######## div_seq_param_flat ########
**div_seq_param_flat: routed metal, one colour a layer**

Only two layers are drawn.
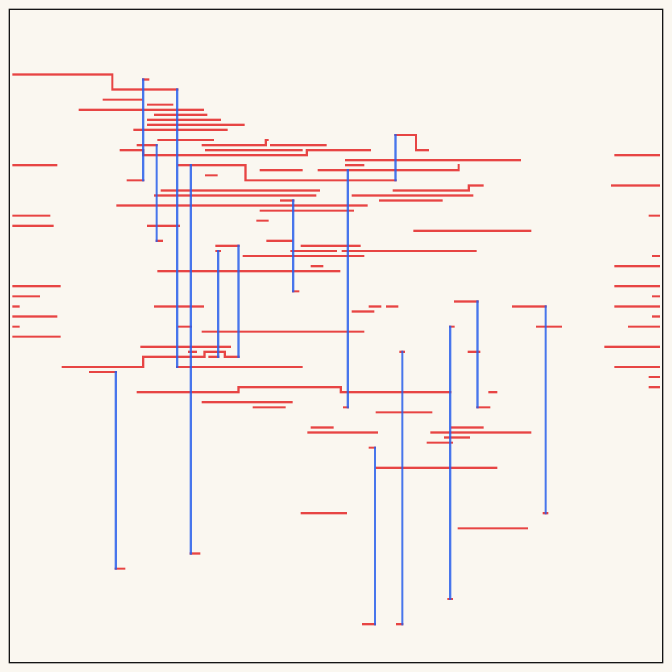
**div_seq_param_flat: pin map**

Pins as bars across the die edge, other pins in grey.
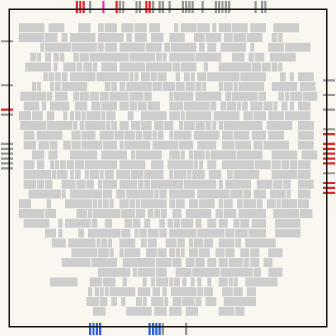
## config.mk

```make
export PLATFORM = sky130hd
export DESIGN_NAME = div_seq_param_flat
export DESIGN_NICKNAME = d
export VERILOG_FILES = /design/src/rtl/div_seq_param_if.sv /design/src/rtl/div_seq_param.sv /design/src/flat_wrapper.sv
export SDC_FILE = /design/constraint.sdc
export NUM_CORES = 1
export LEC_CHECK = 0
export CAP_MARGIN = 20
export CORE_MARGIN = 2
export CORE_UTILIZATION = 47
export CTS_BUF_LIST = sky130_fd_sc_hd__clkbuf_16
export DETAILED_ROUTE_END_ITERATION = 8
export GPL_TIMING_DRIVEN = 0
export PLACE_DENSITY = 0.78
export SETUP_SLACK_MARGIN = 0.3
export SYNTH_ARGS = -nofsm -noshare
export SYNTH_HDL_FRONTEND = slang
export SYNTH_SLANG_ARGS = --single-unit
```

## constraint.sdc

```tcl
create_clock -name clk -period 2 [get_ports clk]
set_clock_uncertainty 0.2 [all_clocks]
set_input_delay 0.2 -clock clk [delete_from_list [all_inputs] [get_ports clk]]
set_output_delay 0.2 -clock clk [all_outputs]
set_load 0.02 [all_outputs]
```

## src/rtl/div_seq_param_if.sv

```systemverilog
// div_seq_param_if: operand/result valid-ready bundle for div_seq_param
interface div_seq_param_if #(parameter int DW = 16, parameter int VW = 8);
    logic          in_valid;
    logic          in_ready;
    logic [DW-1:0] A;
    logic [VW-1:0] B;
    logic          out_valid;
    logic          out_ready;
    logic [DW-1:0] result;
    logic [DW-1:0] odd;
    logic          div0;
    modport master (output in_valid, A, B, out_ready, input in_ready, out_valid, result, odd, div0);
    modport slave (input in_valid, A, B, out_ready, output in_ready, out_valid, result, odd, div0);
endinterface

```

## src/rtl/div_seq_param.sv

```systemverilog
// div_seq_param: sequential restoring divider, one quotient bit per clock, valid/ready in and out
// DIV_SIGNED_EN selects two's-complement operands (extra magnitude cycle, sign fix-up on finish)
module div_seq_param #(
    parameter int DW = 16,
    parameter int VW = 8
) (
    input logic clk,
    input logic rst,
    div_seq_param_if.slave io
);
    localparam int CW = $clog2(DW + 2);
    typedef enum logic [1:0] {IDLE, CALC, DONE} state_t;
    state_t state, nxt;
    logic [DW-1:0] q, res_r, odd_r, res_n, odd_n, rz;
    logic [VW-1:0] bv;
    logic [VW:0] rem, sh, diff;
    logic [CW-1:0] cnt;
    logic z, dz, ge;
`ifdef DIV_SIGNED_EN
    logic sa, sb;
`endif
    assign io.in_ready = state == IDLE;
    assign io.out_valid = state == DONE;
    assign io.result = res_r;
    assign io.odd = odd_r;
    assign io.div0 = dz;
    always_comb begin
        nxt = state;
        nxt = state == IDLE ? (io.in_valid ? CALC : IDLE) :
              state == CALC ? (cnt == '0 ? DONE : CALC) :
              (io.out_ready ? IDLE : DONE);
    end
    // cnt == 0 in CALC is the registering cycle; B == 0 lands there directly
    always_comb begin
        sh = {rem[VW-1:0], q[DW-1]};
        diff = sh - {1'b0, bv};
        ge = sh >= {1'b0, bv};
        rz = DW'(rem);
`ifdef DIV_SIGNED_EN
        res_n = z ? '0 : (sa ^ sb) ? -q : q;
        odd_n = z ? q : sa ? -rz : rz;
`else
        res_n = z ? '0 : q;
        odd_n = z ? q : rz;
`endif
    end
    always_ff @(posedge clk) begin
        if (rst) begin
            state <= IDLE;
            q <= '0;
            bv <= '0;
            rem <= '0;
            cnt <= '0;
            z <= 1'b0;
            dz <= 1'b0;
            res_r <= '0;
            odd_r <= '0;
`ifdef DIV_SIGNED_EN
            sa <= 1'b0;
            sb <= 1'b0;
`endif
        end else begin
            state <= nxt;
            if (state == IDLE && io.in_valid) begin
                q <= io.A;
                bv <= io.B;
                rem <= '0;
                z <= io.B == '0;
`ifdef DIV_SIGNED_EN
                sa <= io.A[DW-1];
                sb <= io.B[VW-1];
                cnt <= io.B == '0 ? '0 : CW'(DW + 1);
`else
                cnt <= io.B == '0 ? '0 : CW'(DW);
`endif
            end else if (state == CALC) begin
                if (cnt == '0) begin
                    res_r <= res_n;
                    odd_r <= odd_n;
                    dz <= z;
`ifdef DIV_SIGNED_EN
                end else if (cnt == CW'(DW + 1)) begin
                    q <= sa ? -q : q;
                    bv <= sb ? -bv : bv;
                    cnt <= cnt - 1'b1;
`endif
                end else begin
                    rem <= ge ? diff : sh;
                    q <= {q[DW-2:0], ge};
                    cnt <= cnt - 1'b1;
                end
            end
        end
    end
endmodule

```

## src/flat_wrapper.sv

```systemverilog
// flat-port wrapper written by rule: the top's interface ports become plain ports
module div_seq_param_flat 
#(
    parameter int DW = 16,
    parameter int VW = 8
)
  (clk, rst, io_in_valid, io_A, io_B, io_out_ready, io_in_ready, io_out_valid, io_result, io_odd, io_div0);
  div_seq_param_if #(.DW(DW), .VW(VW)) io_i ();
  input logic clk;
  input logic rst;
  input wire logic [$bits(io_i.in_valid)-1:0] io_in_valid;
  input wire logic [$bits(io_i.A)-1:0] io_A;
  input wire logic [$bits(io_i.B)-1:0] io_B;
  input wire logic [$bits(io_i.out_ready)-1:0] io_out_ready;
  output wire logic [$bits(io_i.in_ready)-1:0] io_in_ready;
  output wire logic [$bits(io_i.out_valid)-1:0] io_out_valid;
  output wire logic [$bits(io_i.result)-1:0] io_result;
  output wire logic [$bits(io_i.odd)-1:0] io_odd;
  output wire logic [$bits(io_i.div0)-1:0] io_div0;
  assign io_i.in_valid = io_in_valid;
  assign io_i.A = io_A;
  assign io_i.B = io_B;
  assign io_i.out_ready = io_out_ready;
  assign io_in_ready = io_i.in_ready;
  assign io_out_valid = io_i.out_valid;
  assign io_result = io_i.result;
  assign io_odd = io_i.odd;
  assign io_div0 = io_i.div0;
  div_seq_param #(.DW(DW), .VW(VW)) u_core (.clk(clk), .rst(rst), .io(io_i));
endmodule
```

==> reports/qor.csv <==
stage,metric,value,unit
layout,flop share of the area,28.9,%
pwr,Peak VDD IR,675,uV
synth,Largest type area fraction,44.8,%
routing,DRC,0,
routing,met3 WL,830,um
routing,DR WL met2,5650,um
pwr,P_leak,2.16,nW
setup_path,CP max stage cell,or3b_4,
status,failing checks,setup timing,
setup_path,Crit. End Element,register,
place,gpl congestion,0.824,
layout,final std cells w/o fill,610,
clock_network,cts hold-fix bufs,0,
final_timing,endpoints failing setup,61,
synth,Post-Syn Nets,438,
synth,MUX share of area,3.33,%
clock_network,maximum root-to-sink buffer count,2,
final_timing,setup ws final,-209,ps
routing,Final ANT Viol Nets,0,
floorplan,core area,6790,um2
status,status,"complete, but fails checks",
setup_path,FF-to-FF path depth,8,
layout,clock buffer count,9,
layout,multi-input gate share of total cell area,38.7,%
synth,"XOR Share, Synth",1.59,%
About 'routed metal, one colour a layer' of div_seq_param_flat:
[M3] red | wire length: 831 um
[M4] blue | wire length: 362 um
via count: 3522
WL final: 11400 um
gr usage total: 26.7%
drt wl/cell: 18.6 um

About 'pin map' of div_seq_param_flat:
[`io_div0`] magenta | pins: 1 | direction: output | edge: north
[`io_B`] blue | pins: 8 | direction: input | edge: south
[`io_odd`] red | pins: 16 | direction: output | edge: 9 east, 6 north, 1 west
all pins by edge: 29 north, 14 east, 10 west, 10 south
Die Span X: 87.9 um
IO buf count: 61
Die Ht: 87.9 um


######## mem_access_unit_flat ########
--- src/rtl/mem_access_unit_if.sv ---
// Bundle of request, response and data-memory signals for mem_access_unit.
// The unit connects to the slave modport; the datapath/memory side connects to the master modport.
interface mem_access_unit_if;
  logic        req_valid;
  logic        req_ready;
  logic        req_write;
  logic [1:0]  req_size;
  logic        req_unsigned;
  logic [63:0] req_addr;
  logic [63:0] req_wdata;

  logic        resp_valid;
  logic [63:0] resp_rdata;
  logic        resp_err;
  logic [1:0]  resp_cause;

  logic        mem_en;
  logic        mem_we;
  logic [63:0] mem_addr;
  logic [7:0]  mem_be;
  logic [63:0] mem_wdata;
  logic [63:0] mem_rdata;
  logic        mem_ack;

  modport slave (
    input  req_valid, req_write, req_size, req_unsigned, req_addr, req_wdata,
    input  mem_rdata, mem_ack,
    output req_ready, resp_valid, resp_rdata, resp_err, resp_cause,
    output mem_en, mem_we, mem_addr, mem_be, mem_wdata
  );

  modport master (
    output req_valid, req_write, req_size, req_unsigned, req_addr, req_wdata,
    output mem_rdata, mem_ack,
    input  req_ready, resp_valid, resp_rdata, resp_err, resp_cause,
    input  mem_en, mem_we, mem_addr, mem_be, mem_wdata
  );
endinterface

--- src/rtl/mem_access_unit.sv ---
// Load/store bridge: lane-aligns stores, extracts and extends loads, flags misaligned
// accesses and memory timeouts, and returns exactly one response per accepted request.
module mem_access_unit #(
  parameter int TIMEOUT_CYCLES = 16
) (
  input  logic              clk,
  input  logic              rst,
  mem_access_unit_if.slave  bus
);

  localparam int CW = (TIMEOUT_CYCLES > 1) ? $clog2(TIMEOUT_CYCLES) : 1;
  localparam logic [CW-1:0] CNT_LAST = CW'(TIMEOUT_CYCLES - 1);

  localparam logic [1:0] CAUSE_NONE      = 2'b00;
  localparam logic [1:0] CAUSE_MISALIGN  = 2'b01;
  localparam logic [1:0] CAUSE_TIMEOUT   = 2'b10;

  // One-hot so req_ready, mem_en and resp_valid each come straight from a flop.
  typedef enum logic [2:0] {
    IDLE  = 3'b001,
    ISSUE = 3'b010,
    RESP  = 3'b100
  } state_e;

  state_e         state_q, state_d;
  logic [CW-1:0]  cnt_q, cnt_d;
  logic [1:0]     size_q, size_d;
  logic           uns_q, uns_d;
  logic [2:0]     off_q, off_d;
  logic           mem_we_q, mem_we_d;
  logic [63:3]    mem_addr_q, mem_addr_d;
  logic [7:0]     mem_be_q, mem_be_d;
  logic [63:0]    mem_wdata_q, mem_wdata_d;
  logic [63:0]    resp_rdata_q, resp_rdata_d;
  logic           resp_err_q, resp_err_d;
  logic [1:0]     resp_cause_q, resp_cause_d;

  logic           misaligned;
  logic [7:0]     be_base;
  logic [7:0]     be_req;
  logic [63:0]    lane_mask;
  logic [63:0]    wdata_req;
  logic [63:0]    raw;
  logic           sx;
  logic [63:0]    load_ext;

  // Alignment and lane placement of the incoming request.
  always_comb begin
    misaligned = 1'b0;
    be_base    = 8'h01;
    unique case (bus.req_size)
      2'b00: begin misaligned = 1'b0;                 be_base = 8'h01; end
      2'b01: begin misaligned = bus.req_addr[0];      be_base = 8'h03; end
      2'b10: begin misaligned = |bus.req_addr[1:0];   be_base = 8'h0F; end
      default: begin misaligned = |bus.req_addr[2:0]; be_base = 8'hFF; end
    endcase
    be_req = be_base << bus.req_addr[2:0];
    for (int i = 0; i < 8; i++) lane_mask[8*i +: 8] = {8{be_req[i]}};
    wdata_req = (bus.req_wdata << {bus.req_addr[2:0], 3'b000}) & lane_mask;
  end

  // Right-justify the returned lanes, then extend from the access size.
  always_comb begin
    raw      = bus.mem_rdata >> {off_q, 3'b000};
    sx       = 1'b0;
    load_ext = raw;
    unique case (size_q)
      2'b00: begin sx = ~uns_q & raw[7];  load_ext = {{56{sx}}, raw[7:0]};  end
      2'b01: begin sx = ~uns_q & raw[15]; load_ext = {{48{sx}}, raw[15:0]}; end
      2'b10: begin sx = ~uns_q & raw[31]; load_ext = {{32{sx}}, raw[31:0]}; end
      default: load_ext = raw;
    endcase
  end

  // NOTE: every _d gets its hold value first, so no path through the case leaves one unassigned (no latches).
  always_comb begin
    state_d      = state_q;
    cnt_d        = cnt_q;
    size_d       = size_q;
    uns_d        = uns_q;
    off_d        = off_q;
    mem_we_d     = mem_we_q;
    mem_addr_d   = mem_addr_q;
    mem_be_d     = mem_be_q;
    mem_wdata_d  = mem_wdata_q;
    resp_rdata_d = resp_rdata_q;
    resp_err_d   = resp_err_q;
    resp_cause_d = resp_cause_q;

    unique case (state_q)
      IDLE: begin
        if (bus.req_valid) begin
          size_d       = bus.req_size;
          uns_d        = bus.req_unsigned;
          off_d        = bus.req_addr[2:0];
          cnt_d        = '0;
          resp_rdata_d = '0;
          resp_err_d   = 1'b0;
          resp_cause_d = CAUSE_NONE;
          if (misaligned) begin
            resp_err_d   = 1'b1;
            resp_cause_d = CAUSE_MISALIGN;
            state_d      = RESP;
          end else begin
            mem_we_d    = bus.req_write;
            mem_addr_d  = bus.req_addr[63:3];
            mem_be_d    = be_req;
            mem_wdata_d = wdata_req;
            state_d     = ISSUE;
          end
        end
      end
      ISSUE: begin
        // An ack on the final counted cycle still completes successfully.
        if (bus.mem_ack) begin
          if (!mem_we_q) resp_rdata_d = load_ext;
          mem_we_d = 1'b0;
          state_d  = RESP;
        end else if (cnt_q == CNT_LAST) begin
          resp_err_d   = 1'b1;
          resp_cause_d = CAUSE_TIMEOUT;
          mem_we_d     = 1'b0;
          state_d      = RESP;
        end else begin
          cnt_d = cnt_q + CW'(1);
        end
      end
      RESP:    state_d = IDLE;
      default: state_d = IDLE;
    endcase
  end

  // NOTE: sequential state uses non-blocking assignment so every flop samples pre-edge values.
  always_ff @(posedge clk or posedge rst) begin
    if (rst) begin
      state_q      <= IDLE;
      cnt_q        <= '0;
      size_q       <= '0;
      uns_q        <= 1'b0;
      off_q        <= '0;
      mem_we_q     <= 1'b0;
      mem_addr_q   <= '0;
      mem_be_q     <= '0;
      mem_wdata_q  <= '0;
      resp_rdata_q <= '0;
      resp_err_q   <= 1'b0;
      resp_cause_q <= CAUSE_NONE;
    end else begin
      state_q      <= state_d;
      cnt_q        <= cnt_d;
      size_q       <= size_d;
      uns_q        <= uns_d;
      off_q        <= off_d;
      mem_we_q     <= mem_we_d;
      mem_addr_q   <= mem_addr_d;
      mem_be_q     <= mem_be_d;
      mem_wdata_q  <= mem_wdata_d;
      resp_rdata_q <= resp_rdata_d;
      resp_err_q   <= resp_err_d;
      resp_cause_q <= resp_cause_d;
    end
  end

  assign bus.req_ready  = (state_q == IDLE);
  assign bus.mem_en     = (state_q == ISSUE);
  assign bus.resp_valid = (state_q == RESP);
  assign bus.mem_we     = mem_we_q;
  assign bus.mem_addr   = {mem_addr_q, 3'b000};
  assign bus.mem_be     = mem_be_q;
  assign bus.mem_wdata  = mem_wdata_q;
  assign bus.resp_rdata = resp_rdata_q;
  assign bus.resp_err   = resp_err_q;
  assign bus.resp_cause = resp_cause_q;

endmodule
--- src/flat_wrapper.sv ---
// flat-port wrapper written by rule: the top's interface ports become plain ports
module mem_access_unit_flat 
#(
  parameter int TIMEOUT_CYCLES = 16
)
  (clk, rst, bus_req_valid, bus_req_write, bus_req_size, bus_req_unsigned, bus_req_addr, bus_req_wdata, bus_mem_rdata, bus_mem_ack, bus_req_ready, bus_resp_valid, bus_resp_rdata, bus_resp_err, bus_resp_cause, bus_mem_en, bus_mem_we, bus_mem_addr, bus_mem_be, bus_mem_wdata);
  mem_access_unit_if bus_i ();
  input  logic clk;
  input  logic rst;
  input wire logic [$bits(bus_i.req_valid)-1:0] bus_req_valid;
  input wire logic [$bits(bus_i.req_write)-1:0] bus_req_write;
  input wire logic [$bits(bus_i.req_size)-1:0] bus_req_size;
  input wire logic [$bits(bus_i.req_unsigned)-1:0] bus_req_unsigned;
  input wire logic [$bits(bus_i.req_addr)-1:0] bus_req_addr;
  input wire logic [$bits(bus_i.req_wdata)-1:0] bus_req_wdata;
  input wire logic [$bits(bus_i.mem_rdata)-1:0] bus_mem_rdata;
  input wire logic [$bits(bus_i.mem_ack)-1:0] bus_mem_ack;
  output wire logic [$bits(bus_i.req_ready)-1:0] bus_req_ready;
  output wire logic [$bits(bus_i.resp_valid)-1:0] bus_resp_valid;
  output wire logic [$bits(bus_i.resp_rdata)-1:0] bus_resp_rdata;
  output wire logic [$bits(bus_i.resp_err)-1:0] bus_resp_err;
  output wire logic [$bits(bus_i.resp_cause)-1:0] bus_resp_cause;
  output wire logic [$bits(bus_i.mem_en)-1:0] bus_mem_en;
  output wire logic [$bits(bus_i.mem_we)-1:0] bus_mem_we;
  output wire logic [$bits(bus_i.mem_addr)-1:0] bus_mem_addr;
  output wire logic [$bits(bus_i.mem_be)-1:0] bus_mem_be;
  output wire logic [$bits(bus_i.mem_wdata)-1:0] bus_mem_wdata;
  assign bus_i.req_valid = bus_req_valid;
  assign bus_i.req_write = bus_req_write;
  assign bus_i.req_size = bus_req_size;
  assign bus_i.req_unsigned = bus_req_unsigned;
  assign bus_i.req_addr = bus_req_addr;
  assign bus_i.req_wdata = bus_req_wdata;
  assign bus_i.mem_rdata = bus_mem_rdata;
  assign bus_i.mem_ack = bus_mem_ack;
  assign bus_req_ready = bus_i.req_ready;
  assign bus_resp_valid = bus_i.resp_valid;
  assign bus_resp_rdata = bus_i.resp_rdata;
  assign bus_resp_err = bus_i.resp_err;
  assign bus_resp_cause = bus_i.resp_cause;
  assign bus_mem_en = bus_i.mem_en;
  assign bus_mem_we = bus_i.mem_we;
  assign bus_mem_addr = bus_i.mem_addr;
  assign bus_mem_be = bus_i.mem_be;
  assign bus_mem_wdata = bus_i.mem_wdata;
  mem_access_unit #(.TIMEOUT_CYCLES(TIMEOUT_CYCLES)) u_core (.clk(clk), .rst(rst), .bus(bus_i));
endmodule
--- config.mk ---
export PLATFORM = sky130hd
export DESIGN_NAME = mem_access_unit_flat
export DESIGN_NICKNAME = d
export VERILOG_FILES = /design/src/rtl/mem_access_unit_if.sv /design/src/rtl/mem_access_unit.sv /design/src/flat_wrapper.sv
export SDC_FILE = /design/constraint.sdc
export NUM_CORES = 1
export LEC_CHECK = 0
export CORE_MARGIN = 8
export CORE_UTILIZATION = 46
export CTS_CLUSTER_SIZE = 12
export DETAILED_ROUTE_END_ITERATION = 10
export PLACE_DENSITY = 0.81
export SLEW_MARGIN = 5
export SYNTH_ARGS = -nofsm -noshare
export SYNTH_HDL_FRONTEND = slang
export SYNTH_SLANG_ARGS = --single-unit
--- constraint.sdc ---
create_clock -name clk -period 8.09 [get_ports clk]
set_clock_uncertainty 0.1 [all_clocks]
set_input_delay 1.618 -clock clk [delete_from_list [all_inputs] [get_ports clk]]
set_output_delay 1.618 -clock clk [all_outputs]
set_load 0.1 [all_outputs]
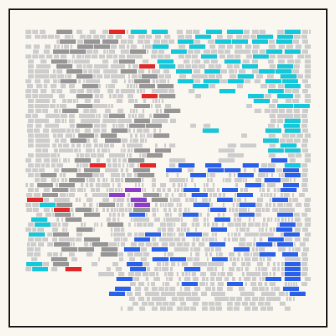
**Above:** mem_access_unit_flat (where the registers sit).
Other sequential cells in the stronger grey, the rest of the logic in the fainter grey.
[`u_core.bus.resp_rdata`] blue | placed flops: 64
[`u_core.mem_addr_q`] cyan | placed flops: 61
[`u_core.bus.mem_be`] red | placed flops: 8
[`u_core.cnt_q`] purple | placed flops: 4 | where: centre
not coloured: 77
Register Area: 5360 um2
Core Util, Final: 67.3%
seq pwr: 1.55 mW
flop share of the area: 32.6%

==> reports/qor.csv <==
stage,metric,value,unit
routing,Final ANT Viol Nets,0,
setup_path,Crit. End Element,primary output,
floorplan,Cell Rows,57,
synth,Netlist Area Pre-Place,11500,um2
layout,Antenna Cells,5,
setup_path,CP max stage cell,clkdlybuf4s50_1,
hold_path,WHS Endpoint,u_core.bus.mem_wdata[24],
global_routing,GRT overflow,0,
floorplan,# IOs,407,
status,status,finished clean,
layout,nets@finish,1628,
synth,Main logic family,multiplexers,
hold_path,Worst Hold Depth,2,
synth,cell type with the largest total area,dfrtp_1,
place,placed cells,1725,
pwr,combinational power share,60.8,%
place,pre-CTS setup slack,3370,ps
place,gpl congestion,0.954,
synth,Syn Inst Count,1072,
synth,Cell area leaders,"dfrtp_1 (47%), mux2_2 (8.3%), mux4_2 (8.1%)",
synth,MUX share of area,21.5,%
synth,ys flops,214,
clock_network,CTS Sinks,214,
floorplan,Die Ht,174,um
hold_path,critical hold path startpoint,u_core.bus.mem_wdata[24],
synth,"XOR Share, Synth",0.382,%
final_timing,Slew headroom,14.2,%
global_routing,met2 usage,42.2,%
setup_path,"delay-heaviest family, CP",buffers and inverters,
setup_path,R2R Path Start,u_core.off_q[0],
job,tool warnings,26,

######## mem_stage_ctrl ########
**mem_stage_ctrl: pin map**

Pins as bars across the die edge, other pins in grey.
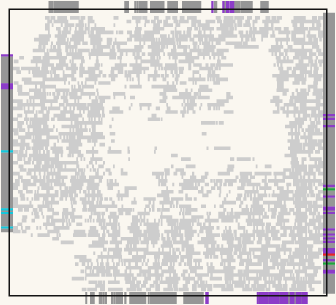
**mem_stage_ctrl: routing congestion**

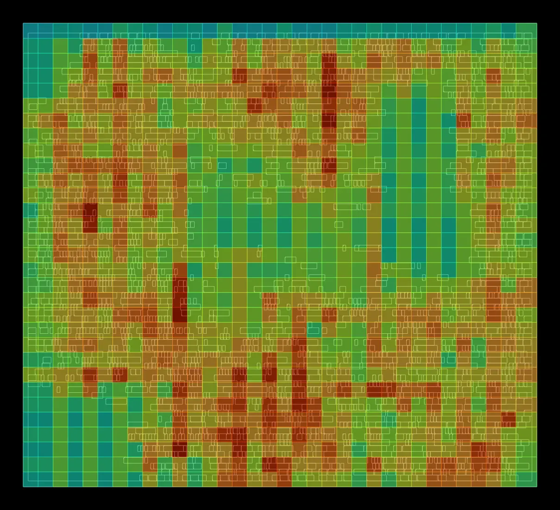
[src/rtl/y86_pkg.sv]
// Shared Y86-64 definitions: instruction codes,
// status encodings and memory-stage FSM state type.
package y86_pkg;

    localparam logic [3:0] I_HALT   = 4'h0;
    localparam logic [3:0] I_NOP    = 4'h1;
    localparam logic [3:0] I_RRMOVQ = 4'h2;
    localparam logic [3:0] I_IRMOVQ = 4'h3;
    localparam logic [3:0] I_RMMOVQ = 4'h4;
    localparam logic [3:0] I_MRMOVQ = 4'h5;
    localparam logic [3:0] I_OPQ    = 4'h6;
    localparam logic [3:0] I_JXX    = 4'h7;
    localparam logic [3:0] I_CALL   = 4'h8;
    localparam logic [3:0] I_RET    = 4'h9;
    localparam logic [3:0] I_PUSHQ  = 4'hA;
    localparam logic [3:0] I_POPQ   = 4'hB;

    localparam logic [1:0] STAT_AOK = 2'd0;
    localparam logic [1:0] STAT_HLT = 2'd1;
    localparam logic [1:0] STAT_ADR = 2'd2;
    localparam logic [1:0] STAT_INS = 2'd3;

    typedef enum logic [1:0] {
        S_IDLE,
        S_CHECK,
        S_REQ,
        S_DONE
    } mem_state_t;

endpackage

[src/rtl/mem_access_decode.sv]
// Combinational icode classifier for the memory stage.
// in: icode; out: is_read, is_write, addr_sel (1=valA),
// data_sel (1=valP), stat_pre (HLT/INS/AOK).
module mem_access_decode
    import y86_pkg::*;
(
    input  logic [3:0] icode,
    output logic       is_read,
    output logic       is_write,
    output logic       addr_sel,
    output logic       data_sel,
    output logic [1:0] stat_pre
);

    always_comb begin
        is_read  = 1'b0;
        is_write = 1'b0;
        addr_sel = 1'b0;
        data_sel = 1'b0;
        stat_pre = STAT_AOK;
        unique case (1'b1)
            (icode == I_RMMOVQ),
            (icode == I_PUSHQ): begin
                is_write = 1'b1;
            end
            (icode == I_CALL): begin
                is_write = 1'b1;
                data_sel = 1'b1;
            end
            (icode == I_MRMOVQ): begin
                is_read = 1'b1;
            end
            (icode == I_RET),
            (icode == I_POPQ): begin
                is_read  = 1'b1;
                addr_sel = 1'b1;
            end
            (icode == I_HALT): begin
                stat_pre = STAT_HLT;
            end
            (icode > I_POPQ): begin
                stat_pre = STAT_INS;
            end
            default: ;
        endcase
    end

endmodule

[src/rtl/mem_stage_ctrl.sv]
// SEQ Y86-64 memory stage: latches execute results, runs one
// data-memory access over a req/ack handshake, returns valm/stat.
// Ports: clk, rst_n, start, icode, vale, vala, valp -> busy, done,
// valm, stat; dmem_req/we/addr/wdata out, dmem_rdata/ack in.
// Optional MEM_TIMEOUT_EN: ack watchdog of TIMEOUT_CYCLES in REQ.
module mem_stage_ctrl
    import y86_pkg::*;
#(
    parameter int ADDR_W         = 64,
    parameter int MEM_BYTES      = 1024,
    parameter int TIMEOUT_CYCLES = 16
) (
    input  logic              clk,
    input  logic              rst_n,
    input  logic              start,
    input  logic [3:0]        icode,
    input  logic [ADDR_W-1:0] vale,
    input  logic [ADDR_W-1:0] vala,
    input  logic [ADDR_W-1:0] valp,
    output logic              busy,
    output logic              done,
    output logic [ADDR_W-1:0] valm,
    output logic [1:0]        stat,
    output logic              dmem_req,
    output logic              dmem_we,
    output logic [ADDR_W-1:0] dmem_addr,
    output logic [ADDR_W-1:0] dmem_wdata,
    input  logic [ADDR_W-1:0] dmem_rdata,
    input  logic              dmem_ack
);

    localparam logic [ADDR_W-1:0] MAX_ADDR =
        ADDR_W'(MEM_BYTES - 8);

    mem_state_t        state;
    logic [3:0]        icode_q;
    logic [ADDR_W-1:0] vale_q;
    logic [ADDR_W-1:0] vala_q;
    logic [ADDR_W-1:0] valp_q;

    logic              d_read;
    logic              d_write;
    logic              d_asel;
    logic              d_dsel;
    logic [1:0]        d_stat;

    logic [ADDR_W-1:0] acc_addr;
    logic [ADDR_W-1:0] acc_data;
    logic              acc_oob;
    logic              accept;

    mem_access_decode u_dec (
        .icode    (icode_q),
        .is_read  (d_read),
        .is_write (d_write),
        .addr_sel (d_asel),
        .data_sel (d_dsel),
        .stat_pre (d_stat)
    );

    assign acc_addr = d_asel ? vala_q : vale_q;
    assign acc_data = d_dsel ? valp_q : vala_q;
    assign acc_oob  = acc_addr > MAX_ADDR;

    // DONE counts as free so a new op can follow with no gap.
    assign accept = start &&
        ((state == S_IDLE) || (state == S_DONE));

`ifdef MEM_TIMEOUT_EN
    localparam int TW = $clog2(TIMEOUT_CYCLES + 1);
    localparam logic [TW-1:0] TLIM = TW'(TIMEOUT_CYCLES - 1);
    logic [TW-1:0] tcnt;
`endif

    always_ff @(posedge clk or negedge rst_n) begin
        if (!rst_n) begin
            state      <= S_IDLE;
            icode_q    <= 4'h0;
            vale_q     <= '0;
            vala_q     <= '0;
            valp_q     <= '0;
            busy       <= 1'b0;
            done       <= 1'b0;
            valm       <= '0;
            stat       <= STAT_AOK;
            dmem_req   <= 1'b0;
            dmem_we    <= 1'b0;
            dmem_addr  <= '0;
            dmem_wdata <= '0;
`ifdef MEM_TIMEOUT_EN
            tcnt       <= '0;
`endif
        end else begin
            done <= 1'b0;
            if (accept) begin
                icode_q <= icode;
                vale_q  <= vale;
                vala_q  <= vala;
                valp_q  <= valp;
                busy    <= 1'b1;
                valm    <= '0;
                stat    <= STAT_AOK;
                state   <= S_CHECK;
            end else begin
                unique case (state)
                    S_IDLE: ;
                    S_CHECK: begin
                        // Non-access ops still pass through REQ
                        // (with req low) so every op without ack
                        // wait has the same latency.
                        state <= S_REQ;
`ifdef MEM_TIMEOUT_EN
                        tcnt  <= '0;
`endif
                        if (d_stat != STAT_AOK) begin
                            stat <= d_stat;
                        end else if (d_read || d_write) begin
                            if (acc_oob) begin
                                stat <= STAT_ADR;
                            end else begin
                                dmem_req   <= 1'b1;
                                dmem_we    <= d_write;
                                dmem_addr  <= acc_addr;
                                dmem_wdata <= acc_data;
                            end
                        end
                    end
                    S_REQ: begin
                        if (!dmem_req) begin
                            busy  <= 1'b0;
                            done  <= 1'b1;
                            state <= S_DONE;
                        end else if (dmem_ack) begin
                            dmem_req <= 1'b0;
                            dmem_we  <= 1'b0;
                            if (!dmem_we) begin
                                valm <= dmem_rdata;
                            end
                            busy  <= 1'b0;
                            done  <= 1'b1;
                            state <= S_DONE;
                        end
`ifdef MEM_TIMEOUT_EN
                        else if (tcnt == TLIM) begin
                            dmem_req <= 1'b0;
                            dmem_we  <= 1'b0;
                            stat     <= STAT_ADR;
                            valm     <= '0;
                            busy     <= 1'b0;
                            done     <= 1'b1;
                            state    <= S_DONE;
                        end else begin
                            tcnt <= tcnt + 1'b1;
                        end
`endif
                    end
                    S_DONE: begin
                        state <= S_IDLE;
                    end
                    default: state <= S_IDLE;
                endcase
            end
        end
    end

endmodule

[config.mk]
export PLATFORM = sky130hd
export DESIGN_NAME = mem_stage_ctrl
export DESIGN_NICKNAME = d
export VERILOG_FILES = /design/src/rtl/y86_pkg.sv /design/src/rtl/mem_access_decode.sv /design/src/rtl/mem_stage_ctrl.sv
export SDC_FILE = /design/constraint.sdc
export NUM_CORES = 1
export LEC_CHECK = 0
export ABC_AREA = 1
export CAP_MARGIN = 20
export CORE_ASPECT_RATIO = 0.9
export CORE_MARGIN = 2
export CORE_UTILIZATION = 35
export CTS_BUF_LIST = sky130_fd_sc_hd__clkbuf_8
export DETAILED_ROUTE_END_ITERATION = 7
export PLACE_DENSITY = 0.66
export SLEW_MARGIN = 20
export SYNTH_ARGS = -nofsm -noshare
export SYNTH_HDL_FRONTEND = slang
export SYNTH_SLANG_ARGS = --single-unit
[constraint.sdc]
create_clock -name clk -period 5.65 [get_ports clk]
set_input_delay 0.8475 -clock clk [delete_from_list [all_inputs] [get_ports clk]]
set_output_delay 0.8475 -clock clk [all_outputs]
set_load 0.03 [all_outputs]
==> reports/qor.csv <==
stage,metric,value,unit
floorplan,core area,48100,um2
synth,Commonest cells post-synth,"nand2_1 (893), dfrtp_1 (396), o21ai_0 (144), inv_1 (142), nand3_1 (105)",
synth,Post-Syn Nets,2312,
setup_path,worst endpoint required time,6180,ps
pwr,largest power group,combinational cells,
place,pre-CTS setup slack,1340,ps
final_timing,final setup TNS,0,ps
layout,Inverters,175,
layout,nets@finish,2724,
layout,most common logic cells in the final layout,"nand2_1 (891), clkdlybuf4s50_1 (460), dfrtp_1 (395)",
floorplan,fp_density,35.6,%
clock_network,maximum root-to-sink buffer count,3,
job,tool warnings,44,
synth,post-synthesis compound-gate area fraction,4.42,%
final_timing,cycle use final,75.5,%
clock_network,H-tree lvl count,3,
pwr,Seq pwr share,38.2,%
pwr,P_leak,11.8,nW
final_timing,RSZ-0062 raised after global routing,false,
final_timing,endpoints failing setup,0,
pwr,Clk pwr share,23.2,%
synth,Main logic family,simple AND/OR/NAND/NOR gates,
status,status,finished clean,
layout,MI comb area,5970,um2
Notes on 'pin map' of mem_stage_ctrl above:
[`stat`] green | pins: 2 | direction: output | edge: east
[`dmem_ack`] red | pins: 1 | direction: input | edge: east
[`dmem_addr`] purple | pins: 64 | direction: output | edge: 35 south, 18 east, 7 north, 4 west
[`icode`] cyan | pins: 4 | direction: input | edge: west
all pins by edge: 155 east, 110 south, 99 north, 98 west
IO buf count: 461
Die Span X: 237 um
Die Ht: 214 um

Notes on 'routing congestion' of mem_stage_ctrl above:
Core Util, Final: 48.9%
drt wl/cell: 18.3 um
gr usage total: 22.4%
met1 Usage GRT: 30.2%
GR peak layer: met2


######## gear_carry_resolver ########
**gear_carry_resolver: routed metal, one colour a layer**

Only two layers are drawn.
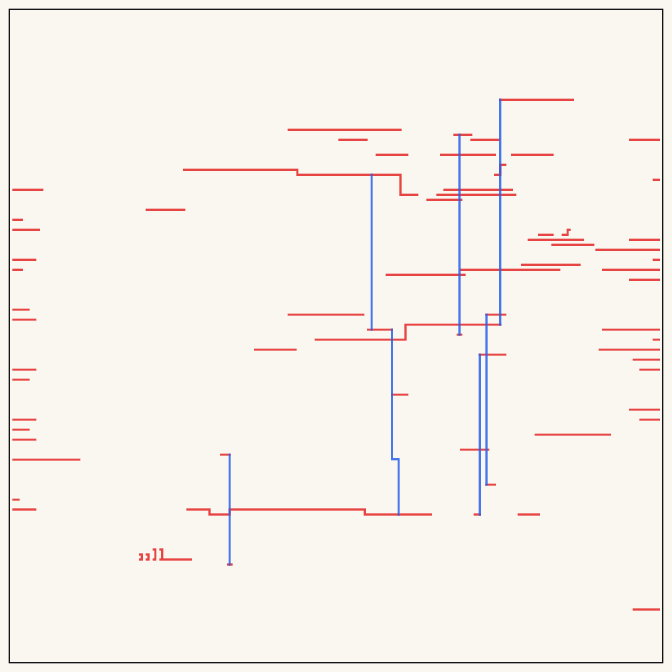
**gear_carry_resolver: where the registers sit**

Other sequential cells in the stronger grey, the rest of the logic in the fainter grey.
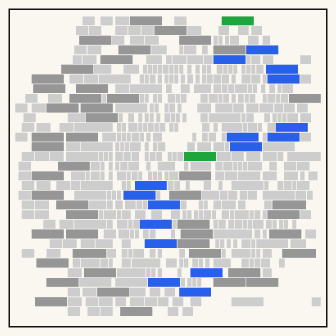
**gear_carry_resolver: pin map**

Pins as bars across the die edge, other pins in grey.
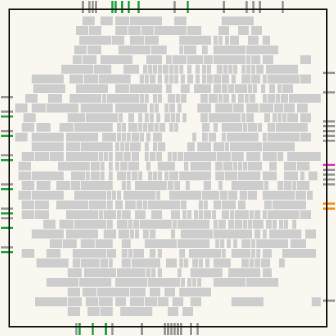
## config.mk

```make
export PLATFORM = sky130hd
export DESIGN_NAME = gear_carry_resolver
export DESIGN_NICKNAME = d
export VERILOG_FILES = /design/src/rtl/gear_carry_resolver.sv
export SDC_FILE = /design/constraint.sdc
export NUM_CORES = 1
export LEC_CHECK = 0
export ABC_AREA = 1
export CORE_UTILIZATION = 49
export CTS_CLUSTER_DIAMETER = 40
export DETAILED_ROUTE_END_ITERATION = 7
export GPL_TIMING_DRIVEN = 0
export PLACE_DENSITY = 0.77
export SYNTH_ARGS = -nofsm -noshare
export SYNTH_HDL_FRONTEND = slang
export SYNTH_SLANG_ARGS = --single-unit
```

## constraint.sdc

```tcl
create_clock -name clk -period 1.6 [get_ports clk]
set_input_delay 0.24 -clock clk [delete_from_list [all_inputs] [get_ports clk]]
set_output_delay 0.24 -clock clk [all_outputs]
set_load 0.03 [all_outputs]
```

## src/rtl/gear_carry_resolver.sv

```systemverilog
// GeAr approximate adder with a sequential carry-repair walk.
// One cycle gives the approximate sum; exact mode then repairs one sub-adder window per cycle.
module gear_carry_resolver #(
    parameter  int N  = 16,
    parameter  int R  = 4,
    parameter  int P  = 4,
    localparam int K  = (N - P) / R,
    localparam int CW = $clog2(K)
) (
    input  logic         clk,
    input  logic         rst_n,
    input  logic         in_valid,
    output logic         in_ready,
    input  logic [N-1:0] a,
    input  logic [N-1:0] b,
    input  logic         exact,
    output logic         out_valid,
    input  logic         out_ready,
    output logic [N-1:0] sum,
    output logic         cout,
    output logic [K-2:0] err_mask,
    output logic [CW-1:0] err_cnt
);

    if (((N - P) % R) != 0 || K < 2 || P < 1) begin : g_bad_config
        $error("gear_carry_resolver: illegal N/R/P combination");
    end

    typedef enum logic [1:0] {S_IDLE, S_CALC, S_WALK, S_DONE} state_t;

    state_t        r_state;
    logic [N-1:0]  r_a;
    logic [N-1:0]  r_b;
    logic          r_exact;
    logic [N-1:0]  r_sum;
    logic          r_cout;
    logic [K-2:0]  r_errMask;
    logic [CW-1:0] r_errCnt;
    logic [K-2:0]  r_gg;
    logic [K-2:0]  r_pg;
    logic [K-1:1]  r_op;
    logic          r_cr;
    logic [CW-1:0] r_k;

    logic [N-1:0]  w_approxSum;
    logic          w_approxCout;
    logic [R+P:0]  w_winSum;
    logic [K-2:0]  w_gg;
    logic [K-2:0]  w_pg;
    logic [K-1:1]  w_op;
    logic          w_gAcc;
    logic          w_pAcc;

    // Every window adds with carry-in 0; only window 0 keeps its overlap bits.
    always_comb begin
        w_approxSum  = '0;
        w_approxCout = 1'b0;
        w_winSum     = '0;
        w_gg         = '0;
        w_pg         = '0;
        w_op         = '0;
        w_gAcc       = 1'b0;
        w_pAcc       = 1'b1;
        for (int k = 0; k < K; k++) begin
            w_winSum = {1'b0, r_a[k*R +: R+P]} + {1'b0, r_b[k*R +: R+P]};
            if (k == 0)
                w_approxSum[R+P-1:0] = w_winSum[R+P-1:0];
            else
                w_approxSum[k*R+P +: R] = w_winSum[R+P-1:P];
            if (k == K - 1)
                w_approxCout = w_winSum[R+P];
        end
        for (int j = 0; j < K - 1; j++) begin
            w_gAcc = 1'b0;
            w_pAcc = 1'b1;
            for (int i = 0; i < R; i++) begin
                w_gAcc = (r_a[j*R+i] & r_b[j*R+i]) | ((r_a[j*R+i] ^ r_b[j*R+i]) & w_gAcc);
                w_pAcc = w_pAcc & (r_a[j*R+i] ^ r_b[j*R+i]);
            end
            w_gg[j] = w_gAcc;
            w_pg[j] = w_pAcc;
        end
        for (int k = 1; k < K; k++)
            w_op[k] = &(r_a[k*R +: P] ^ r_b[k*R +: P]);
    end

    logic          w_gSel;
    logic          w_pSel;
    logic          w_opSel;
    logic [R-1:0]  w_winSel;
    logic [R-1:0]  w_winInc;
    logic          w_c;
    logic          w_fix;
    logic          w_last;

    always_comb begin
        w_gSel   = 1'b0;
        w_pSel   = 1'b0;
        w_opSel  = 1'b0;
        w_winSel = '0;
        for (int i = 1; i < K; i++) begin
            if (r_k == CW'(i)) begin
                w_gSel   = r_gg[i-1];
                w_pSel   = r_pg[i-1];
                w_opSel  = r_op[i];
                w_winSel = r_sum[i*R+P +: R];
            end
        end
    end

    // A window mispredicts only when the true carry reaches it through a fully propagating overlap.
    assign w_c      = w_gSel | (w_pSel & r_cr);
    assign w_fix    = w_c & w_opSel;
    assign w_winInc = w_winSel + 1'b1;
    assign w_last   = (r_k == CW'(K - 1));

    always_ff @(posedge clk or negedge rst_n) begin
        if (!rst_n) begin
            r_state   <= S_IDLE;
            r_a       <= '0;
            r_b       <= '0;
            r_exact   <= 1'b0;
            r_sum     <= '0;
            r_cout    <= 1'b0;
            r_errMask <= '0;
            r_errCnt  <= '0;
            r_gg      <= '0;
            r_pg      <= '0;
            r_op      <= '0;
            r_cr      <= 1'b0;
            r_k       <= '0;
        end else begin
            case (r_state)
                S_IDLE: begin
                    if (in_valid) begin
                        r_a     <= a;
                        r_b     <= b;
                        r_exact <= exact;
                        r_state <= S_CALC;
                    end
                end
                S_CALC: begin
                    r_sum     <= w_approxSum;
                    r_cout    <= w_approxCout;
                    r_gg      <= w_gg;
                    r_pg      <= w_pg;
                    r_op      <= w_op;
                    r_errMask <= '0;
                    r_errCnt  <= '0;
                    r_cr      <= 1'b0;
                    r_k       <= CW'(1);
                    r_state   <= r_exact ? S_WALK : S_DONE;
                end
                S_WALK: begin
                    if (w_fix) begin
                        for (int i = 1; i < K; i++) begin
                            if (r_k == CW'(i)) begin
                                r_sum[i*R+P +: R] <= w_winInc;
                                r_errMask[i-1]    <= 1'b1;
                            end
                        end
                        r_errCnt <= r_errCnt + 1'b1;
                        if (w_last && (w_winInc == '0))
                            r_cout <= 1'b1;
                    end
                    r_cr <= w_c;
                    r_k  <= r_k + 1'b1;
                    if (w_last)
                        r_state <= S_DONE;
                end
                S_DONE: begin
                    if (out_ready)
                        r_state <= S_IDLE;
                end
                default: r_state <= S_IDLE;
            endcase
        end
    end

    assign in_ready  = (r_state == S_IDLE);
    assign out_valid = (r_state == S_DONE);
    assign sum       = r_sum;
    assign cout      = r_cout;
    assign err_mask  = r_errMask;
    assign err_cnt   = r_errCnt;

endmodule
```

==> reports/qor.csv <==
stage,metric,value,unit
final_timing,Fin Hold WS,-23.1,ps
hold_path,worst hold-check path type,in2async,
layout,non-clock buffer instance count of the final layout,84,
routing,met3 WL,390,um
clock_network,CTS Sinks,65,
final_timing,endpoints failing setup,14,
final_timing,Fin. Hold Viols,31,
global_routing,met2 usage,37.7,%
status,failing checks,"hold timing, setup timing",
floorplan,Die Area,7870,um2
clock_network,cts hold-fix bufs,0,
final_timing,setup ws final,-103,ps
synth,syn avg cell area,8.69,um2
floorplan,fp_density,50.8,%
synth,Netlist Area Pre-Place,3690,um2
status,status,"complete, but fails checks",
final_timing,Slew @ Worst Pin,802,ps
setup_path,"Max FO, Critical Path",6,
About 'routed metal, one colour a layer' of gear_carry_resolver:
[M3] red | wire length: 391 um
[M4] blue | wire length: 165 um
drt wl/cell: 14.1 um
via count: 3174
WL final: 8650 um
gr usage total: 22.9%

About 'where the registers sit' of gear_carry_resolver:
[`err_mask`] green | placed flops: 2
[`sum`] blue | placed flops: 16
not coloured: 47
Register Area: 1630 um2
flop share of the area: 31.7%
Core Util, Final: 70.8%

About 'pin map' of gear_carry_resolver:
[`a`] green | pins: 16 | direction: input | edge: 7 west, 6 north, 3 south
[`err_cnt`] orange | pins: 2 | direction: output | edge: east
[`exact`] magenta | pins: 1 | direction: input | edge: east
all pins by edge: 16 north, 15 west, 15 east, 14 south
Die Span X: 88.7 um
Die Ht: 88.7 um
IO buf count: 59


######## channel_in_acc_ctrl ########
<file path="src/rtl/channel_in_acc_ctrl_pkg.sv">
// channel_in_acc_ctrl_pkg: lane geometry, FSM states and beat tag shared by the accumulator controller
package channel_in_acc_ctrl_pkg;
  localparam int PICTURE_NUM = 4;
  localparam int WIDTH_DATA_OUT = 8;
  localparam int DEF_LANES = PICTURE_NUM;
  localparam int DEF_LANE_W = 2 * WIDTH_DATA_OUT;
  typedef enum logic [1:0] {
    ST_IDLE,
    ST_RUN,
    ST_DRAIN
  } state_t;
  typedef struct packed {
    logic valid;
    logic first;
    logic last;
  } tag_t;
endpackage

</file>
<file path="src/rtl/channel_in_acc_ctrl_acc_tag_delay.sv">
// acc_tag_delay: fixed-depth shift register of beat tags matching the reduction tree latency
module acc_tag_delay
  import channel_in_acc_ctrl_pkg::*;
#(
  parameter int DEPTH = 4
) (
  input  logic clk,
  input  logic rst,
  input  tag_t din,
  output tag_t dout,
  output logic any_valid
);
  tag_t [DEPTH-1:0] sr;
  assign dout = sr[DEPTH-1];
  always_ff @(posedge clk) begin
    if (rst) sr <= '0;
    else begin
      sr[0] <= din;
      for (int k = 1; k < DEPTH; k++) sr[k] <= sr[k-1];
    end
  end
  always_comb begin
    any_valid = 1'b0;
    for (int k = 0; k < DEPTH; k++) any_valid = any_valid | sr[k].valid;
  end
endmodule

</file>
<file path="src/rtl/channel_in_acc_ctrl.sv">
// channel_in_acc_ctrl: sequences 4-channel groups per pixel and accumulates tree outputs lane-wise
module channel_in_acc_ctrl
  import channel_in_acc_ctrl_pkg::*;
#(
  parameter int LANES = DEF_LANES,
  parameter int LANE_W = DEF_LANE_W,
  parameter int TREE_LAT = 4,
  parameter int GRP_W = 8,
  parameter int PIX_W = 16
) (
  input  logic                      clk,
  input  logic                      rst,
  input  logic                      start,
  input  logic [GRP_W-1:0]          cfg_groups,
  input  logic [PIX_W-1:0]          cfg_pixels,
  input  logic                      in_valid,
  output logic                      in_ready,
  input  logic [LANES*LANE_W-1:0]   tree_data,
  output logic [LANES*LANE_W-1:0]   out_data,
  output logic                      out_valid,
  output logic                      busy,
  output logic                      done
);
  localparam int DW = LANES * LANE_W;
  state_t state, state_nx;
  logic [GRP_W-1:0] groups, grp_cnt;
  logic [PIX_W-1:0] pixels, pix_cnt;
  logic [DW-1:0] acc, acc_sum;
  logic accept, last, final_beat, any_valid;
  tag_t tag_in, tag_out;
  assign in_ready = state == ST_RUN;
  assign busy = state != ST_IDLE;
  assign accept = in_valid && in_ready;
  assign last = grp_cnt == groups - 1'b1;
  assign final_beat = accept && last && pix_cnt == pixels - 1'b1;
  assign tag_in = '{valid: accept, first: grp_cnt == '0, last: last};
  assign out_data = acc;
  always_comb begin
    state_nx = state;
    state_nx = state == ST_IDLE ? (start && cfg_pixels != '0 ? ST_RUN : ST_IDLE)
             : state == ST_RUN  ? (final_beat ? ST_DRAIN : ST_RUN)
             : (any_valid ? ST_DRAIN : ST_IDLE);
  end
  always_ff @(posedge clk) begin
    if (rst) begin
      state <= ST_IDLE;
      groups <= '0;
      pixels <= '0;
      grp_cnt <= '0;
      pix_cnt <= '0;
      out_valid <= 1'b0;
      done <= 1'b0;
    end else begin
      state <= state_nx;
      out_valid <= tag_out.valid && tag_out.last;
      done <= (state == ST_DRAIN && !any_valid) || (state == ST_IDLE && start && cfg_pixels == '0);
      if (state == ST_IDLE && start) begin
        groups <= cfg_groups == '0 ? GRP_W'(1) : cfg_groups;
        pixels <= cfg_pixels;
        grp_cnt <= '0;
        pix_cnt <= '0;
      end else if (accept) begin
        grp_cnt <= last ? '0 : grp_cnt + 1'b1;
        pix_cnt <= last ? pix_cnt + 1'b1 : pix_cnt;
      end
    end
  end
  // lanes wrap independently; no carry crosses a lane boundary
  for (genvar i = 0; i < LANES; i++) begin : g_lane
    assign acc_sum[i*LANE_W +: LANE_W] = acc[i*LANE_W +: LANE_W] + tree_data[i*LANE_W +: LANE_W];
  end
  always_ff @(posedge clk) begin
    if (rst) acc <= '0;
    else if (tag_out.valid) acc <= tag_out.first ? tree_data : acc_sum;
  end
  acc_tag_delay #(.DEPTH(TREE_LAT)) u_delay (
    .clk(clk),
    .rst(rst),
    .din(tag_in),
    .dout(tag_out),
    .any_valid(any_valid)
  );
endmodule

</file>
<file path="config.mk">
export PLATFORM = sky130hd
export DESIGN_NAME = channel_in_acc_ctrl
export DESIGN_NICKNAME = d
export VERILOG_FILES = /design/src/rtl/channel_in_acc_ctrl_pkg.sv /design/src/rtl/channel_in_acc_ctrl_acc_tag_delay.sv /design/src/rtl/channel_in_acc_ctrl.sv
export SDC_FILE = /design/constraint.sdc
export NUM_CORES = 1
export LEC_CHECK = 0
export ABC_AREA = 1
export CORE_UTILIZATION = 59
export DETAILED_ROUTE_END_ITERATION = 8
export DONT_BUFFER_PORTS = 1
export PLACE_DENSITY = 0.83
export SLEW_MARGIN = 20
export SYNTH_ARGS = -nofsm -noshare
export SYNTH_HDL_FRONTEND = slang
export SYNTH_SLANG_ARGS = --single-unit
</file>
<file path="constraint.sdc">
create_clock -name clk -period 2.05 [get_ports clk]
set_input_delay 0.205 -clock clk [delete_from_list [all_inputs] [get_ports clk]]
set_output_delay 0.205 -clock clk [all_outputs]
set_load 0.05 [all_outputs]
</file>
==> reports/qor.csv <==
stage,metric,value,unit
synth,Post-synth ARST share,0,%
place,Post-DP HPWL,18200,um
layout,flop share of the area,22.6,%
setup_path,Crit path largest cell delay,350,ps
final_timing,Fin Hold WS,-1.85,ps
layout,"Core Util, Final",75.0,%
global_routing,initial antenna violation count,0,
pwr,P_leak,5.43,nW
status,status,"complete, but fails checks",
setup_path,"delay-heaviest family, CP",simple AND/OR/NAND/NOR gates,
clock_network,CTS Sinks,128,
floorplan,n_taps,211,
floorplan,# IOs,160,
final_timing,Fin. Hold Viols,1,
synth,most frequent cell after synthesis,nand2_1,
layout,multi-input gate share of total cell area,53.4,%
global_routing,first-pass GRT wire length,42100,um
status,failing checks,hold timing,
pwr,Cell Int Power,4.49,mW
job,tool warnings,30,
routing,first-pass iteration count of the detailed router,5,
clock_network,root buffer selected by CTS,clkbuf_16,
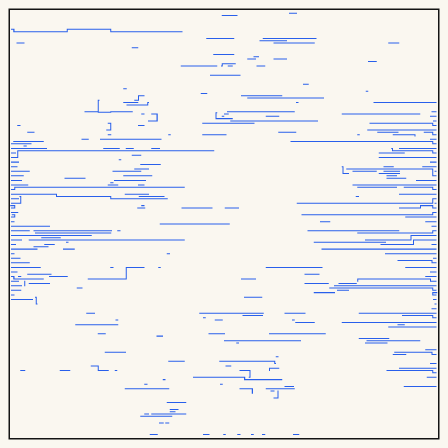
**Above:** channel_in_acc_ctrl (met3 routing).
share of all routed wire: 7.8%
main direction: horizontal
longest straight run: 58.2 um
wire length on this layer: 2110 um
nets with wire on the layer: 202
via count: 10100
met3 Resource Use GR: 7.29%
WL final: 27100 um


######## config_sequencer_flat ########
**config_sequencer_flat: where the registers sit**

Other sequential cells in the stronger grey, the rest of the logic in the fainter grey.
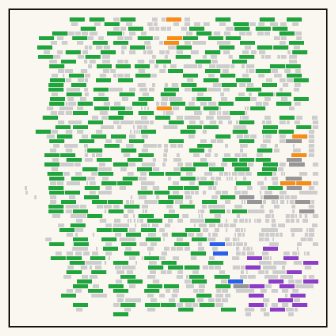
**src/rtl/config_sequencer_if.sv**
```systemverilog
// Host-side and chain-side signals of the configuration sequencer.
// The slave modport is the sequencer's view; master is the host/chain side.
interface config_sequencer_if #(
    parameter int NUM_BLOCKS = 4,
    parameter int MAX_BYTES  = 8
);
    localparam int BW = (NUM_BLOCKS > 1) ? $clog2(NUM_BLOCKS) : 1;
    localparam int AW = (MAX_BYTES > 1) ? $clog2(MAX_BYTES) : 1;
    localparam int LW = $clog2(MAX_BYTES + 1);

    logic          tracing_req;
    logic          start;
    logic          wr_en;
    logic [BW-1:0] wr_block;
    logic [AW-1:0] wr_addr;
    logic [7:0]    wr_data;
    logic          len_wr_en;
    logic [LW-1:0] len_data;
    logic          tracing;
    logic [7:0]    configId;
    logic [7:0]    configData;
    logic          busy;
    logic          done;
    logic          wr_err;

    modport master (
        output tracing_req, start, wr_en, wr_block, wr_addr, wr_data, len_wr_en, len_data,
        input  tracing, configId, configData, busy, done, wr_err
    );

    modport slave (
        input  tracing_req, start, wr_en, wr_block, wr_addr, wr_data, len_wr_en, len_data,
        output tracing, configId, configData, busy, done, wr_err
    );
endinterface

```
**src/rtl/config_sequencer.sv**
```systemverilog
// Streams per-block firmware images onto the configId/configData bus after draining the chain.
// Latency: start -> DRAIN next cycle, first byte DRAIN_CYCLES later, one byte per cycle.
// No backpressure: the chain must accept every byte; host writes while busy are dropped and flagged.
module config_sequencer #(
    parameter int         NUM_BLOCKS   = 4,
    parameter int         MAX_BYTES    = 8,
    parameter int         BASE_ID      = 0,
    parameter logic [7:0] IDLE_ID      = 8'hFF,
    parameter int         DRAIN_CYCLES = 4
) (
    input logic                clk,
    input logic                reset,
    config_sequencer_if.slave  bus
);
    localparam int BW = (NUM_BLOCKS > 1) ? $clog2(NUM_BLOCKS) : 1;
    localparam int AW = (MAX_BYTES > 1) ? $clog2(MAX_BYTES) : 1;
    localparam int LW = $clog2(MAX_BYTES + 1);
    localparam int CW = (DRAIN_CYCLES > 1) ? $clog2(DRAIN_CYCLES) : 1;

    typedef enum logic [1:0] {S_IDLE, S_DRAIN, S_SEND, S_GAP} state_t;

    state_t        state, state_nxt;
    logic [BW-1:0] blk, blk_nxt;
    logic [AW-1:0] idx, idx_nxt;
    logic [CW-1:0] cnt, cnt_nxt;
    logic [7:0]    image [NUM_BLOCKS][MAX_BYTES];
    logic [LW-1:0] len   [NUM_BLOCKS];
    logic [7:0]    id_nxt, data_nxt;
    logic          done_nxt;
    logic          found;
    logic [BW-1:0] found_blk;
    int            search_from;
    logic          accept;

    assign accept = (state == S_IDLE);

    // Lowest-numbered non-empty block at or after search_from; empty blocks are skipped entirely.
    always_comb begin
        search_from = (state == S_GAP) ? int'(blk) + 1 : 0;
        found       = 1'b0;
        found_blk   = '0;
        for (int b = NUM_BLOCKS - 1; b >= 0; b--) begin
            if (b >= search_from && len[b] != '0) begin
                found     = 1'b1;
                found_blk = BW'(b);
            end
        end
    end

    always_comb begin
        state_nxt = state;
        blk_nxt   = blk;
        idx_nxt   = idx;
        cnt_nxt   = cnt;
        case (state)
            S_IDLE: begin
                if (bus.start) begin
                    state_nxt = S_DRAIN;
                    cnt_nxt   = '0;
                end
            end
            S_DRAIN, S_GAP: begin
                if (state == S_DRAIN && int'(cnt) != DRAIN_CYCLES - 1) begin
                    cnt_nxt = cnt + CW'(1);
                end else if (found) begin
                    state_nxt = S_SEND;
                    blk_nxt   = found_blk;
                    idx_nxt   = '0;
                end else begin
                    state_nxt = S_IDLE;
                end
            end
            S_SEND: begin
                if (int'(idx) + 1 >= int'(len[blk])) state_nxt = S_GAP;
                else                                 idx_nxt   = idx + AW'(1);
            end
            default: state_nxt = S_IDLE;
        endcase
    end

    // Bus outputs are registered, so they are derived from the upcoming state.
    always_comb begin
        id_nxt   = IDLE_ID;
        data_nxt = '0;
        done_nxt = (state != S_IDLE) && (state_nxt == S_IDLE);
        if (state_nxt == S_SEND) begin
            id_nxt   = 8'(BASE_ID + int'(blk_nxt));
            data_nxt = image[blk_nxt][idx_nxt];
        end
    end

    always_ff @(posedge clk or posedge reset) begin
        if (reset) begin
            state          <= S_IDLE;
            blk            <= '0;
            idx            <= '0;
            cnt            <= '0;
            bus.configId   <= IDLE_ID;
            bus.configData <= '0;
            bus.done       <= 1'b0;
        end else begin
            state          <= state_nxt;
            blk            <= blk_nxt;
            idx            <= idx_nxt;
            cnt            <= cnt_nxt;
            bus.configId   <= id_nxt;
            bus.configData <= data_nxt;
            bus.done       <= done_nxt;
        end
    end

    always_ff @(posedge clk or posedge reset) begin
        if (reset) begin
            bus.wr_err <= 1'b0;
            for (int b = 0; b < NUM_BLOCKS; b++) begin
                len[b] <= '0;
                for (int a = 0; a < MAX_BYTES; a++) image[b][a] <= '0;
            end
        end else begin
            if ((bus.wr_en || bus.len_wr_en) && !accept) bus.wr_err <= 1'b1;
            else if (accept && bus.start)                bus.wr_err <= 1'b0;
            if (accept && bus.wr_en && int'(bus.wr_block) < NUM_BLOCKS
                && int'(bus.wr_addr) < MAX_BYTES)
                image[bus.wr_block][bus.wr_addr] <= bus.wr_data;
            if (accept && bus.len_wr_en && int'(bus.wr_block) < NUM_BLOCKS)
                len[bus.wr_block] <= (int'(bus.len_data) > MAX_BYTES) ? LW'(MAX_BYTES)
                                                                      : bus.len_data;
        end
    end

    assign bus.busy    = (state != S_IDLE);
    assign bus.tracing = bus.tracing_req & ~bus.busy & ~reset;
endmodule

```
**src/flat_wrapper.sv**
```systemverilog
// flat-port wrapper written by rule: the top's interface ports become plain ports
module config_sequencer_flat 
#(
    parameter int         NUM_BLOCKS   = 4,
    parameter int         MAX_BYTES    = 8,
    parameter int         BASE_ID      = 0,
    parameter logic [7:0] IDLE_ID      = 8'hFF,
    parameter int         DRAIN_CYCLES = 4
)
  (clk, reset, bus_tracing_req, bus_start, bus_wr_en, bus_wr_block, bus_wr_addr, bus_wr_data, bus_len_wr_en, bus_len_data, bus_tracing, bus_configId, bus_configData, bus_busy, bus_done, bus_wr_err);
  config_sequencer_if #(.NUM_BLOCKS(NUM_BLOCKS), .MAX_BYTES(MAX_BYTES)) bus_i ();
  input logic clk;
  input logic reset;
  input wire logic [$bits(bus_i.tracing_req)-1:0] bus_tracing_req;
  input wire logic [$bits(bus_i.start)-1:0] bus_start;
  input wire logic [$bits(bus_i.wr_en)-1:0] bus_wr_en;
  input wire logic [$bits(bus_i.wr_block)-1:0] bus_wr_block;
  input wire logic [$bits(bus_i.wr_addr)-1:0] bus_wr_addr;
  input wire logic [$bits(bus_i.wr_data)-1:0] bus_wr_data;
  input wire logic [$bits(bus_i.len_wr_en)-1:0] bus_len_wr_en;
  input wire logic [$bits(bus_i.len_data)-1:0] bus_len_data;
  output wire logic [$bits(bus_i.tracing)-1:0] bus_tracing;
  output wire logic [$bits(bus_i.configId)-1:0] bus_configId;
  output wire logic [$bits(bus_i.configData)-1:0] bus_configData;
  output wire logic [$bits(bus_i.busy)-1:0] bus_busy;
  output wire logic [$bits(bus_i.done)-1:0] bus_done;
  output wire logic [$bits(bus_i.wr_err)-1:0] bus_wr_err;
  assign bus_i.tracing_req = bus_tracing_req;
  assign bus_i.start = bus_start;
  assign bus_i.wr_en = bus_wr_en;
  assign bus_i.wr_block = bus_wr_block;
  assign bus_i.wr_addr = bus_wr_addr;
  assign bus_i.wr_data = bus_wr_data;
  assign bus_i.len_wr_en = bus_len_wr_en;
  assign bus_i.len_data = bus_len_data;
  assign bus_tracing = bus_i.tracing;
  assign bus_configId = bus_i.configId;
  assign bus_configData = bus_i.configData;
  assign bus_busy = bus_i.busy;
  assign bus_done = bus_i.done;
  assign bus_wr_err = bus_i.wr_err;
  config_sequencer #(.NUM_BLOCKS(NUM_BLOCKS), .MAX_BYTES(MAX_BYTES), .BASE_ID(BASE_ID), .IDLE_ID(IDLE_ID), .DRAIN_CYCLES(DRAIN_CYCLES)) u_core (.clk(clk), .reset(reset), .bus(bus_i));
endmodule
```
**config.mk**
```make
export PLATFORM = sky130hd
export DESIGN_NAME = config_sequencer_flat
export DESIGN_NICKNAME = d
export VERILOG_FILES = /design/src/rtl/config_sequencer_if.sv /design/src/rtl/config_sequencer.sv /design/src/flat_wrapper.sv
export SDC_FILE = /design/constraint.sdc
export NUM_CORES = 1
export LEC_CHECK = 0
export CORE_MARGIN = 4
export CORE_UTILIZATION = 45
export CTS_BUF_LIST = sky130_fd_sc_hd__clkbuf_8
export DETAILED_ROUTE_END_ITERATION = 10
export GPL_ROUTABILITY_DRIVEN = 0
export MAX_ROUTING_LAYER = met4
export PLACE_DENSITY_LB_ADDON = 0.12
export SLEW_MARGIN = 40
export SYNTH_ARGS = -nofsm -noshare
export SYNTH_HDL_FRONTEND = slang
export SYNTH_SLANG_ARGS = --single-unit
```
**constraint.sdc**
```tcl
create_clock -name clk -period 19.4 [get_ports clk]
set_input_delay 3.88 -clock clk [delete_from_list [all_inputs] [get_ports clk]]
set_output_delay 3.88 -clock clk [all_outputs]
set_load 0.01 [all_outputs]
```
==> reports/qor.csv <==
stage,metric,value,unit
status,status,finished clean,
layout,most common logic cells in the final layout,"dfrtp_1 (291), mux2_2 (274), mux2i_1 (65)",
synth,Post-Syn Nets,993,
floorplan,n_taps,396,
layout,MI comb cells,592,
clock_network,Num CTS Buffers,51,
layout,Top reg by flops,u_core.image,
layout,clock buffer count,58,
routing,DRC,0,
final_timing,endpoints failing setup,0,
place,Post-Place Cell Area,14700,um2
global_routing,met1 Usage GRT,27.4,%
pwr,Peak VDD IR,114,uV
clock_network,H-tree lvl count,2,
floorplan,Cell Rows,64,
setup_path,R2R setup slack,15040,ps
layout,biggest regs,"u_core.image x256, u_core.len x16, u_core.bus.configData x8",
global_routing,met2 usage,31.7,%
setup_path,R2R Path Start,u_core.blk[0],
layout,final std cells w/o fill,1440,
setup_path,CP max stage cell,clkdlybuf4s50_1,
synth,MUX share of area,33.0,%
global_routing,gr usage total,20.2,%
floorplan,fp_density,45.5,%
synth,ys flops,294,
routing,first-pass iteration count of the detailed router,4,
layout,Clock-cell share,6.34,%
Notes on 'where the registers sit' of config_sequencer_flat above:
[`u_core.idx`] blue | placed flops: 3
[`u_core.image`] green | placed flops: 256 | where: all over the die
[`u_core.bus.configData`] orange | placed flops: 8
[`u_core.len`] purple | placed flops: 16 | where: south-east
seq pwr: 0.866 mW
flop share of the area: 47.0%
Core Util, Final: 51.3%
Register Area: 7360 um2


######## dino_game_ctrl_flat ########
### src/rtl/dino_pkg.sv
// Shared types and widths for the dino runner game controller.
package dino_pkg;

    typedef enum logic [1:0] {
        IDLE = 2'd0,
        RUN  = 2'd1,
        OVER = 2'd2
    } state_t;

    localparam int ROW_W    = 8;
    localparam int SCORE_W  = 16;
    localparam int PERIOD_W = 24;

endpackage

### src/rtl/dino_game_ctrl_if.sv
// Player/obstacle-side signal bundle of the dino game controller.
interface dino_game_ctrl_if;
    import dino_pkg::*;

    logic               start_btn;
    logic               jump_btn;
    logic [ROW_W-1:0]   obs_row;
    logic               obs_tick;
    logic               obs_clear;
    logic               dino_up;
    logic               game_over;
    logic               running;
    logic [SCORE_W-1:0] score;

    // The controller consumes buttons and the obstacle row, produces the rest.
    modport slave (
        input  start_btn, jump_btn, obs_row,
        output obs_tick, obs_clear, dino_up, game_over, running, score
    );

    modport master (
        output start_btn, jump_btn, obs_row,
        input  obs_tick, obs_clear, dino_up, game_over, running, score
    );

endinterface

### src/rtl/dino_tick_div.sv
// Loadable down-counter producing a one-cycle registered tick every `period` cycles.
module dino_tick_div
    import dino_pkg::*;
(
    input  logic                clk,
    input  logic                reset,
    input  logic [PERIOD_W-1:0] period,
    input  logic                load,
    input  logic                enable,
    output logic                tick
);

    localparam logic [PERIOD_W-1:0] ONE = PERIOD_W'(1);

    logic [PERIOD_W-1:0] count;

    // Count down while enabled; on zero fire the tick and reload period-1.
    always_ff @(posedge clk or posedge reset) begin
        if (reset) begin
            count <= '0;
            tick  <= 1'b0;
        end else begin
            tick <= 1'b0;
            if (load) begin
                count <= period - ONE;
            end else if (enable) begin
                if (count == '0) begin
                    tick  <= 1'b1;
                    count <= period - ONE;
                end else begin
                    count <= count - ONE;
                end
            end
        end
    end

endmodule

### src/rtl/dino_game_ctrl.sv
// Dino runner sequencer: game FSM, movement tick, jump, collision and score.
module dino_game_ctrl
    import dino_pkg::*;
#(
    parameter logic [PERIOD_W-1:0] TICK_DIV_INIT = 24'd12_000_000,
    parameter logic [PERIOD_W-1:0] TICK_DIV_MIN  = 24'd3_000_000,
    parameter logic [PERIOD_W-1:0] SPEED_STEP    = 24'd500_000,
    parameter logic [SCORE_W-1:0]  SPEED_EVERY   = 16'd32,
    parameter int                  JUMP_TICKS    = 3,
    parameter int                  DINO_BIT      = 6
)(
    input  logic             clk,
    input  logic             reset,
    dino_game_ctrl_if.slave  bus
);

    state_t              state;
    state_t              state_next;
    logic                start_d;
    logic                jump_d;
    logic                armed;
    logic                start_press;
    logic                jump_press;
    logic                go;
    logic                check;
    logic                collide;
    logic                jump_go;
    logic                tick;
    logic                tick_d;
    logic                div_enable;
    logic [PERIOD_W-1:0] div_period;
    logic [PERIOD_W-1:0] period;
    logic [SCORE_W-1:0]  score;
    logic [SCORE_W-1:0]  score_inc;
    logic                speed_up;
    logic [3:0]          jump_cnt;
    logic                dino_up;
    logic                obs_clear;

    function automatic logic [SCORE_W-1:0] sat_inc(input logic [SCORE_W-1:0] v);
        return (v == {SCORE_W{1'b1}}) ? v : v + SCORE_W'(1);
    endfunction

    // One extra bit keeps a large step from wrapping the period around.
    function automatic logic [PERIOD_W-1:0] shrink(input logic [PERIOD_W-1:0] p);
        logic [PERIOD_W:0] diff;
        diff = {1'b0, p} - {1'b0, SPEED_STEP};
        if (diff[PERIOD_W] || (diff[PERIOD_W-1:0] < TICK_DIV_MIN))
            return TICK_DIV_MIN;
        return diff[PERIOD_W-1:0];
    endfunction

    // A button already held when reset lifts must not look like a fresh press,
    // so edges are only honoured once one clock has passed after reset.
    assign start_press = armed & bus.start_btn & ~start_d;
    assign jump_press  = armed & bus.jump_btn  & ~jump_d;

    // Button history for edge detection.
    always_ff @(posedge clk or posedge reset) begin
        if (reset) begin
            start_d <= 1'b0;
            jump_d  <= 1'b0;
            armed   <= 1'b0;
        end else begin
            start_d <= bus.start_btn;
            jump_d  <= bus.jump_btn;
            armed   <= 1'b1;
        end
    end

    // Game state register.
    always_ff @(posedge clk or posedge reset) begin
        if (reset) state <= IDLE;
        else       state <= state_next;
    end

    // Next state plus the per-cycle game decisions (start, collision, jump).
    always_comb begin
        state_next = state;
        go         = 1'b0;
        check      = 1'b0;
        collide    = 1'b0;
        jump_go    = 1'b0;
        case (state)
            IDLE, OVER: begin
                if (start_press) begin
                    state_next = RUN;
                    go         = 1'b1;
                end
            end
            RUN: begin
                // obstacle_gen moved on the tick edge, so the row is judged one cycle later
                check   = tick_d;
                collide = tick_d & bus.obs_row[DINO_BIT] & ~dino_up;
                if (collide) state_next = OVER;
                else         jump_go    = jump_press & ~dino_up;
            end
            default: state_next = IDLE;
        endcase
    end

    // A collision freezes the divider in the same cycle so OVER never sees a tick.
    assign div_enable = (state == RUN) & ~collide;
    assign div_period = go ? TICK_DIV_INIT : period;

    dino_tick_div u_div (
        .clk    (clk),
        .reset  (reset),
        .period (div_period),
        .load   (go),
        .enable (div_enable),
        .tick   (tick)
    );

    assign score_inc = sat_inc(score);
    assign speed_up  = ((score_inc & (SPEED_EVERY - SCORE_W'(1))) == '0) && (score != '1);

    // Score, speed, jump and clear-pulse registers.
    always_ff @(posedge clk or posedge reset) begin
        if (reset) begin
            score     <= '0;
            period    <= TICK_DIV_INIT;
            dino_up   <= 1'b0;
            jump_cnt  <= '0;
            obs_clear <= 1'b0;
            tick_d    <= 1'b0;
        end else begin
            obs_clear <= go;
            tick_d    <= tick;
            if (go) begin
                score    <= '0;
                period   <= TICK_DIV_INIT;
                dino_up  <= 1'b0;
                jump_cnt <= '0;
            end else if ((state == RUN) && !collide) begin
                if (check) begin
                    score <= score_inc;
                    if (speed_up) period <= shrink(period);
                end
                if (dino_up) begin
                    if (tick) begin
                        jump_cnt <= jump_cnt - 4'd1;
                        if (jump_cnt == 4'd1) dino_up <= 1'b0;
                    end
                end else if (jump_go) begin
                    dino_up  <= 1'b1;
                    jump_cnt <= 4'(JUMP_TICKS);
                end
            end
        end
    end

    assign bus.obs_tick  = tick;
    assign bus.obs_clear = obs_clear;
    assign bus.dino_up   = dino_up;
    assign bus.game_over = (state == OVER);
    assign bus.running   = (state == RUN);
    assign bus.score     = score;

endmodule

### src/flat_wrapper.sv
// flat-port wrapper written by rule: the top's interface ports become plain ports
module dino_game_ctrl_flat import dino_pkg::*;
#(
    parameter logic [PERIOD_W-1:0] TICK_DIV_INIT = 24'd12_000_000,
    parameter logic [PERIOD_W-1:0] TICK_DIV_MIN  = 24'd3_000_000,
    parameter logic [PERIOD_W-1:0] SPEED_STEP    = 24'd500_000,
    parameter logic [SCORE_W-1:0]  SPEED_EVERY   = 16'd32,
    parameter int                  JUMP_TICKS    = 3,
    parameter int                  DINO_BIT      = 6
)
  (clk, reset, bus_start_btn, bus_jump_btn, bus_obs_row, bus_obs_tick, bus_obs_clear, bus_dino_up, bus_game_over, bus_running, bus_score);
  dino_game_ctrl_if bus_i ();
  input  logic clk;
  input  logic reset;
  input wire logic [$bits(bus_i.start_btn)-1:0] bus_start_btn;
  input wire logic [$bits(bus_i.jump_btn)-1:0] bus_jump_btn;
  input wire logic [$bits(bus_i.obs_row)-1:0] bus_obs_row;
  output wire logic [$bits(bus_i.obs_tick)-1:0] bus_obs_tick;
  output wire logic [$bits(bus_i.obs_clear)-1:0] bus_obs_clear;
  output wire logic [$bits(bus_i.dino_up)-1:0] bus_dino_up;
  output wire logic [$bits(bus_i.game_over)-1:0] bus_game_over;
  output wire logic [$bits(bus_i.running)-1:0] bus_running;
  output wire logic [$bits(bus_i.score)-1:0] bus_score;
  assign bus_i.start_btn = bus_start_btn;
  assign bus_i.jump_btn = bus_jump_btn;
  assign bus_i.obs_row = bus_obs_row;
  assign bus_obs_tick = bus_i.obs_tick;
  assign bus_obs_clear = bus_i.obs_clear;
  assign bus_dino_up = bus_i.dino_up;
  assign bus_game_over = bus_i.game_over;
  assign bus_running = bus_i.running;
  assign bus_score = bus_i.score;
  dino_game_ctrl #(.TICK_DIV_INIT(TICK_DIV_INIT), .TICK_DIV_MIN(TICK_DIV_MIN), .SPEED_STEP(SPEED_STEP), .SPEED_EVERY(SPEED_EVERY), .JUMP_TICKS(JUMP_TICKS), .DINO_BIT(DINO_BIT)) u_core (.clk(clk), .reset(reset), .bus(bus_i));
endmodule
### config.mk
export PLATFORM = sky130hd
export DESIGN_NAME = dino_game_ctrl_flat
export DESIGN_NICKNAME = d
export VERILOG_FILES = /design/src/rtl/dino_pkg.sv /design/src/rtl/dino_game_ctrl_if.sv /design/src/rtl/dino_tick_div.sv /design/src/rtl/dino_game_ctrl.sv /design/src/flat_wrapper.sv
export SDC_FILE = /design/constraint.sdc
export NUM_CORES = 1
export LEC_CHECK = 0
export ABC_AREA = 0
export CAP_MARGIN = 0
export CORE_UTILIZATION = 45
export CTS_CLUSTER_DIAMETER = 120
export DETAILED_ROUTE_END_ITERATION = 8
export PLACE_DENSITY = 0.64
export SKIP_CTS_REPAIR_TIMING = 1
export SLEW_MARGIN = 30
export SYNTH_ARGS = -nofsm -noshare
export SYNTH_HDL_FRONTEND = slang
export SYNTH_SLANG_ARGS = --single-unit
### constraint.sdc
create_clock -name clk -period 8.9 [get_ports clk]
set_input_delay 1.78 -clock clk [delete_from_list [all_inputs] [get_ports clk]]
set_output_delay 1.78 -clock clk [all_outputs]
set_load 0.005 [all_outputs]
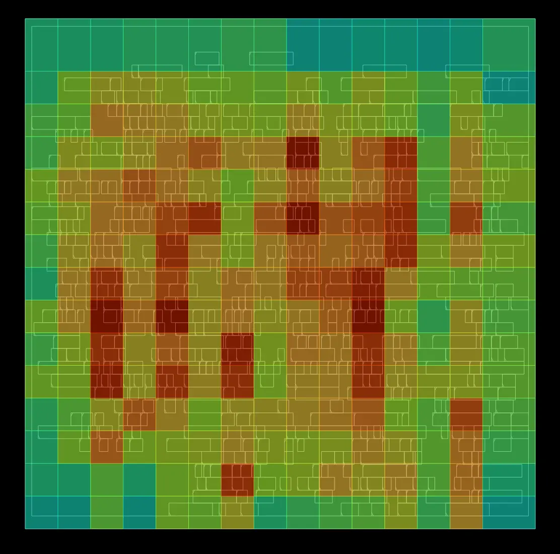
**Above:** dino_game_ctrl_flat (routing congestion).
Core Util, Final: 50.6%
met3 Resource Use GR: 3.81%
met1 Usage GRT: 32.8%
gr usage total: 24.8%
GR peak layer: met2

==> reports/qor.csv <==
stage,metric,value,unit
status,status,finished clean,
pwr,seq pwr,0.332,mW
synth,Commonest cells post-synth,"nor2_1 (71), dfrtp_1 (62), nand2_1 (60), o21ai_0 (46), a21oi_1 (40)",
routing,DR WL met2,6280,um
synth,syn avg cell area,8.16,um2
synth,Yosys warning count,0,
layout,Leading cell kind,logic gates,
pwr,PD cells,107,nW/um2
clock_network,CTS tree,built,
final_timing,minimum clock period,4790,ps
synth,cell type with the largest total area,dfrtp_1,
layout,non-clock buffer instance count of the final layout,30,
synth,Cell area leaders,"dfrtp_1 (31%), nor2_1 (5.3%), dfstp_2 (5.2%)",
synth,"Seq share, synth",36.1,%
layout,clock buffer count,9,
setup_path,R2R Path Start,u_core.period[10],
routing,Final ANT Viol Nets,0,
clock_network,Latency at later pin,370,ps
setup_path,WS Path Type,in2reg,
routing,max layer used,met4,
setup_path,"Max FO, Critical Path",22,
clock_network,Clock transition at path regs,80,ps
synth,cells in synth_stat.txt,616,
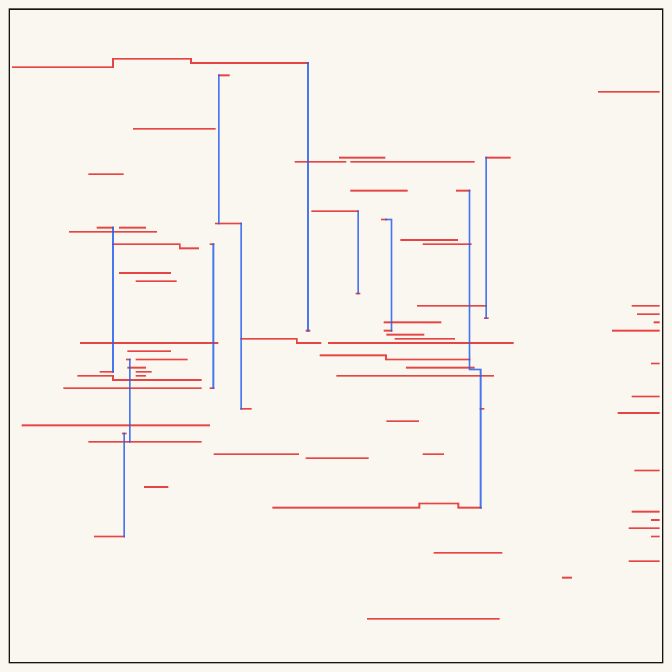
**Above:** dino_game_ctrl_flat (routed metal, one colour a layer).
Only two layers are drawn.
[M4] blue | wire length: 291 um
[M3] red | wire length: 657 um
drt wl/cell: 17.5 um
WL final: 13500 um
via count: 4734


######## sip_shift_accum ########
**sip_shift_accum: where the registers sit**

Other sequential cells in the stronger grey, the rest of the logic in the fainter grey.
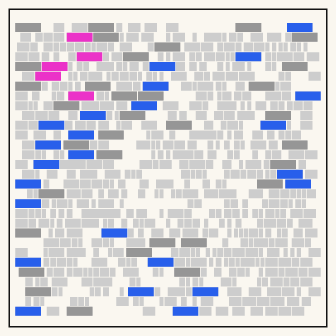
**sip_shift_accum: routing congestion**

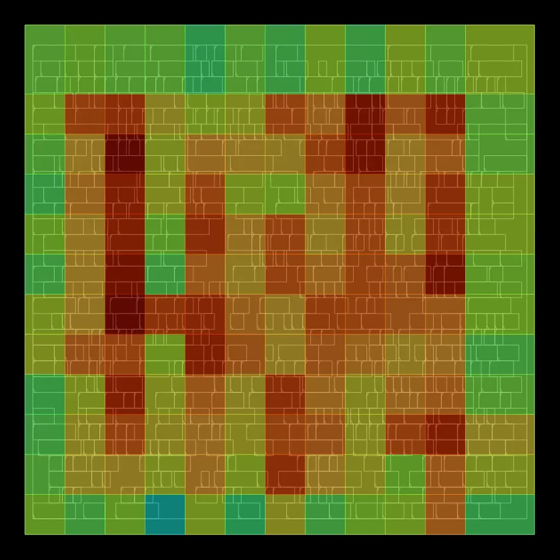
==> config.mk <==
export PLATFORM = sky130hd
export DESIGN_NAME = sip_shift_accum
export DESIGN_NICKNAME = d
export VERILOG_FILES = /design/src/rtl/sip_shift_accum_pkg.sv /design/src/rtl/sip_shift_term.sv /design/src/rtl/sip_shift_accum.sv
export SDC_FILE = /design/constraint.sdc
export NUM_CORES = 1
export LEC_CHECK = 0
export CAP_MARGIN = 0
export CORE_UTILIZATION = 60
export DETAILED_ROUTE_END_ITERATION = 16
export HOLD_SLACK_MARGIN = 0.15
export MAX_ROUTING_LAYER = met4
export PLACE_DENSITY = 0.86
export SLEW_MARGIN = 20
export SYNTH_ARGS = -nofsm -noshare
export SYNTH_HDL_FRONTEND = slang
export SYNTH_SLANG_ARGS = --single-unit
==> constraint.sdc <==
create_clock -name i_clk -period 5.8 [get_ports i_clk]
set_input_delay 1.45 -clock i_clk [delete_from_list [all_inputs] [get_ports i_clk]]
set_output_delay 1.45 -clock i_clk [all_outputs]
set_load 0.05 [all_outputs]
==> src/rtl/sip_shift_accum_pkg.sv <==
// Shared widths and FSM encoding for the SIP shift-accumulate stage.
// Latency: n/a (constants and types only).
// Backpressure: n/a.
// Optional feature macro used by the design files: SIP_SHIFT_ACCUM_SAT_EN.
package sip_shift_accum_pkg;

  // Width of the signed partial sum produced by the SIP dot adder.
  localparam int BITS_SIP_DOT_ADDER = 12;
  localparam int SIP_BITS_SHIFT     = 4;
  localparam int SIP_BITS_ACC       = 24;
  localparam int SIP_BITS_BEAT      = 5;

  typedef enum logic {
    IDLE  = 1'b0,
    ACCUM = 1'b1
  } state_e;

endpackage

==> src/rtl/sip_shift_term.sv <==
// Sign-extends one partial sum and shifts it left by its bit significance.
// Latency: combinational.
// Backpressure: none (pure function of its inputs).
// Ports: i_psum (signed partial sum), i_shift (left-shift amount),
//        o_term (BITS_ACC-bit term), o_ovf (significant bits lost above BITS_ACC).
// Macro SIP_SHIFT_ACCUM_SAT_EN: when defined, o_term clamps by the sign of i_psum
// on overflow; otherwise o_term is the two's-complement wrapped value.
module sip_shift_term
  import sip_shift_accum_pkg::*;
#(
  parameter int BITS_IN    = BITS_SIP_DOT_ADDER,
  parameter int BITS_SHIFT = SIP_BITS_SHIFT,
  parameter int BITS_ACC   = SIP_BITS_ACC
) (
  input  logic [BITS_IN-1:0]    i_psum,
  input  logic [BITS_SHIFT-1:0] i_shift,
  output logic [BITS_ACC-1:0]   o_term,
  output logic                  o_ovf
);

  // Wide enough to hold any shifted value exactly, so overflow is a simple
  // "upper bits are not a pure sign extension" test.
  localparam int W = BITS_ACC + (2 ** BITS_SHIFT);

  logic [W-1:0] ext;
  logic [W-1:0] shifted;
  logic [W-BITS_ACC:0] top;

  always_comb begin
    ext     = {{(W-BITS_IN){i_psum[BITS_IN-1]}}, i_psum};
    shifted = ext << i_shift;
    // Bits from the accumulator sign bit upward must all agree.
    top     = shifted[W-1:BITS_ACC-1];
    o_ovf   = !((&top) || !(|top));
`ifdef SIP_SHIFT_ACCUM_SAT_EN
    if (o_ovf) begin
      o_term = i_psum[BITS_IN-1] ? {1'b1, {(BITS_ACC-1){1'b0}}}
                                 : {1'b0, {(BITS_ACC-1){1'b1}}};
    end else begin
      o_term = shifted[BITS_ACC-1:0];
    end
`else
    o_term = shifted[BITS_ACC-1:0];
`endif
  end

endmodule

==> src/rtl/sip_shift_accum.sv <==
// Shift-accumulates signed SIP partial dot-sums into one signed dot product per group.
// Latency: result valid one cycle after the accepted last beat.
// Backpressure: o_ready = !o_valid || i_ready; a held result blocks new beats, no bubbles on drain.
// Ports: i_clk/i_rst_n (sync active-low reset); beat in: i_valid/o_ready, i_psum,
//        i_shift, i_first, i_last; result out: o_valid/i_ready, o_acc, o_beats, o_ovf.
// Macro SIP_SHIFT_ACCUM_SAT_EN: defined -> accumulation saturates to signed
// BITS_ACC limits; undefined -> two's-complement wrap. o_ovf reports either way.
module sip_shift_accum
  import sip_shift_accum_pkg::*;
#(
  parameter int BITS_IN    = BITS_SIP_DOT_ADDER,
  parameter int BITS_SHIFT = SIP_BITS_SHIFT,
  parameter int BITS_ACC   = SIP_BITS_ACC,
  parameter int BITS_BEAT  = SIP_BITS_BEAT
) (
  input  logic                  i_clk,
  input  logic                  i_rst_n,
  input  logic                  i_valid,
  output logic                  o_ready,
  input  logic [BITS_IN-1:0]    i_psum,
  input  logic [BITS_SHIFT-1:0] i_shift,
  input  logic                  i_first,
  input  logic                  i_last,
  output logic                  o_valid,
  input  logic                  i_ready,
  output logic [BITS_ACC-1:0]   o_acc,
  output logic [BITS_BEAT-1:0]  o_beats,
  output logic                  o_ovf
);

  state_e                 state_q, state_d;
  logic [BITS_ACC-1:0]    acc_q, acc_d;
  logic [BITS_BEAT-1:0]   cnt_q, cnt_d;
  logic                   ovf_q, ovf_d;
  logic                   valid_q, valid_d;
  logic [BITS_ACC-1:0]    res_acc_q, res_acc_d;
  logic [BITS_BEAT-1:0]   res_beats_q, res_beats_d;
  logic                   res_ovf_q, res_ovf_d;

  logic [BITS_ACC-1:0]    term;
  logic                   term_ovf;
  logic [BITS_ACC:0]      sum;
  logic                   add_ovf;
  logic                   beat_acc;
  logic                   start;
  logic [BITS_ACC-1:0]    acc_nx;
  logic [BITS_BEAT-1:0]   cnt_nx;
  logic                   ovf_nx;

  sip_shift_term #(
    .BITS_IN   (BITS_IN),
    .BITS_SHIFT(BITS_SHIFT),
    .BITS_ACC  (BITS_ACC)
  ) u_term (
    .i_psum (i_psum),
    .i_shift(i_shift),
    .o_term (term),
    .o_ovf  (term_ovf)
  );

  assign o_ready = !valid_q || i_ready;

  always_comb begin
    // One extra bit exposes signed overflow of the add.
    sum      = {acc_q[BITS_ACC-1], acc_q} + {term[BITS_ACC-1], term};
    add_ovf  = sum[BITS_ACC] ^ sum[BITS_ACC-1];
    beat_acc = i_valid && o_ready;
    // A beat in IDLE starts a group even without i_first; i_first mid-group
    // drops the open group.
    start    = (state_q == IDLE) || i_first;

    if (start) begin
      acc_nx = term;
      cnt_nx = BITS_BEAT'(1);
      ovf_nx = term_ovf;
    end else begin
`ifdef SIP_SHIFT_ACCUM_SAT_EN
      if (add_ovf) begin
        acc_nx = sum[BITS_ACC] ? {1'b1, {(BITS_ACC-1){1'b0}}}
                               : {1'b0, {(BITS_ACC-1){1'b1}}};
      end else begin
        acc_nx = sum[BITS_ACC-1:0];
      end
`else
      acc_nx = sum[BITS_ACC-1:0];
`endif
      // Beat counter sticks at all-ones; the extra beat is flagged.
      cnt_nx = (&cnt_q) ? cnt_q : cnt_q + BITS_BEAT'(1);
      ovf_nx = ovf_q | term_ovf | add_ovf | (&cnt_q);
    end

    state_d     = state_q;
    acc_d       = acc_q;
    cnt_d       = cnt_q;
    ovf_d       = ovf_q;
    valid_d     = valid_q;
    res_acc_d   = res_acc_q;
    res_beats_d = res_beats_q;
    res_ovf_d   = res_ovf_q;

    if (valid_q && i_ready) begin
      valid_d = 1'b0;
    end

    if (beat_acc) begin
      if (i_last) begin
        res_acc_d   = acc_nx;
        res_beats_d = cnt_nx;
        res_ovf_d   = ovf_nx;
        valid_d     = 1'b1;
        state_d     = IDLE;
        acc_d       = '0;
        cnt_d       = '0;
        ovf_d       = 1'b0;
      end else begin
        state_d = ACCUM;
        acc_d   = acc_nx;
        cnt_d   = cnt_nx;
        ovf_d   = ovf_nx;
      end
    end
  end

  always_ff @(posedge i_clk) begin
    if (!i_rst_n) begin
      state_q     <= IDLE;
      acc_q       <= '0;
      cnt_q       <= '0;
      ovf_q       <= 1'b0;
      valid_q     <= 1'b0;
      res_acc_q   <= '0;
      res_beats_q <= '0;
      res_ovf_q   <= 1'b0;
    end else begin
      state_q     <= state_d;
      acc_q       <= acc_d;
      cnt_q       <= cnt_d;
      ovf_q       <= ovf_d;
      valid_q     <= valid_d;
      res_acc_q   <= res_acc_d;
      res_beats_q <= res_beats_d;
      res_ovf_q   <= res_ovf_d;
    end
  end

  assign o_valid = valid_q;
  assign o_acc   = res_acc_q;
  assign o_beats = res_beats_q;
  assign o_ovf   = res_ovf_q;

endmodule

==> reports/qor.csv <==
stage,metric,value,unit
status,status,finished clean,
floorplan,Cell Rows,30,
setup_path,cells along the critical path,clkdlybuf4s50_1 -> mux2_2 -> mux2i_1 -> nor2_1 -> a31oi_1 -> nor2_1 -> ha_1 -> o21ai_0 -> nor4b_2 -> o21ai_1 -> a21bo_2 -> a21oi_1 -> o21ai_0 -> a31oi_1 -> o21ai_0,
layout,Final Cell Area,5180,um2
setup_path,Crit. End Element,register,
global_routing,initial antenna violation count,0,
clock_network,cts hold-fix bufs,0,
pwr,Seq pwr share,37.8,%
floorplan,core area,6940,um2
pwr,comb pwr,0.345,mW
routing,M1 WL,5670,um
setup_path,startpoint types,primary input,
place,Post-Place Cell Area,4980,um2
layout,final std cells w/o fill,705,
global_routing,met3 Resource Use GR,4.34,%
layout,Area Overhead vs Synth,17.4,%
routing,max layer used,met4,
final_timing,cycle use final,89.1,%
place,gpl congestion,0.973,
place,Post-DP HPWL,9130,um
global_routing,met2 usage,55.6,%
job,tool warnings,26,
About 'where the registers sit' of sip_shift_accum:
[`o_acc`] blue | placed flops: 24 | where: all over the die
[`cnt_q`] magenta | placed flops: 5 | where: north-west
Register Area: 1240 um2
seq pwr: 0.455 mW
Core Util, Final: 74.7%
flop share of the area: 23.9%

About 'routing congestion' of sip_shift_accum:
drt wl/cell: 17.6 um
gr usage total: 34.9%


######## alu_issue_flat ########
**alu_issue_flat: routing congestion**

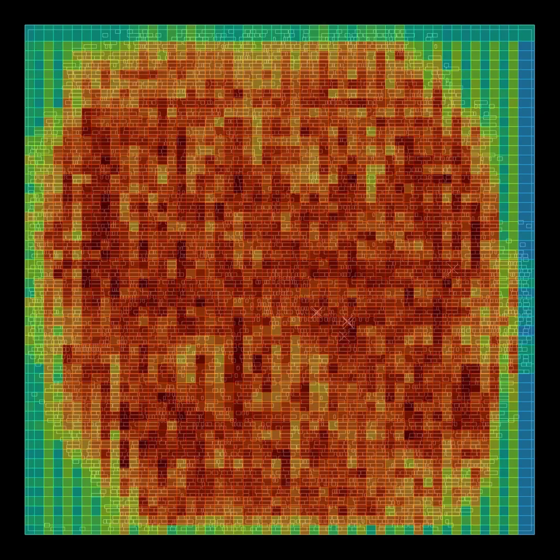
**alu_issue_flat: routed metal, one colour a layer**

Only two layers are drawn.
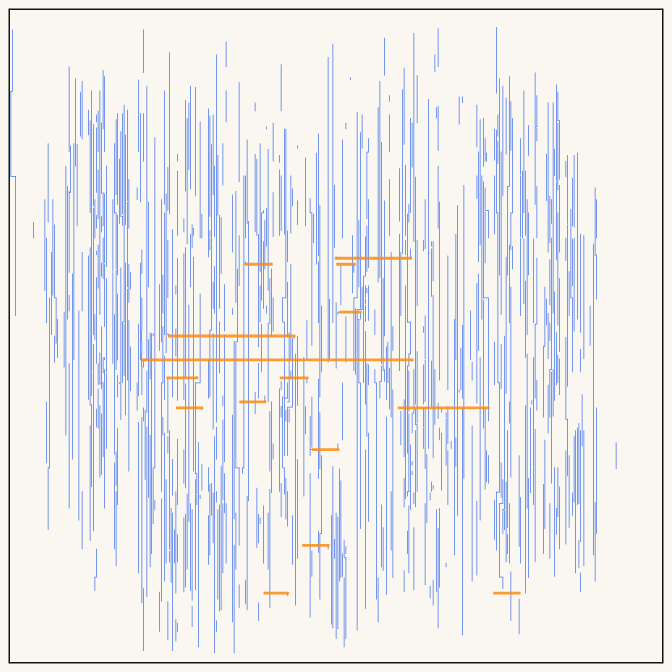
**alu_issue_flat: met3 routing**

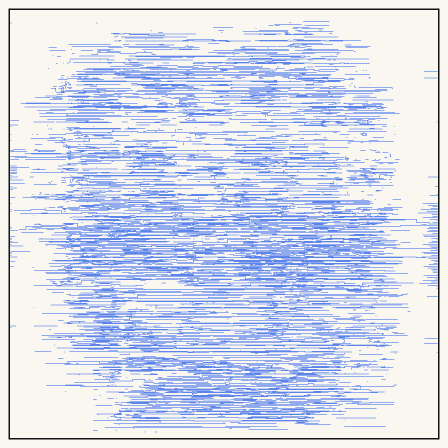
`src/rtl/alu_issue_if.sv`:
```
// Bus between the issue stage and its surroundings: instruction handshake,
// ALU operand/result lines, retire/illegal reporting and the debug read port.
interface alu_issue_if #(
    parameter int XLEN = 32
);
    logic            instr_valid;
    logic [31:0]     instr;
    logic            instr_ready;
    logic [2:0]      alu_funct3;
    logic            alu_funct7;
    logic [XLEN-1:0] alu_rs1;
    logic [XLEN-1:0] alu_rs2;
    logic [XLEN-1:0] alu_rd;
    logic            retire_valid;
    logic [4:0]      retire_rd;
    logic [XLEN-1:0] retire_data;
    logic            illegal;
    logic [4:0]      dbg_addr;
    logic [XLEN-1:0] dbg_data;

    // Upstream/environment side: supplies instructions, the ALU result and debug index.
    modport master (
        output instr_valid, instr, alu_rd, dbg_addr,
        input  instr_ready, alu_funct3, alu_funct7, alu_rs1, alu_rs2,
               retire_valid, retire_rd, retire_data, illegal, dbg_data
    );

    // Issue stage side.
    modport slave (
        input  instr_valid, instr, alu_rd, dbg_addr,
        output instr_ready, alu_funct3, alu_funct7, alu_rs1, alu_rs2,
               retire_valid, retire_rd, retire_data, illegal, dbg_data
    );
endinterface

```
`src/rtl/alu_issue.sv`:
```
// Single-issue decode / operand fetch / writeback stage for RV32I OP and
// OP-IMM instructions. Owns the 32-entry register file and drives an external
// ALU whose result arrives one cycle after the operands are presented.
module alu_issue #(
    parameter int XLEN = 32
) (
    input  logic     clk,
    input  logic     rst_n,
    alu_issue_if.slave bus
);
    localparam logic [6:0] OPC_OP     = 7'b0110011;
    localparam logic [6:0] OPC_OP_IMM = 7'b0010011;

    typedef enum logic [1:0] {S_IDLE, S_ISSUE, S_WB} state_t;

    state_t          r_state;
    state_t          w_state_next;
    logic [XLEN-1:0] r_regs [32];
    logic            r_illegal;
    logic [2:0]      r_funct3;
    logic            r_funct7;
    logic [XLEN-1:0] r_rs1;
    logic [XLEN-1:0] r_rs2;
    logic [4:0]      r_rd;

    logic [6:0]      w_opcode;
    logic [2:0]      w_f3;
    logic [6:0]      w_f7;
    logic [4:0]      w_rs1_idx;
    logic [4:0]      w_rs2_idx;
    logic [XLEN-1:0] w_rs1_val;
    logic [XLEN-1:0] w_rs2_val;
    logic            w_legal;
    logic            w_f7_bit;
    logic [XLEN-1:0] w_op2;
    logic            w_ready;
    logic            w_accept;
    logic            w_wb;

    assign w_opcode  = bus.instr[6:0];
    assign w_f3      = bus.instr[14:12];
    assign w_f7      = bus.instr[31:25];
    assign w_rs1_idx = bus.instr[19:15];
    assign w_rs2_idx = bus.instr[24:20];
    assign w_rs1_val = (w_rs1_idx == 5'd0) ? '0 : r_regs[w_rs1_idx];
    assign w_rs2_val = (w_rs2_idx == 5'd0) ? '0 : r_regs[w_rs2_idx];

    // The cycle after an illegal word is still busy (illegal pulse), so ready stays low then.
    assign w_ready  = (r_state == S_IDLE) && !r_illegal;
    assign w_accept = bus.instr_valid && w_ready;
    assign w_wb     = (r_state == S_WB);

    // Decode legality, ALU funct7 bit and the second operand (shift amounts are 5 bits wide).
    always_comb begin
        w_legal  = 1'b0;
        w_f7_bit = 1'b0;
        w_op2    = w_rs2_val;
        case (w_opcode)
            OPC_OP: begin
                w_legal  = (w_f7 == 7'b0000000) ||
                           ((w_f7 == 7'b0100000) && ((w_f3 == 3'b000) || (w_f3 == 3'b101)));
                w_f7_bit = bus.instr[30];
                if ((w_f3 == 3'b001) || (w_f3 == 3'b101))
                    w_op2 = {{(XLEN-5){1'b0}}, w_rs2_val[4:0]};
            end
            OPC_OP_IMM: begin
                w_op2 = {{(XLEN-12){bus.instr[31]}}, bus.instr[31:20]};
                case (w_f3)
                    3'b001: begin
                        w_legal = (w_f7 == 7'b0000000);
                        w_op2   = {{(XLEN-5){1'b0}}, bus.instr[24:20]};
                    end
                    3'b101: begin
                        w_legal  = (w_f7 == 7'b0000000) || (w_f7 == 7'b0100000);
                        w_op2    = {{(XLEN-5){1'b0}}, bus.instr[24:20]};
                        w_f7_bit = bus.instr[30];
                    end
                    default: w_legal = 1'b1;
                endcase
            end
            default: w_legal = 1'b0;
        endcase
    end

    // Next-state logic: legal words run ISSUE then WB; illegal words stay in IDLE.
    always_comb begin
        w_state_next = r_state;
        case (r_state)
            S_IDLE:  if (w_accept && w_legal) w_state_next = S_ISSUE;
            S_ISSUE: w_state_next = S_WB;
            S_WB:    w_state_next = S_IDLE;
            default: w_state_next = S_IDLE;
        endcase
    end

    // State register.
    always_ff @(posedge clk or negedge rst_n) begin
        if (!rst_n) r_state <= S_IDLE;
        else        r_state <= w_state_next;
    end

    // Capture decoded operands on a legal accept; they hold until the next one.
    always_ff @(posedge clk or negedge rst_n) begin
        if (!rst_n) begin
            r_illegal <= 1'b0;
            r_funct3  <= '0;
            r_funct7  <= 1'b0;
            r_rs1     <= '0;
            r_rs2     <= '0;
            r_rd      <= '0;
        end else begin
            r_illegal <= w_accept && !w_legal;
            if (w_accept && w_legal) begin
                r_funct3 <= w_f3;
                r_funct7 <= w_f7_bit;
                r_rs1    <= w_rs1_val;
                r_rs2    <= w_op2;
                r_rd     <= bus.instr[11:7];
            end
        end
    end

    // Register file: written from the ALU result in WB; x0 is never written.
    always_ff @(posedge clk or negedge rst_n) begin
        if (!rst_n) begin
            for (int i = 0; i < 32; i++) r_regs[i] <= '0;
        end else if (w_wb && (r_rd != 5'd0)) begin
            r_regs[r_rd] <= bus.alu_rd;
        end
    end

    assign bus.instr_ready  = w_ready;
    assign bus.alu_funct3   = r_funct3;
    assign bus.alu_funct7   = r_funct7;
    assign bus.alu_rs1      = r_rs1;
    assign bus.alu_rs2      = r_rs2;
    assign bus.illegal      = r_illegal;
    assign bus.retire_valid = w_wb;
    assign bus.retire_rd    = w_wb ? r_rd : 5'd0;
    assign bus.retire_data  = w_wb ? bus.alu_rd : '0;
    assign bus.dbg_data     = (bus.dbg_addr == 5'd0) ? '0 : r_regs[bus.dbg_addr];
endmodule

```
`src/flat_wrapper.sv`:
```
// flat-port wrapper written by rule: the top's interface ports become plain ports
module alu_issue_flat 
#(
    parameter int XLEN = 32
)
  (clk, rst_n, bus_instr_valid, bus_instr, bus_alu_rd, bus_dbg_addr, bus_instr_ready, bus_alu_funct3, bus_alu_funct7, bus_alu_rs1, bus_alu_rs2, bus_retire_valid, bus_retire_rd, bus_retire_data, bus_illegal, bus_dbg_data);
  alu_issue_if #(.XLEN(XLEN)) bus_i ();
  input  logic clk;
  input  logic rst_n;
  input wire logic [$bits(bus_i.instr_valid)-1:0] bus_instr_valid;
  input wire logic [$bits(bus_i.instr)-1:0] bus_instr;
  input wire logic [$bits(bus_i.alu_rd)-1:0] bus_alu_rd;
  input wire logic [$bits(bus_i.dbg_addr)-1:0] bus_dbg_addr;
  output wire logic [$bits(bus_i.instr_ready)-1:0] bus_instr_ready;
  output wire logic [$bits(bus_i.alu_funct3)-1:0] bus_alu_funct3;
  output wire logic [$bits(bus_i.alu_funct7)-1:0] bus_alu_funct7;
  output wire logic [$bits(bus_i.alu_rs1)-1:0] bus_alu_rs1;
  output wire logic [$bits(bus_i.alu_rs2)-1:0] bus_alu_rs2;
  output wire logic [$bits(bus_i.retire_valid)-1:0] bus_retire_valid;
  output wire logic [$bits(bus_i.retire_rd)-1:0] bus_retire_rd;
  output wire logic [$bits(bus_i.retire_data)-1:0] bus_retire_data;
  output wire logic [$bits(bus_i.illegal)-1:0] bus_illegal;
  output wire logic [$bits(bus_i.dbg_data)-1:0] bus_dbg_data;
  assign bus_i.instr_valid = bus_instr_valid;
  assign bus_i.instr = bus_instr;
  assign bus_i.alu_rd = bus_alu_rd;
  assign bus_i.dbg_addr = bus_dbg_addr;
  assign bus_instr_ready = bus_i.instr_ready;
  assign bus_alu_funct3 = bus_i.alu_funct3;
  assign bus_alu_funct7 = bus_i.alu_funct7;
  assign bus_alu_rs1 = bus_i.alu_rs1;
  assign bus_alu_rs2 = bus_i.alu_rs2;
  assign bus_retire_valid = bus_i.retire_valid;
  assign bus_retire_rd = bus_i.retire_rd;
  assign bus_retire_data = bus_i.retire_data;
  assign bus_illegal = bus_i.illegal;
  assign bus_dbg_data = bus_i.dbg_data;
  alu_issue #(.XLEN(XLEN)) u_core (.clk(clk), .rst_n(rst_n), .bus(bus_i));
endmodule
```
`config.mk`:
```
export PLATFORM = sky130hd
export DESIGN_NAME = alu_issue_flat
export DESIGN_NICKNAME = d
export VERILOG_FILES = /design/src/rtl/alu_issue_if.sv /design/src/rtl/alu_issue.sv /design/src/flat_wrapper.sv
export SDC_FILE = /design/constraint.sdc
export NUM_CORES = 2
export LEC_CHECK = 0
export CORE_MARGIN = 2
export CORE_UTILIZATION = 49
export CTS_CLUSTER_DIAMETER = 40
export CTS_CLUSTER_SIZE = 10
export DETAILED_ROUTE_END_ITERATION = 6
export GPL_TIMING_DRIVEN = 0
export HOLD_SLACK_MARGIN = 0.1
export PLACE_DENSITY = 0.66
export SLEW_MARGIN = 10
export SYNTH_ARGS = -nofsm -noshare
export SYNTH_HDL_FRONTEND = slang
export SYNTH_SLANG_ARGS = --single-unit
```
`constraint.sdc`:
```
create_clock -name clk -period 6.7 [get_ports clk]
set_input_delay 1.005 -clock clk [delete_from_list [all_inputs] [get_ports clk]]
set_output_delay 1.005 -clock clk [all_outputs]
set_load 0.1 [all_outputs]
```
==> reports/qor.csv <==
stage,metric,value,unit
synth,"XOR Share, Synth",0,%
final_timing,"Slew Viols, Final",34,
pwr,switching portion of total power,28.5,%
global_routing,largest net degree at the start of global routing,162,
synth,Commonest cells post-synth,"dfrtp_1 (1100), mux2_2 (1002), mux4_2 (817), clkbuf_1 (223), nand2_1 (182)",
place,Post-DP HPWL,213000,um
clock_network,maximum root-to-sink buffer count,3,
routing,DRC,9,
routing,first-pass iteration count of the detailed router,7,
pwr,seq pwr,7.02,mW
layout,flop share of the area,35.7,%
setup_path,Crit. End Element,primary output,
setup_path,cells along the critical path,clkdlybuf4s50_1 -> clkbuf_1 -> clkbuf_1 -> mux4_2 -> nand2_1 -> o21ai_1 -> clkdlybuf4s50_1,
layout,Register Area,27500,um2
synth,post-synthesis compound-gate area fraction,3.31,%
layout,MI comb area,35600,um2
routing,DR WL met2,129000,um
global_routing,initial antenna violation count,28,
global_routing,first-pass GRT wire length,435000,um
pwr,Peak VDD IR,316,uV
final_timing,endpoints failing setup,9,
status,failing checks,"DRC, capacitance limit, slew limit, setup timing",
final_timing,cycle use final,103,%
routing,met3 WL,58400,um
synth,cells in synth_stat.txt,4414,
setup_path,WS Path Type,in2out,
clock_network,cts hold-fix bufs,1,
routing,M1 WL,110000,um
pwr,Cell Int Power,14.3,mW
clock_network,Post-CTS Setup Inserts,0,
final_timing,setup ws final,-218,ps
clock_network,CTS Sinks,1100,
setup_path,Crit path largest cell delay,1250,ps
final_timing,Slew @ Worst Pin,1530,ps
job,Max-Cap Viols,5,
setup_path,CP bufs+invs,4,
synth,Largest type area fraction,41.8,%
final_timing,Slew headroom,-2.12,%
layout,multi-input gate share of total cell area,46.1,%
setup_path,RR Endpoint,u_core.bus.alu_rs1[6],
synth,Syn Inst Count,4414,
status,status,"complete, but fails checks",
setup_path,Worst EP arrival,5910,ps
floorplan,Die Ht,371,um
## Picture notes: 'routing congestion' of alu_issue_flat
met3 Resource Use GR: 28.6%
met1 Usage GRT: 57.7%
met2 usage: 62.3%
Core Util, Final: 57.8%

## Picture notes: 'routed metal, one colour a layer' of alu_issue_flat
[M4] blue | wire length: 29.3 mm
[M5] orange | wire length: 465 um
gr usage total: 47.9%
via count: 52800
drt wl/cell: 48.5 um

## Picture notes: 'met3 routing' of alu_issue_flat
main direction: horizontal
wire length on this layer: 58.4 mm
share of all routed wire: 18%
WL final: 328000 um


######## reg_writeback_queue ########
**reg_writeback_queue: routing congestion**

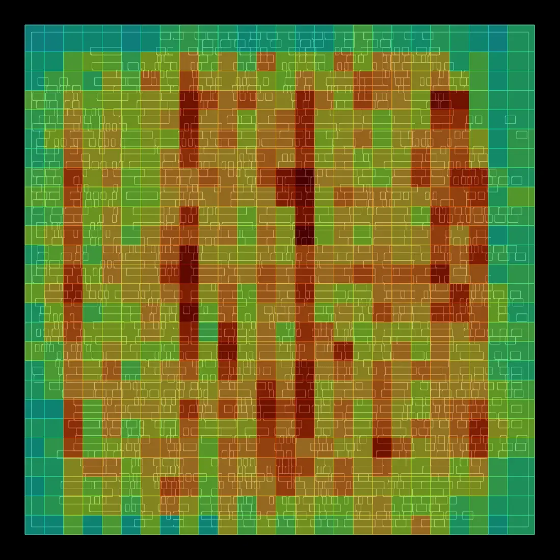
$ cat src/rtl/reg_writeback_queue.sv
// reg_writeback_queue
//   Producer side of the register-file write port. Each execute/memory result
//   that writes a register is resolved to its destination (rt or rd), sub-word
//   loads are extended, and the result is queued in a small FIFO. The queue
//   drains one write per cycle over a write/ack handshake. Decode can look up
//   two registers against the queued (in-flight) results to forward or stall.
//
// Ports
//   clk, rst_n                      clock, synchronous active-low reset
//   in_valid / in_ready             result handshake (in_ready = not full)
//   in_opcode, in_rt, in_rd,
//   in_regdst, in_regwrite,
//   in_byte_off, in_data            result fields
//   wb_write, wb_reg, wb_data       head entry presented to the register file
//   wb_ack                          register file consumed the head this cycle
//   chk_reg_1/2                     lookup registers
//   chk_hit_1/2, chk_data_1/2       youngest queued result for each lookup
//   pending_count                   number of queued entries
module reg_writeback_queue #(
    parameter int DEPTH = 4,
    parameter int CNT_W = 3
) (
    input  logic             clk,
    input  logic             rst_n,
    input  logic             in_valid,
    output logic             in_ready,
    input  logic [5:0]       in_opcode,
    input  logic [4:0]       in_rt,
    input  logic [4:0]       in_rd,
    input  logic             in_regdst,
    input  logic             in_regwrite,
    input  logic [1:0]       in_byte_off,
    input  logic [31:0]      in_data,
    output logic             wb_write,
    output logic [4:0]       wb_reg,
    output logic [31:0]      wb_data,
    input  logic             wb_ack,
    input  logic [4:0]       chk_reg_1,
    input  logic [4:0]       chk_reg_2,
    output logic             chk_hit_1,
    output logic             chk_hit_2,
    output logic [31:0]      chk_data_1,
    output logic [31:0]      chk_data_2,
    output logic [CNT_W-1:0] pending_count
);
    localparam int PTR_W = (DEPTH > 1) ? $clog2(DEPTH) : 1;

    logic [4:0]       reg_mem  [DEPTH];
    logic [31:0]      data_mem [DEPTH];
    logic [PTR_W-1:0] rd_ptr_reg;
    logic [PTR_W-1:0] wr_ptr_reg;
    logic [CNT_W-1:0] count_reg;

    logic [4:0]  dest;
    logic [7:0]  sel_byte;
    logic [15:0] sel_half;
    logic [31:0] ext_data;
    logic        push;
    logic        pop;

    // Destination, sub-word selection and load extension.
    always_comb begin
        dest = in_regdst ? in_rd : in_rt;
        case (in_byte_off)
            2'd0:    sel_byte = in_data[7:0];
            2'd1:    sel_byte = in_data[15:8];
            2'd2:    sel_byte = in_data[23:16];
            default: sel_byte = in_data[31:24];
        endcase
        // Half-word loads ignore the low offset bit.
        sel_half = in_byte_off[1] ? in_data[31:16] : in_data[15:0];
        case (in_opcode)
            6'h20:   ext_data = {{24{sel_byte[7]}}, sel_byte};
            6'h24:   ext_data = {24'b0, sel_byte};
            6'h21:   ext_data = {{16{sel_half[15]}}, sel_half};
            6'h25:   ext_data = {16'b0, sel_half};
            default: ext_data = in_data;
        endcase
    end

    // A full queue refuses input even when the head pops in the same cycle,
    // so in_ready never depends on wb_ack.
    assign in_ready = (count_reg != CNT_W'(DEPTH));
    // Results that do not write a register (or target r0) are accepted but
    // silently dropped.
    assign push = in_valid && in_ready && in_regwrite && (dest != 5'd0);
    assign pop  = (count_reg != '0) && wb_ack;

    always_ff @(posedge clk) begin
        if (!rst_n) begin
            rd_ptr_reg <= '0;
            wr_ptr_reg <= '0;
            count_reg  <= '0;
        end else begin
            if (push) wr_ptr_reg <= wr_ptr_reg + PTR_W'(1);
            if (pop)  rd_ptr_reg <= rd_ptr_reg + PTR_W'(1);
            case ({push, pop})
                2'b10:   count_reg <= count_reg + CNT_W'(1);
                2'b01:   count_reg <= count_reg - CNT_W'(1);
                default: count_reg <= count_reg;
            endcase
        end
    end

    // Entry storage has no reset; validity is tracked by count_reg alone.
    always_ff @(posedge clk) begin
        if (push) begin
            reg_mem[wr_ptr_reg]  <= dest;
            data_mem[wr_ptr_reg] <= ext_data;
        end
    end

    assign wb_write      = (count_reg != '0);
    assign wb_reg        = wb_write ? reg_mem[rd_ptr_reg]  : 5'd0;
    assign wb_data       = wb_write ? data_mem[rd_ptr_reg] : 32'd0;
    assign pending_count = count_reg;

    // Lookup: slots are visited by age (0 = head/oldest). Later ages override
    // earlier ones in the scan below, so the youngest match wins.
    logic [DEPTH-1:0] match_1;
    logic [DEPTH-1:0] match_2;
    logic [31:0]      age_data [DEPTH];

    generate
        for (genvar gi = 0; gi < DEPTH; gi++) begin : g_age
            logic [PTR_W-1:0] slot;
            logic             live;
            assign slot         = rd_ptr_reg + PTR_W'(gi);
            assign live         = (CNT_W'(gi) < count_reg);
            assign match_1[gi]  = live && (chk_reg_1 != 5'd0) && (reg_mem[slot] == chk_reg_1);
            assign match_2[gi]  = live && (chk_reg_2 != 5'd0) && (reg_mem[slot] == chk_reg_2);
            assign age_data[gi] = data_mem[slot];
        end
    endgenerate

    always_comb begin
        chk_hit_1  = 1'b0;
        chk_hit_2  = 1'b0;
        chk_data_1 = 32'd0;
        chk_data_2 = 32'd0;
        for (int k = 0; k < DEPTH; k++) begin
            if (match_1[k]) begin
                chk_hit_1  = 1'b1;
                chk_data_1 = age_data[k];
            end
            if (match_2[k]) begin
                chk_hit_2  = 1'b1;
                chk_data_2 = age_data[k];
            end
        end
    end
endmodule

$ cat config.mk
export PLATFORM = sky130hd
export DESIGN_NAME = reg_writeback_queue
export DESIGN_NICKNAME = d
export VERILOG_FILES = /design/src/rtl/reg_writeback_queue.sv
export SDC_FILE = /design/constraint.sdc
export NUM_CORES = 1
export LEC_CHECK = 0
export CAP_MARGIN = 20
export CELL_PAD_IN_SITES_DETAIL_PLACEMENT = 1
export CELL_PAD_IN_SITES_GLOBAL_PLACEMENT = 2
export CORE_MARGIN = 2
export CORE_UTILIZATION = 39
export DETAILED_ROUTE_END_ITERATION = 10
export PLACE_DENSITY_LB_ADDON = 0.2
export SYNTH_ARGS = -nofsm -noshare
export SYNTH_HDL_FRONTEND = slang
export SYNTH_SLANG_ARGS = --single-unit
$ cat constraint.sdc
create_clock -name clk -period 9 [get_ports clk]
set_input_delay 1.8 -clock clk [delete_from_list [all_inputs] [get_ports clk]]
set_output_delay 1.8 -clock clk [all_outputs]
set_load 0.02 [all_outputs]
==> reports/qor.csv <==
stage,metric,value,unit
clock_network,maximum root-to-sink buffer count,2,
status,status,finished clean,
final_timing,endpoints failing setup,0,
setup_path,FF-to-FF path depth,8,
floorplan,Die Ht,182,um
layout,Antenna Cells,1,
final_timing,Fin. Hold Viols,0,
synth,Main logic family,multiplexers,
layout,Flops,157,
setup_path,"delay-heaviest family, CP",simple AND/OR/NAND/NOR gates,
setup_path,RR Endpoint,pending_count[2],
place,Post-DP HPWL,28700,um
synth,Cell area leaders,"edfxtp_1 (36%), mux4_2 (15%), mux2i_1 (4.9%)",
global_routing,GR peak layer,met2,
final_timing,Worst Clk Skew,11.5,ps
setup_path,CP bufs+invs,2,
setup_path,"Max FO, Critical Path",31,
pwr,comb pwr,1.64,mW
routing,via count,10700,
place,Post-Place Cell Area,14300,um2
layout,MI comb cells,914,
floorplan,# IOs,174,
synth,Yosys warning count,0,
Notes on 'routing congestion' of reg_writeback_queue above:
met3 Resource Use GR: 3.43%
met2 usage: 44.5%


######## iobuf_pwr_seq ########
**iobuf_pwr_seq: routing congestion**

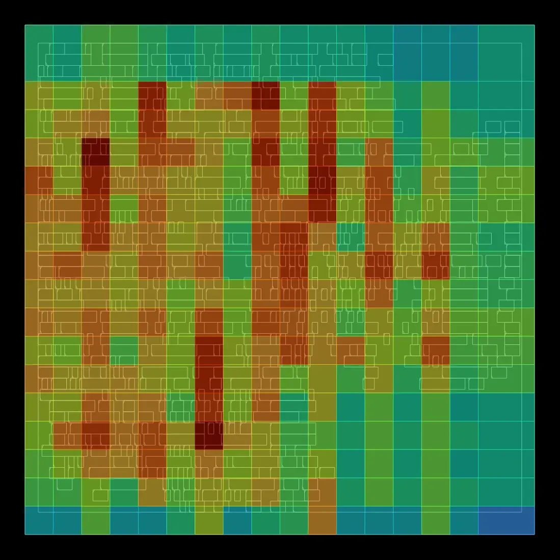
**iobuf_pwr_seq: routed metal, one colour a layer**

Only two layers are drawn.
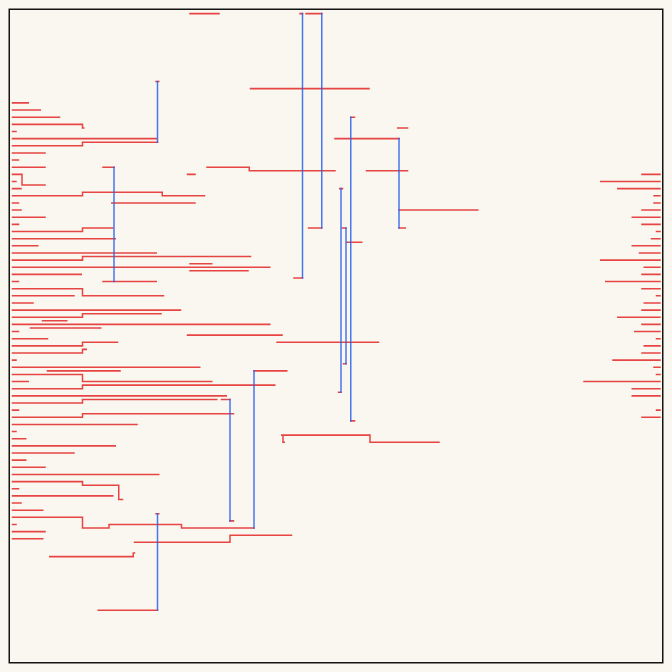
**iobuf_pwr_seq: pin map**

Pins as bars across the die edge, other pins in grey.
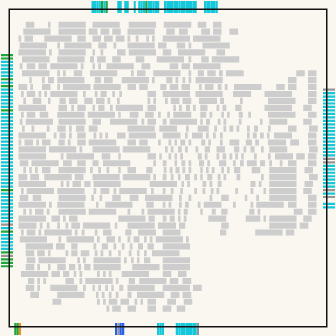
### src/rtl/iobuf_pwr_seq.sv
// Power-up sequencer for a bank of GPIO pad buffers: drives ENABLE_H / HLD_H_N and holds per-pad static config.
// Optional HOLD (output freeze) support is built when IOBUF_PWR_SEQ_HOLD_EN is defined.
module iobuf_pwr_seq #(
  parameter int          NPADS          = 8,
  parameter int          TECH_CFG_WIDTH = 16,
  parameter int          RAMP_CYCLES    = 1024,
  parameter int          SETTLE_CYCLES  = 16,
  parameter logic [15:0] CFG_RESET      = 16'hC020,
  localparam int         AW             = (NPADS > 1) ? $clog2(NPADS) : 1
) (
  input  logic                            clk,
  input  logic                            rst,
  input  logic                            pwr_good,
  input  logic                            hold_req,
  input  logic                            cfg_we,
  input  logic [AW-1:0]                   cfg_addr,
  input  logic [15:0]                     cfg_wdata,
  output logic [NPADS*TECH_CFG_WIDTH-1:0] tech_cfg,
  output logic                            ready,
  output logic                            hold_ack,
  output logic [2:0]                      dbg_state
);

  localparam int CMAX = (RAMP_CYCLES > SETTLE_CYCLES) ? RAMP_CYCLES : SETTLE_CYCLES;
  localparam int CW   = $clog2(CMAX + 1);

  typedef enum logic [2:0] {
    OFF    = 3'd0,
    RAMP   = 3'd1,
    SETTLE = 3'd2,
    ACTIVE = 3'd3,
    HOLD   = 3'd4
  } state_t;

  state_t        state_q, state_d;
  logic [CW-1:0] cnt_q, cnt_d;
  logic          en_q, hld_q, ready_q, hold_ack_q;
  logic [15:2]   cfg_q [NPADS];

  always_ff @(posedge clk) begin
    if (rst) begin
      state_q    <= OFF;
      cnt_q      <= '0;
      en_q       <= 1'b0;
      hld_q      <= 1'b0;
      ready_q    <= 1'b0;
      hold_ack_q <= 1'b0;
    end else begin
      state_q    <= state_d;
      cnt_q      <= cnt_d;
      en_q       <= (state_d == SETTLE) || (state_d == ACTIVE) || (state_d == HOLD);
      hld_q      <= (state_d == ACTIVE);
      ready_q    <= (state_d == ACTIVE);
      hold_ack_q <= (state_d == HOLD);
    end
  end

  always_comb begin
    state_d = state_q;
    cnt_d   = cnt_q;
    case (state_q)
      OFF: begin
        if (pwr_good) begin
          state_d = RAMP;
          cnt_d   = CW'(RAMP_CYCLES - 1);
        end
      end
      RAMP: begin
        if (cnt_q == '0) begin
          state_d = SETTLE;
          cnt_d   = CW'(SETTLE_CYCLES - 1);
        end else begin
          cnt_d = cnt_q - 1'b1;
        end
      end
      SETTLE: begin
        if (cnt_q == '0) state_d = ACTIVE;
        else             cnt_d   = cnt_q - 1'b1;
      end
      ACTIVE: begin
`ifdef IOBUF_PWR_SEQ_HOLD_EN
        if (hold_req) state_d = HOLD;
`endif
      end
      HOLD: begin
`ifdef IOBUF_PWR_SEQ_HOLD_EN
        if (!hold_req) state_d = ACTIVE;
`else
        state_d = ACTIVE;
`endif
      end
      default: state_d = OFF;
    endcase
    // Supply loss beats every other transition.
    if ((state_q != OFF) && !pwr_good) begin
      state_d = OFF;
      cnt_d   = '0;
    end
  end

  // Config writes ignore FSM state; the index compare drops out-of-range addresses.
  always_ff @(posedge clk) begin
    if (rst) begin
      for (int i = 0; i < NPADS; i++) cfg_q[i] <= CFG_RESET[15:2];
    end else if (cfg_we) begin
      for (int i = 0; i < NPADS; i++) begin
        if (cfg_addr == AW'(i)) cfg_q[i] <= cfg_wdata[15:2];
      end
    end
  end

  for (genvar g = 0; g < NPADS; g++) begin : g_pad
    assign tech_cfg[TECH_CFG_WIDTH*g +: TECH_CFG_WIDTH] = {cfg_q[g], en_q, hld_q};
  end

  assign ready     = ready_q;
  assign hold_ack  = hold_ack_q;
  assign dbg_state = state_q;

  logic unused_wdata_lo;
  assign unused_wdata_lo = ^cfg_wdata[1:0];
`ifndef IOBUF_PWR_SEQ_HOLD_EN
  logic unused_hold_req;
  assign unused_hold_req = hold_req;
`endif

endmodule

### config.mk
export PLATFORM = sky130hd
export DESIGN_NAME = iobuf_pwr_seq
export DESIGN_NICKNAME = d
export VERILOG_FILES = /design/src/rtl/iobuf_pwr_seq.sv
export SDC_FILE = /design/constraint.sdc
export NUM_CORES = 1
export LEC_CHECK = 0
export ABC_AREA = 1
export CELL_PAD_IN_SITES_DETAIL_PLACEMENT = 1
export CELL_PAD_IN_SITES_GLOBAL_PLACEMENT = 1
export CORE_MARGIN = 3
export CORE_UTILIZATION = 37
export CTS_BUF_LIST = sky130_fd_sc_hd__clkbuf_4
export DETAILED_ROUTE_END_ITERATION = 16
export PLACE_DENSITY = 0.89
export SLEW_MARGIN = 20
export SYNTH_ARGS = -nofsm -noshare
export SYNTH_HDL_FRONTEND = slang
export SYNTH_SLANG_ARGS = --single-unit
### constraint.sdc
create_clock -name clk -period 2.9 [get_ports clk]
set_clock_uncertainty 0.2 [all_clocks]
set_input_delay 0.58 -clock clk [delete_from_list [all_inputs] [get_ports clk]]
set_output_delay 0.58 -clock clk [all_outputs]
set_load 0.05 [all_outputs]
==> reports/qor.csv <==
stage,metric,value,unit
clock_network,Latency at later pin,530,ps
layout,clock buffer count,17,
layout,nets@finish,646,
layout,Inverters,67,
routing,DRC,0,
global_routing,GRT overflow,0,
synth,Cell area leaders,"edfxtp_1 (65%), nor2_1 (7.7%), dfxtp_1 (6.6%)",
final_timing,Fin Hold WS,322,ps
clock_network,Clock transition at path regs,110,ps
pwr,PD cells,651,nW/um2
pwr,Peak VDD IR,380,uV
setup_path,Worst path depth,1,
synth,Yosys warning count,0,
synth,MUX share of area,0,%
layout,MI comb area,1050,um2
final_timing,endpoints failing setup,0,
status,status,finished clean,
pwr,Design Power,4.63,mW
## Picture notes: 'routing congestion' of iobuf_pwr_seq
met1 Usage GRT: 22.8%
Core Util, Final: 52.9%

## Picture notes: 'routed metal, one colour a layer' of iobuf_pwr_seq
[M4] blue | wire length: 335 um
[M3] red | wire length: 1470 um
gr usage total: 21.6%
drt wl/cell: 19.6 um
WL final: 15800 um
via count: 3855

## Picture notes: 'pin map' of iobuf_pwr_seq
[`cfg_wdata`] green | pins: 16 | direction: input | edge: 11 west, 3 north, 2 south
[`hold_req`] orange | pins: 1 | direction: input | edge: south
[`cfg_addr`] blue | pins: 3 | direction: input | edge: south
[`tech_cfg`] cyan | pins: 128 | direction: output | edge: 49 west, 38 north, 29 east, 12 south
all pins by edge: 62 west, 41 north, 34 east, 20 south
Die Span X: 124 um
IO buf count: 153
Die Ht: 124 um



==> gallery <==
Met3 routing.
(a)
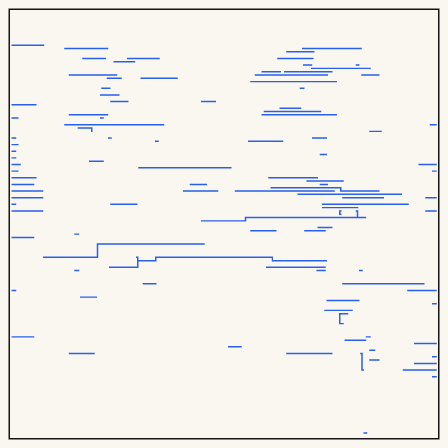
(b)
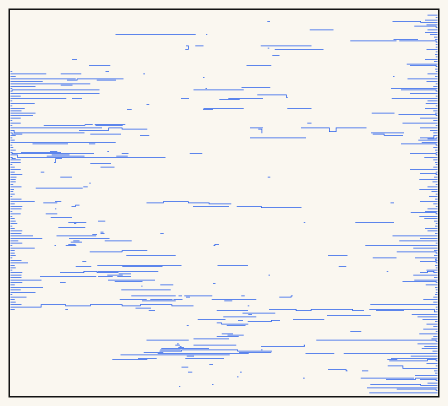
(c)
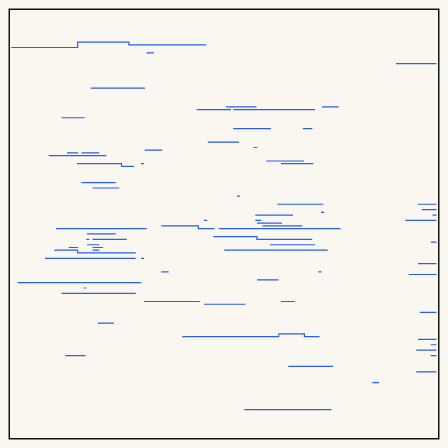
(d)
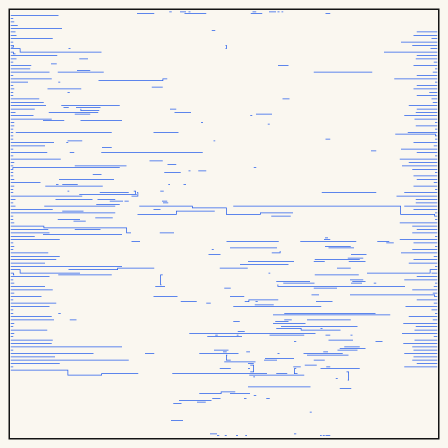
(e)
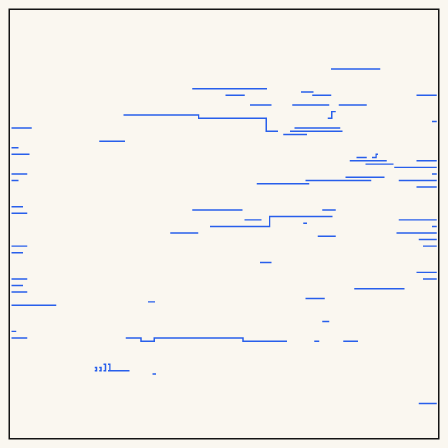
(f)
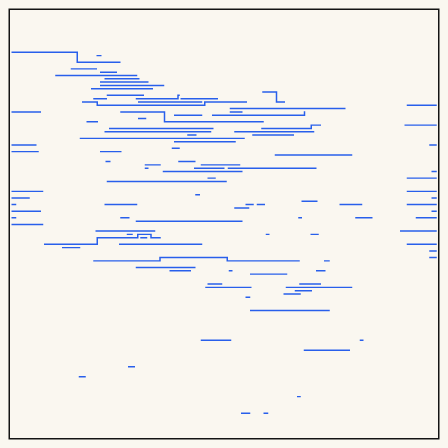
- (a) = sip_shift_accum
- (b) = mem_stage_ctrl
- (f) = div_seq_param_flat
- (d) = mem_access_unit_flat
- (e) = gear_carry_resolver
- (c) = dino_game_ctrl_flat


==> layout pictures side by side <==
Pin map.
Pins as bars across the die edge, other pins in grey.
Plate I
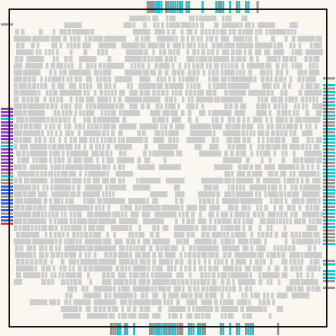
Plate II
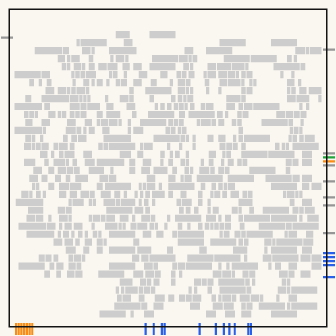
Plate III
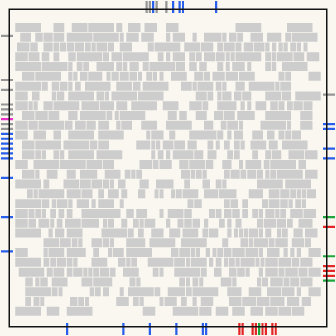
Plate IV
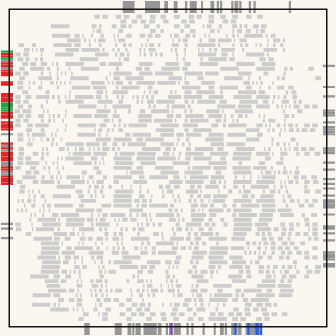
Plate V
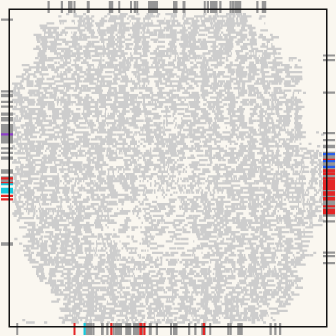
Plate VI
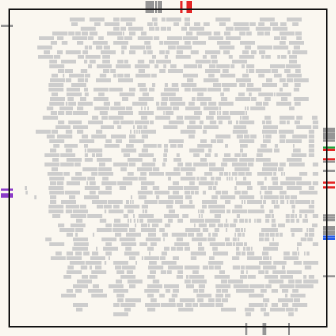
For channel_in_acc_ctrl, see Plate I.
For sip_shift_accum, see Plate III.
For reg_writeback_queue, see Plate IV.
For alu_issue_flat, see Plate V.
For dino_game_ctrl_flat, see Plate II.
For config_sequencer_flat, see Plate VI.
Of these, most pins: Plate V
Of these, fewest pins: Plate II

Power figures rest on the tool's default switching activity, not on a simulated workload.
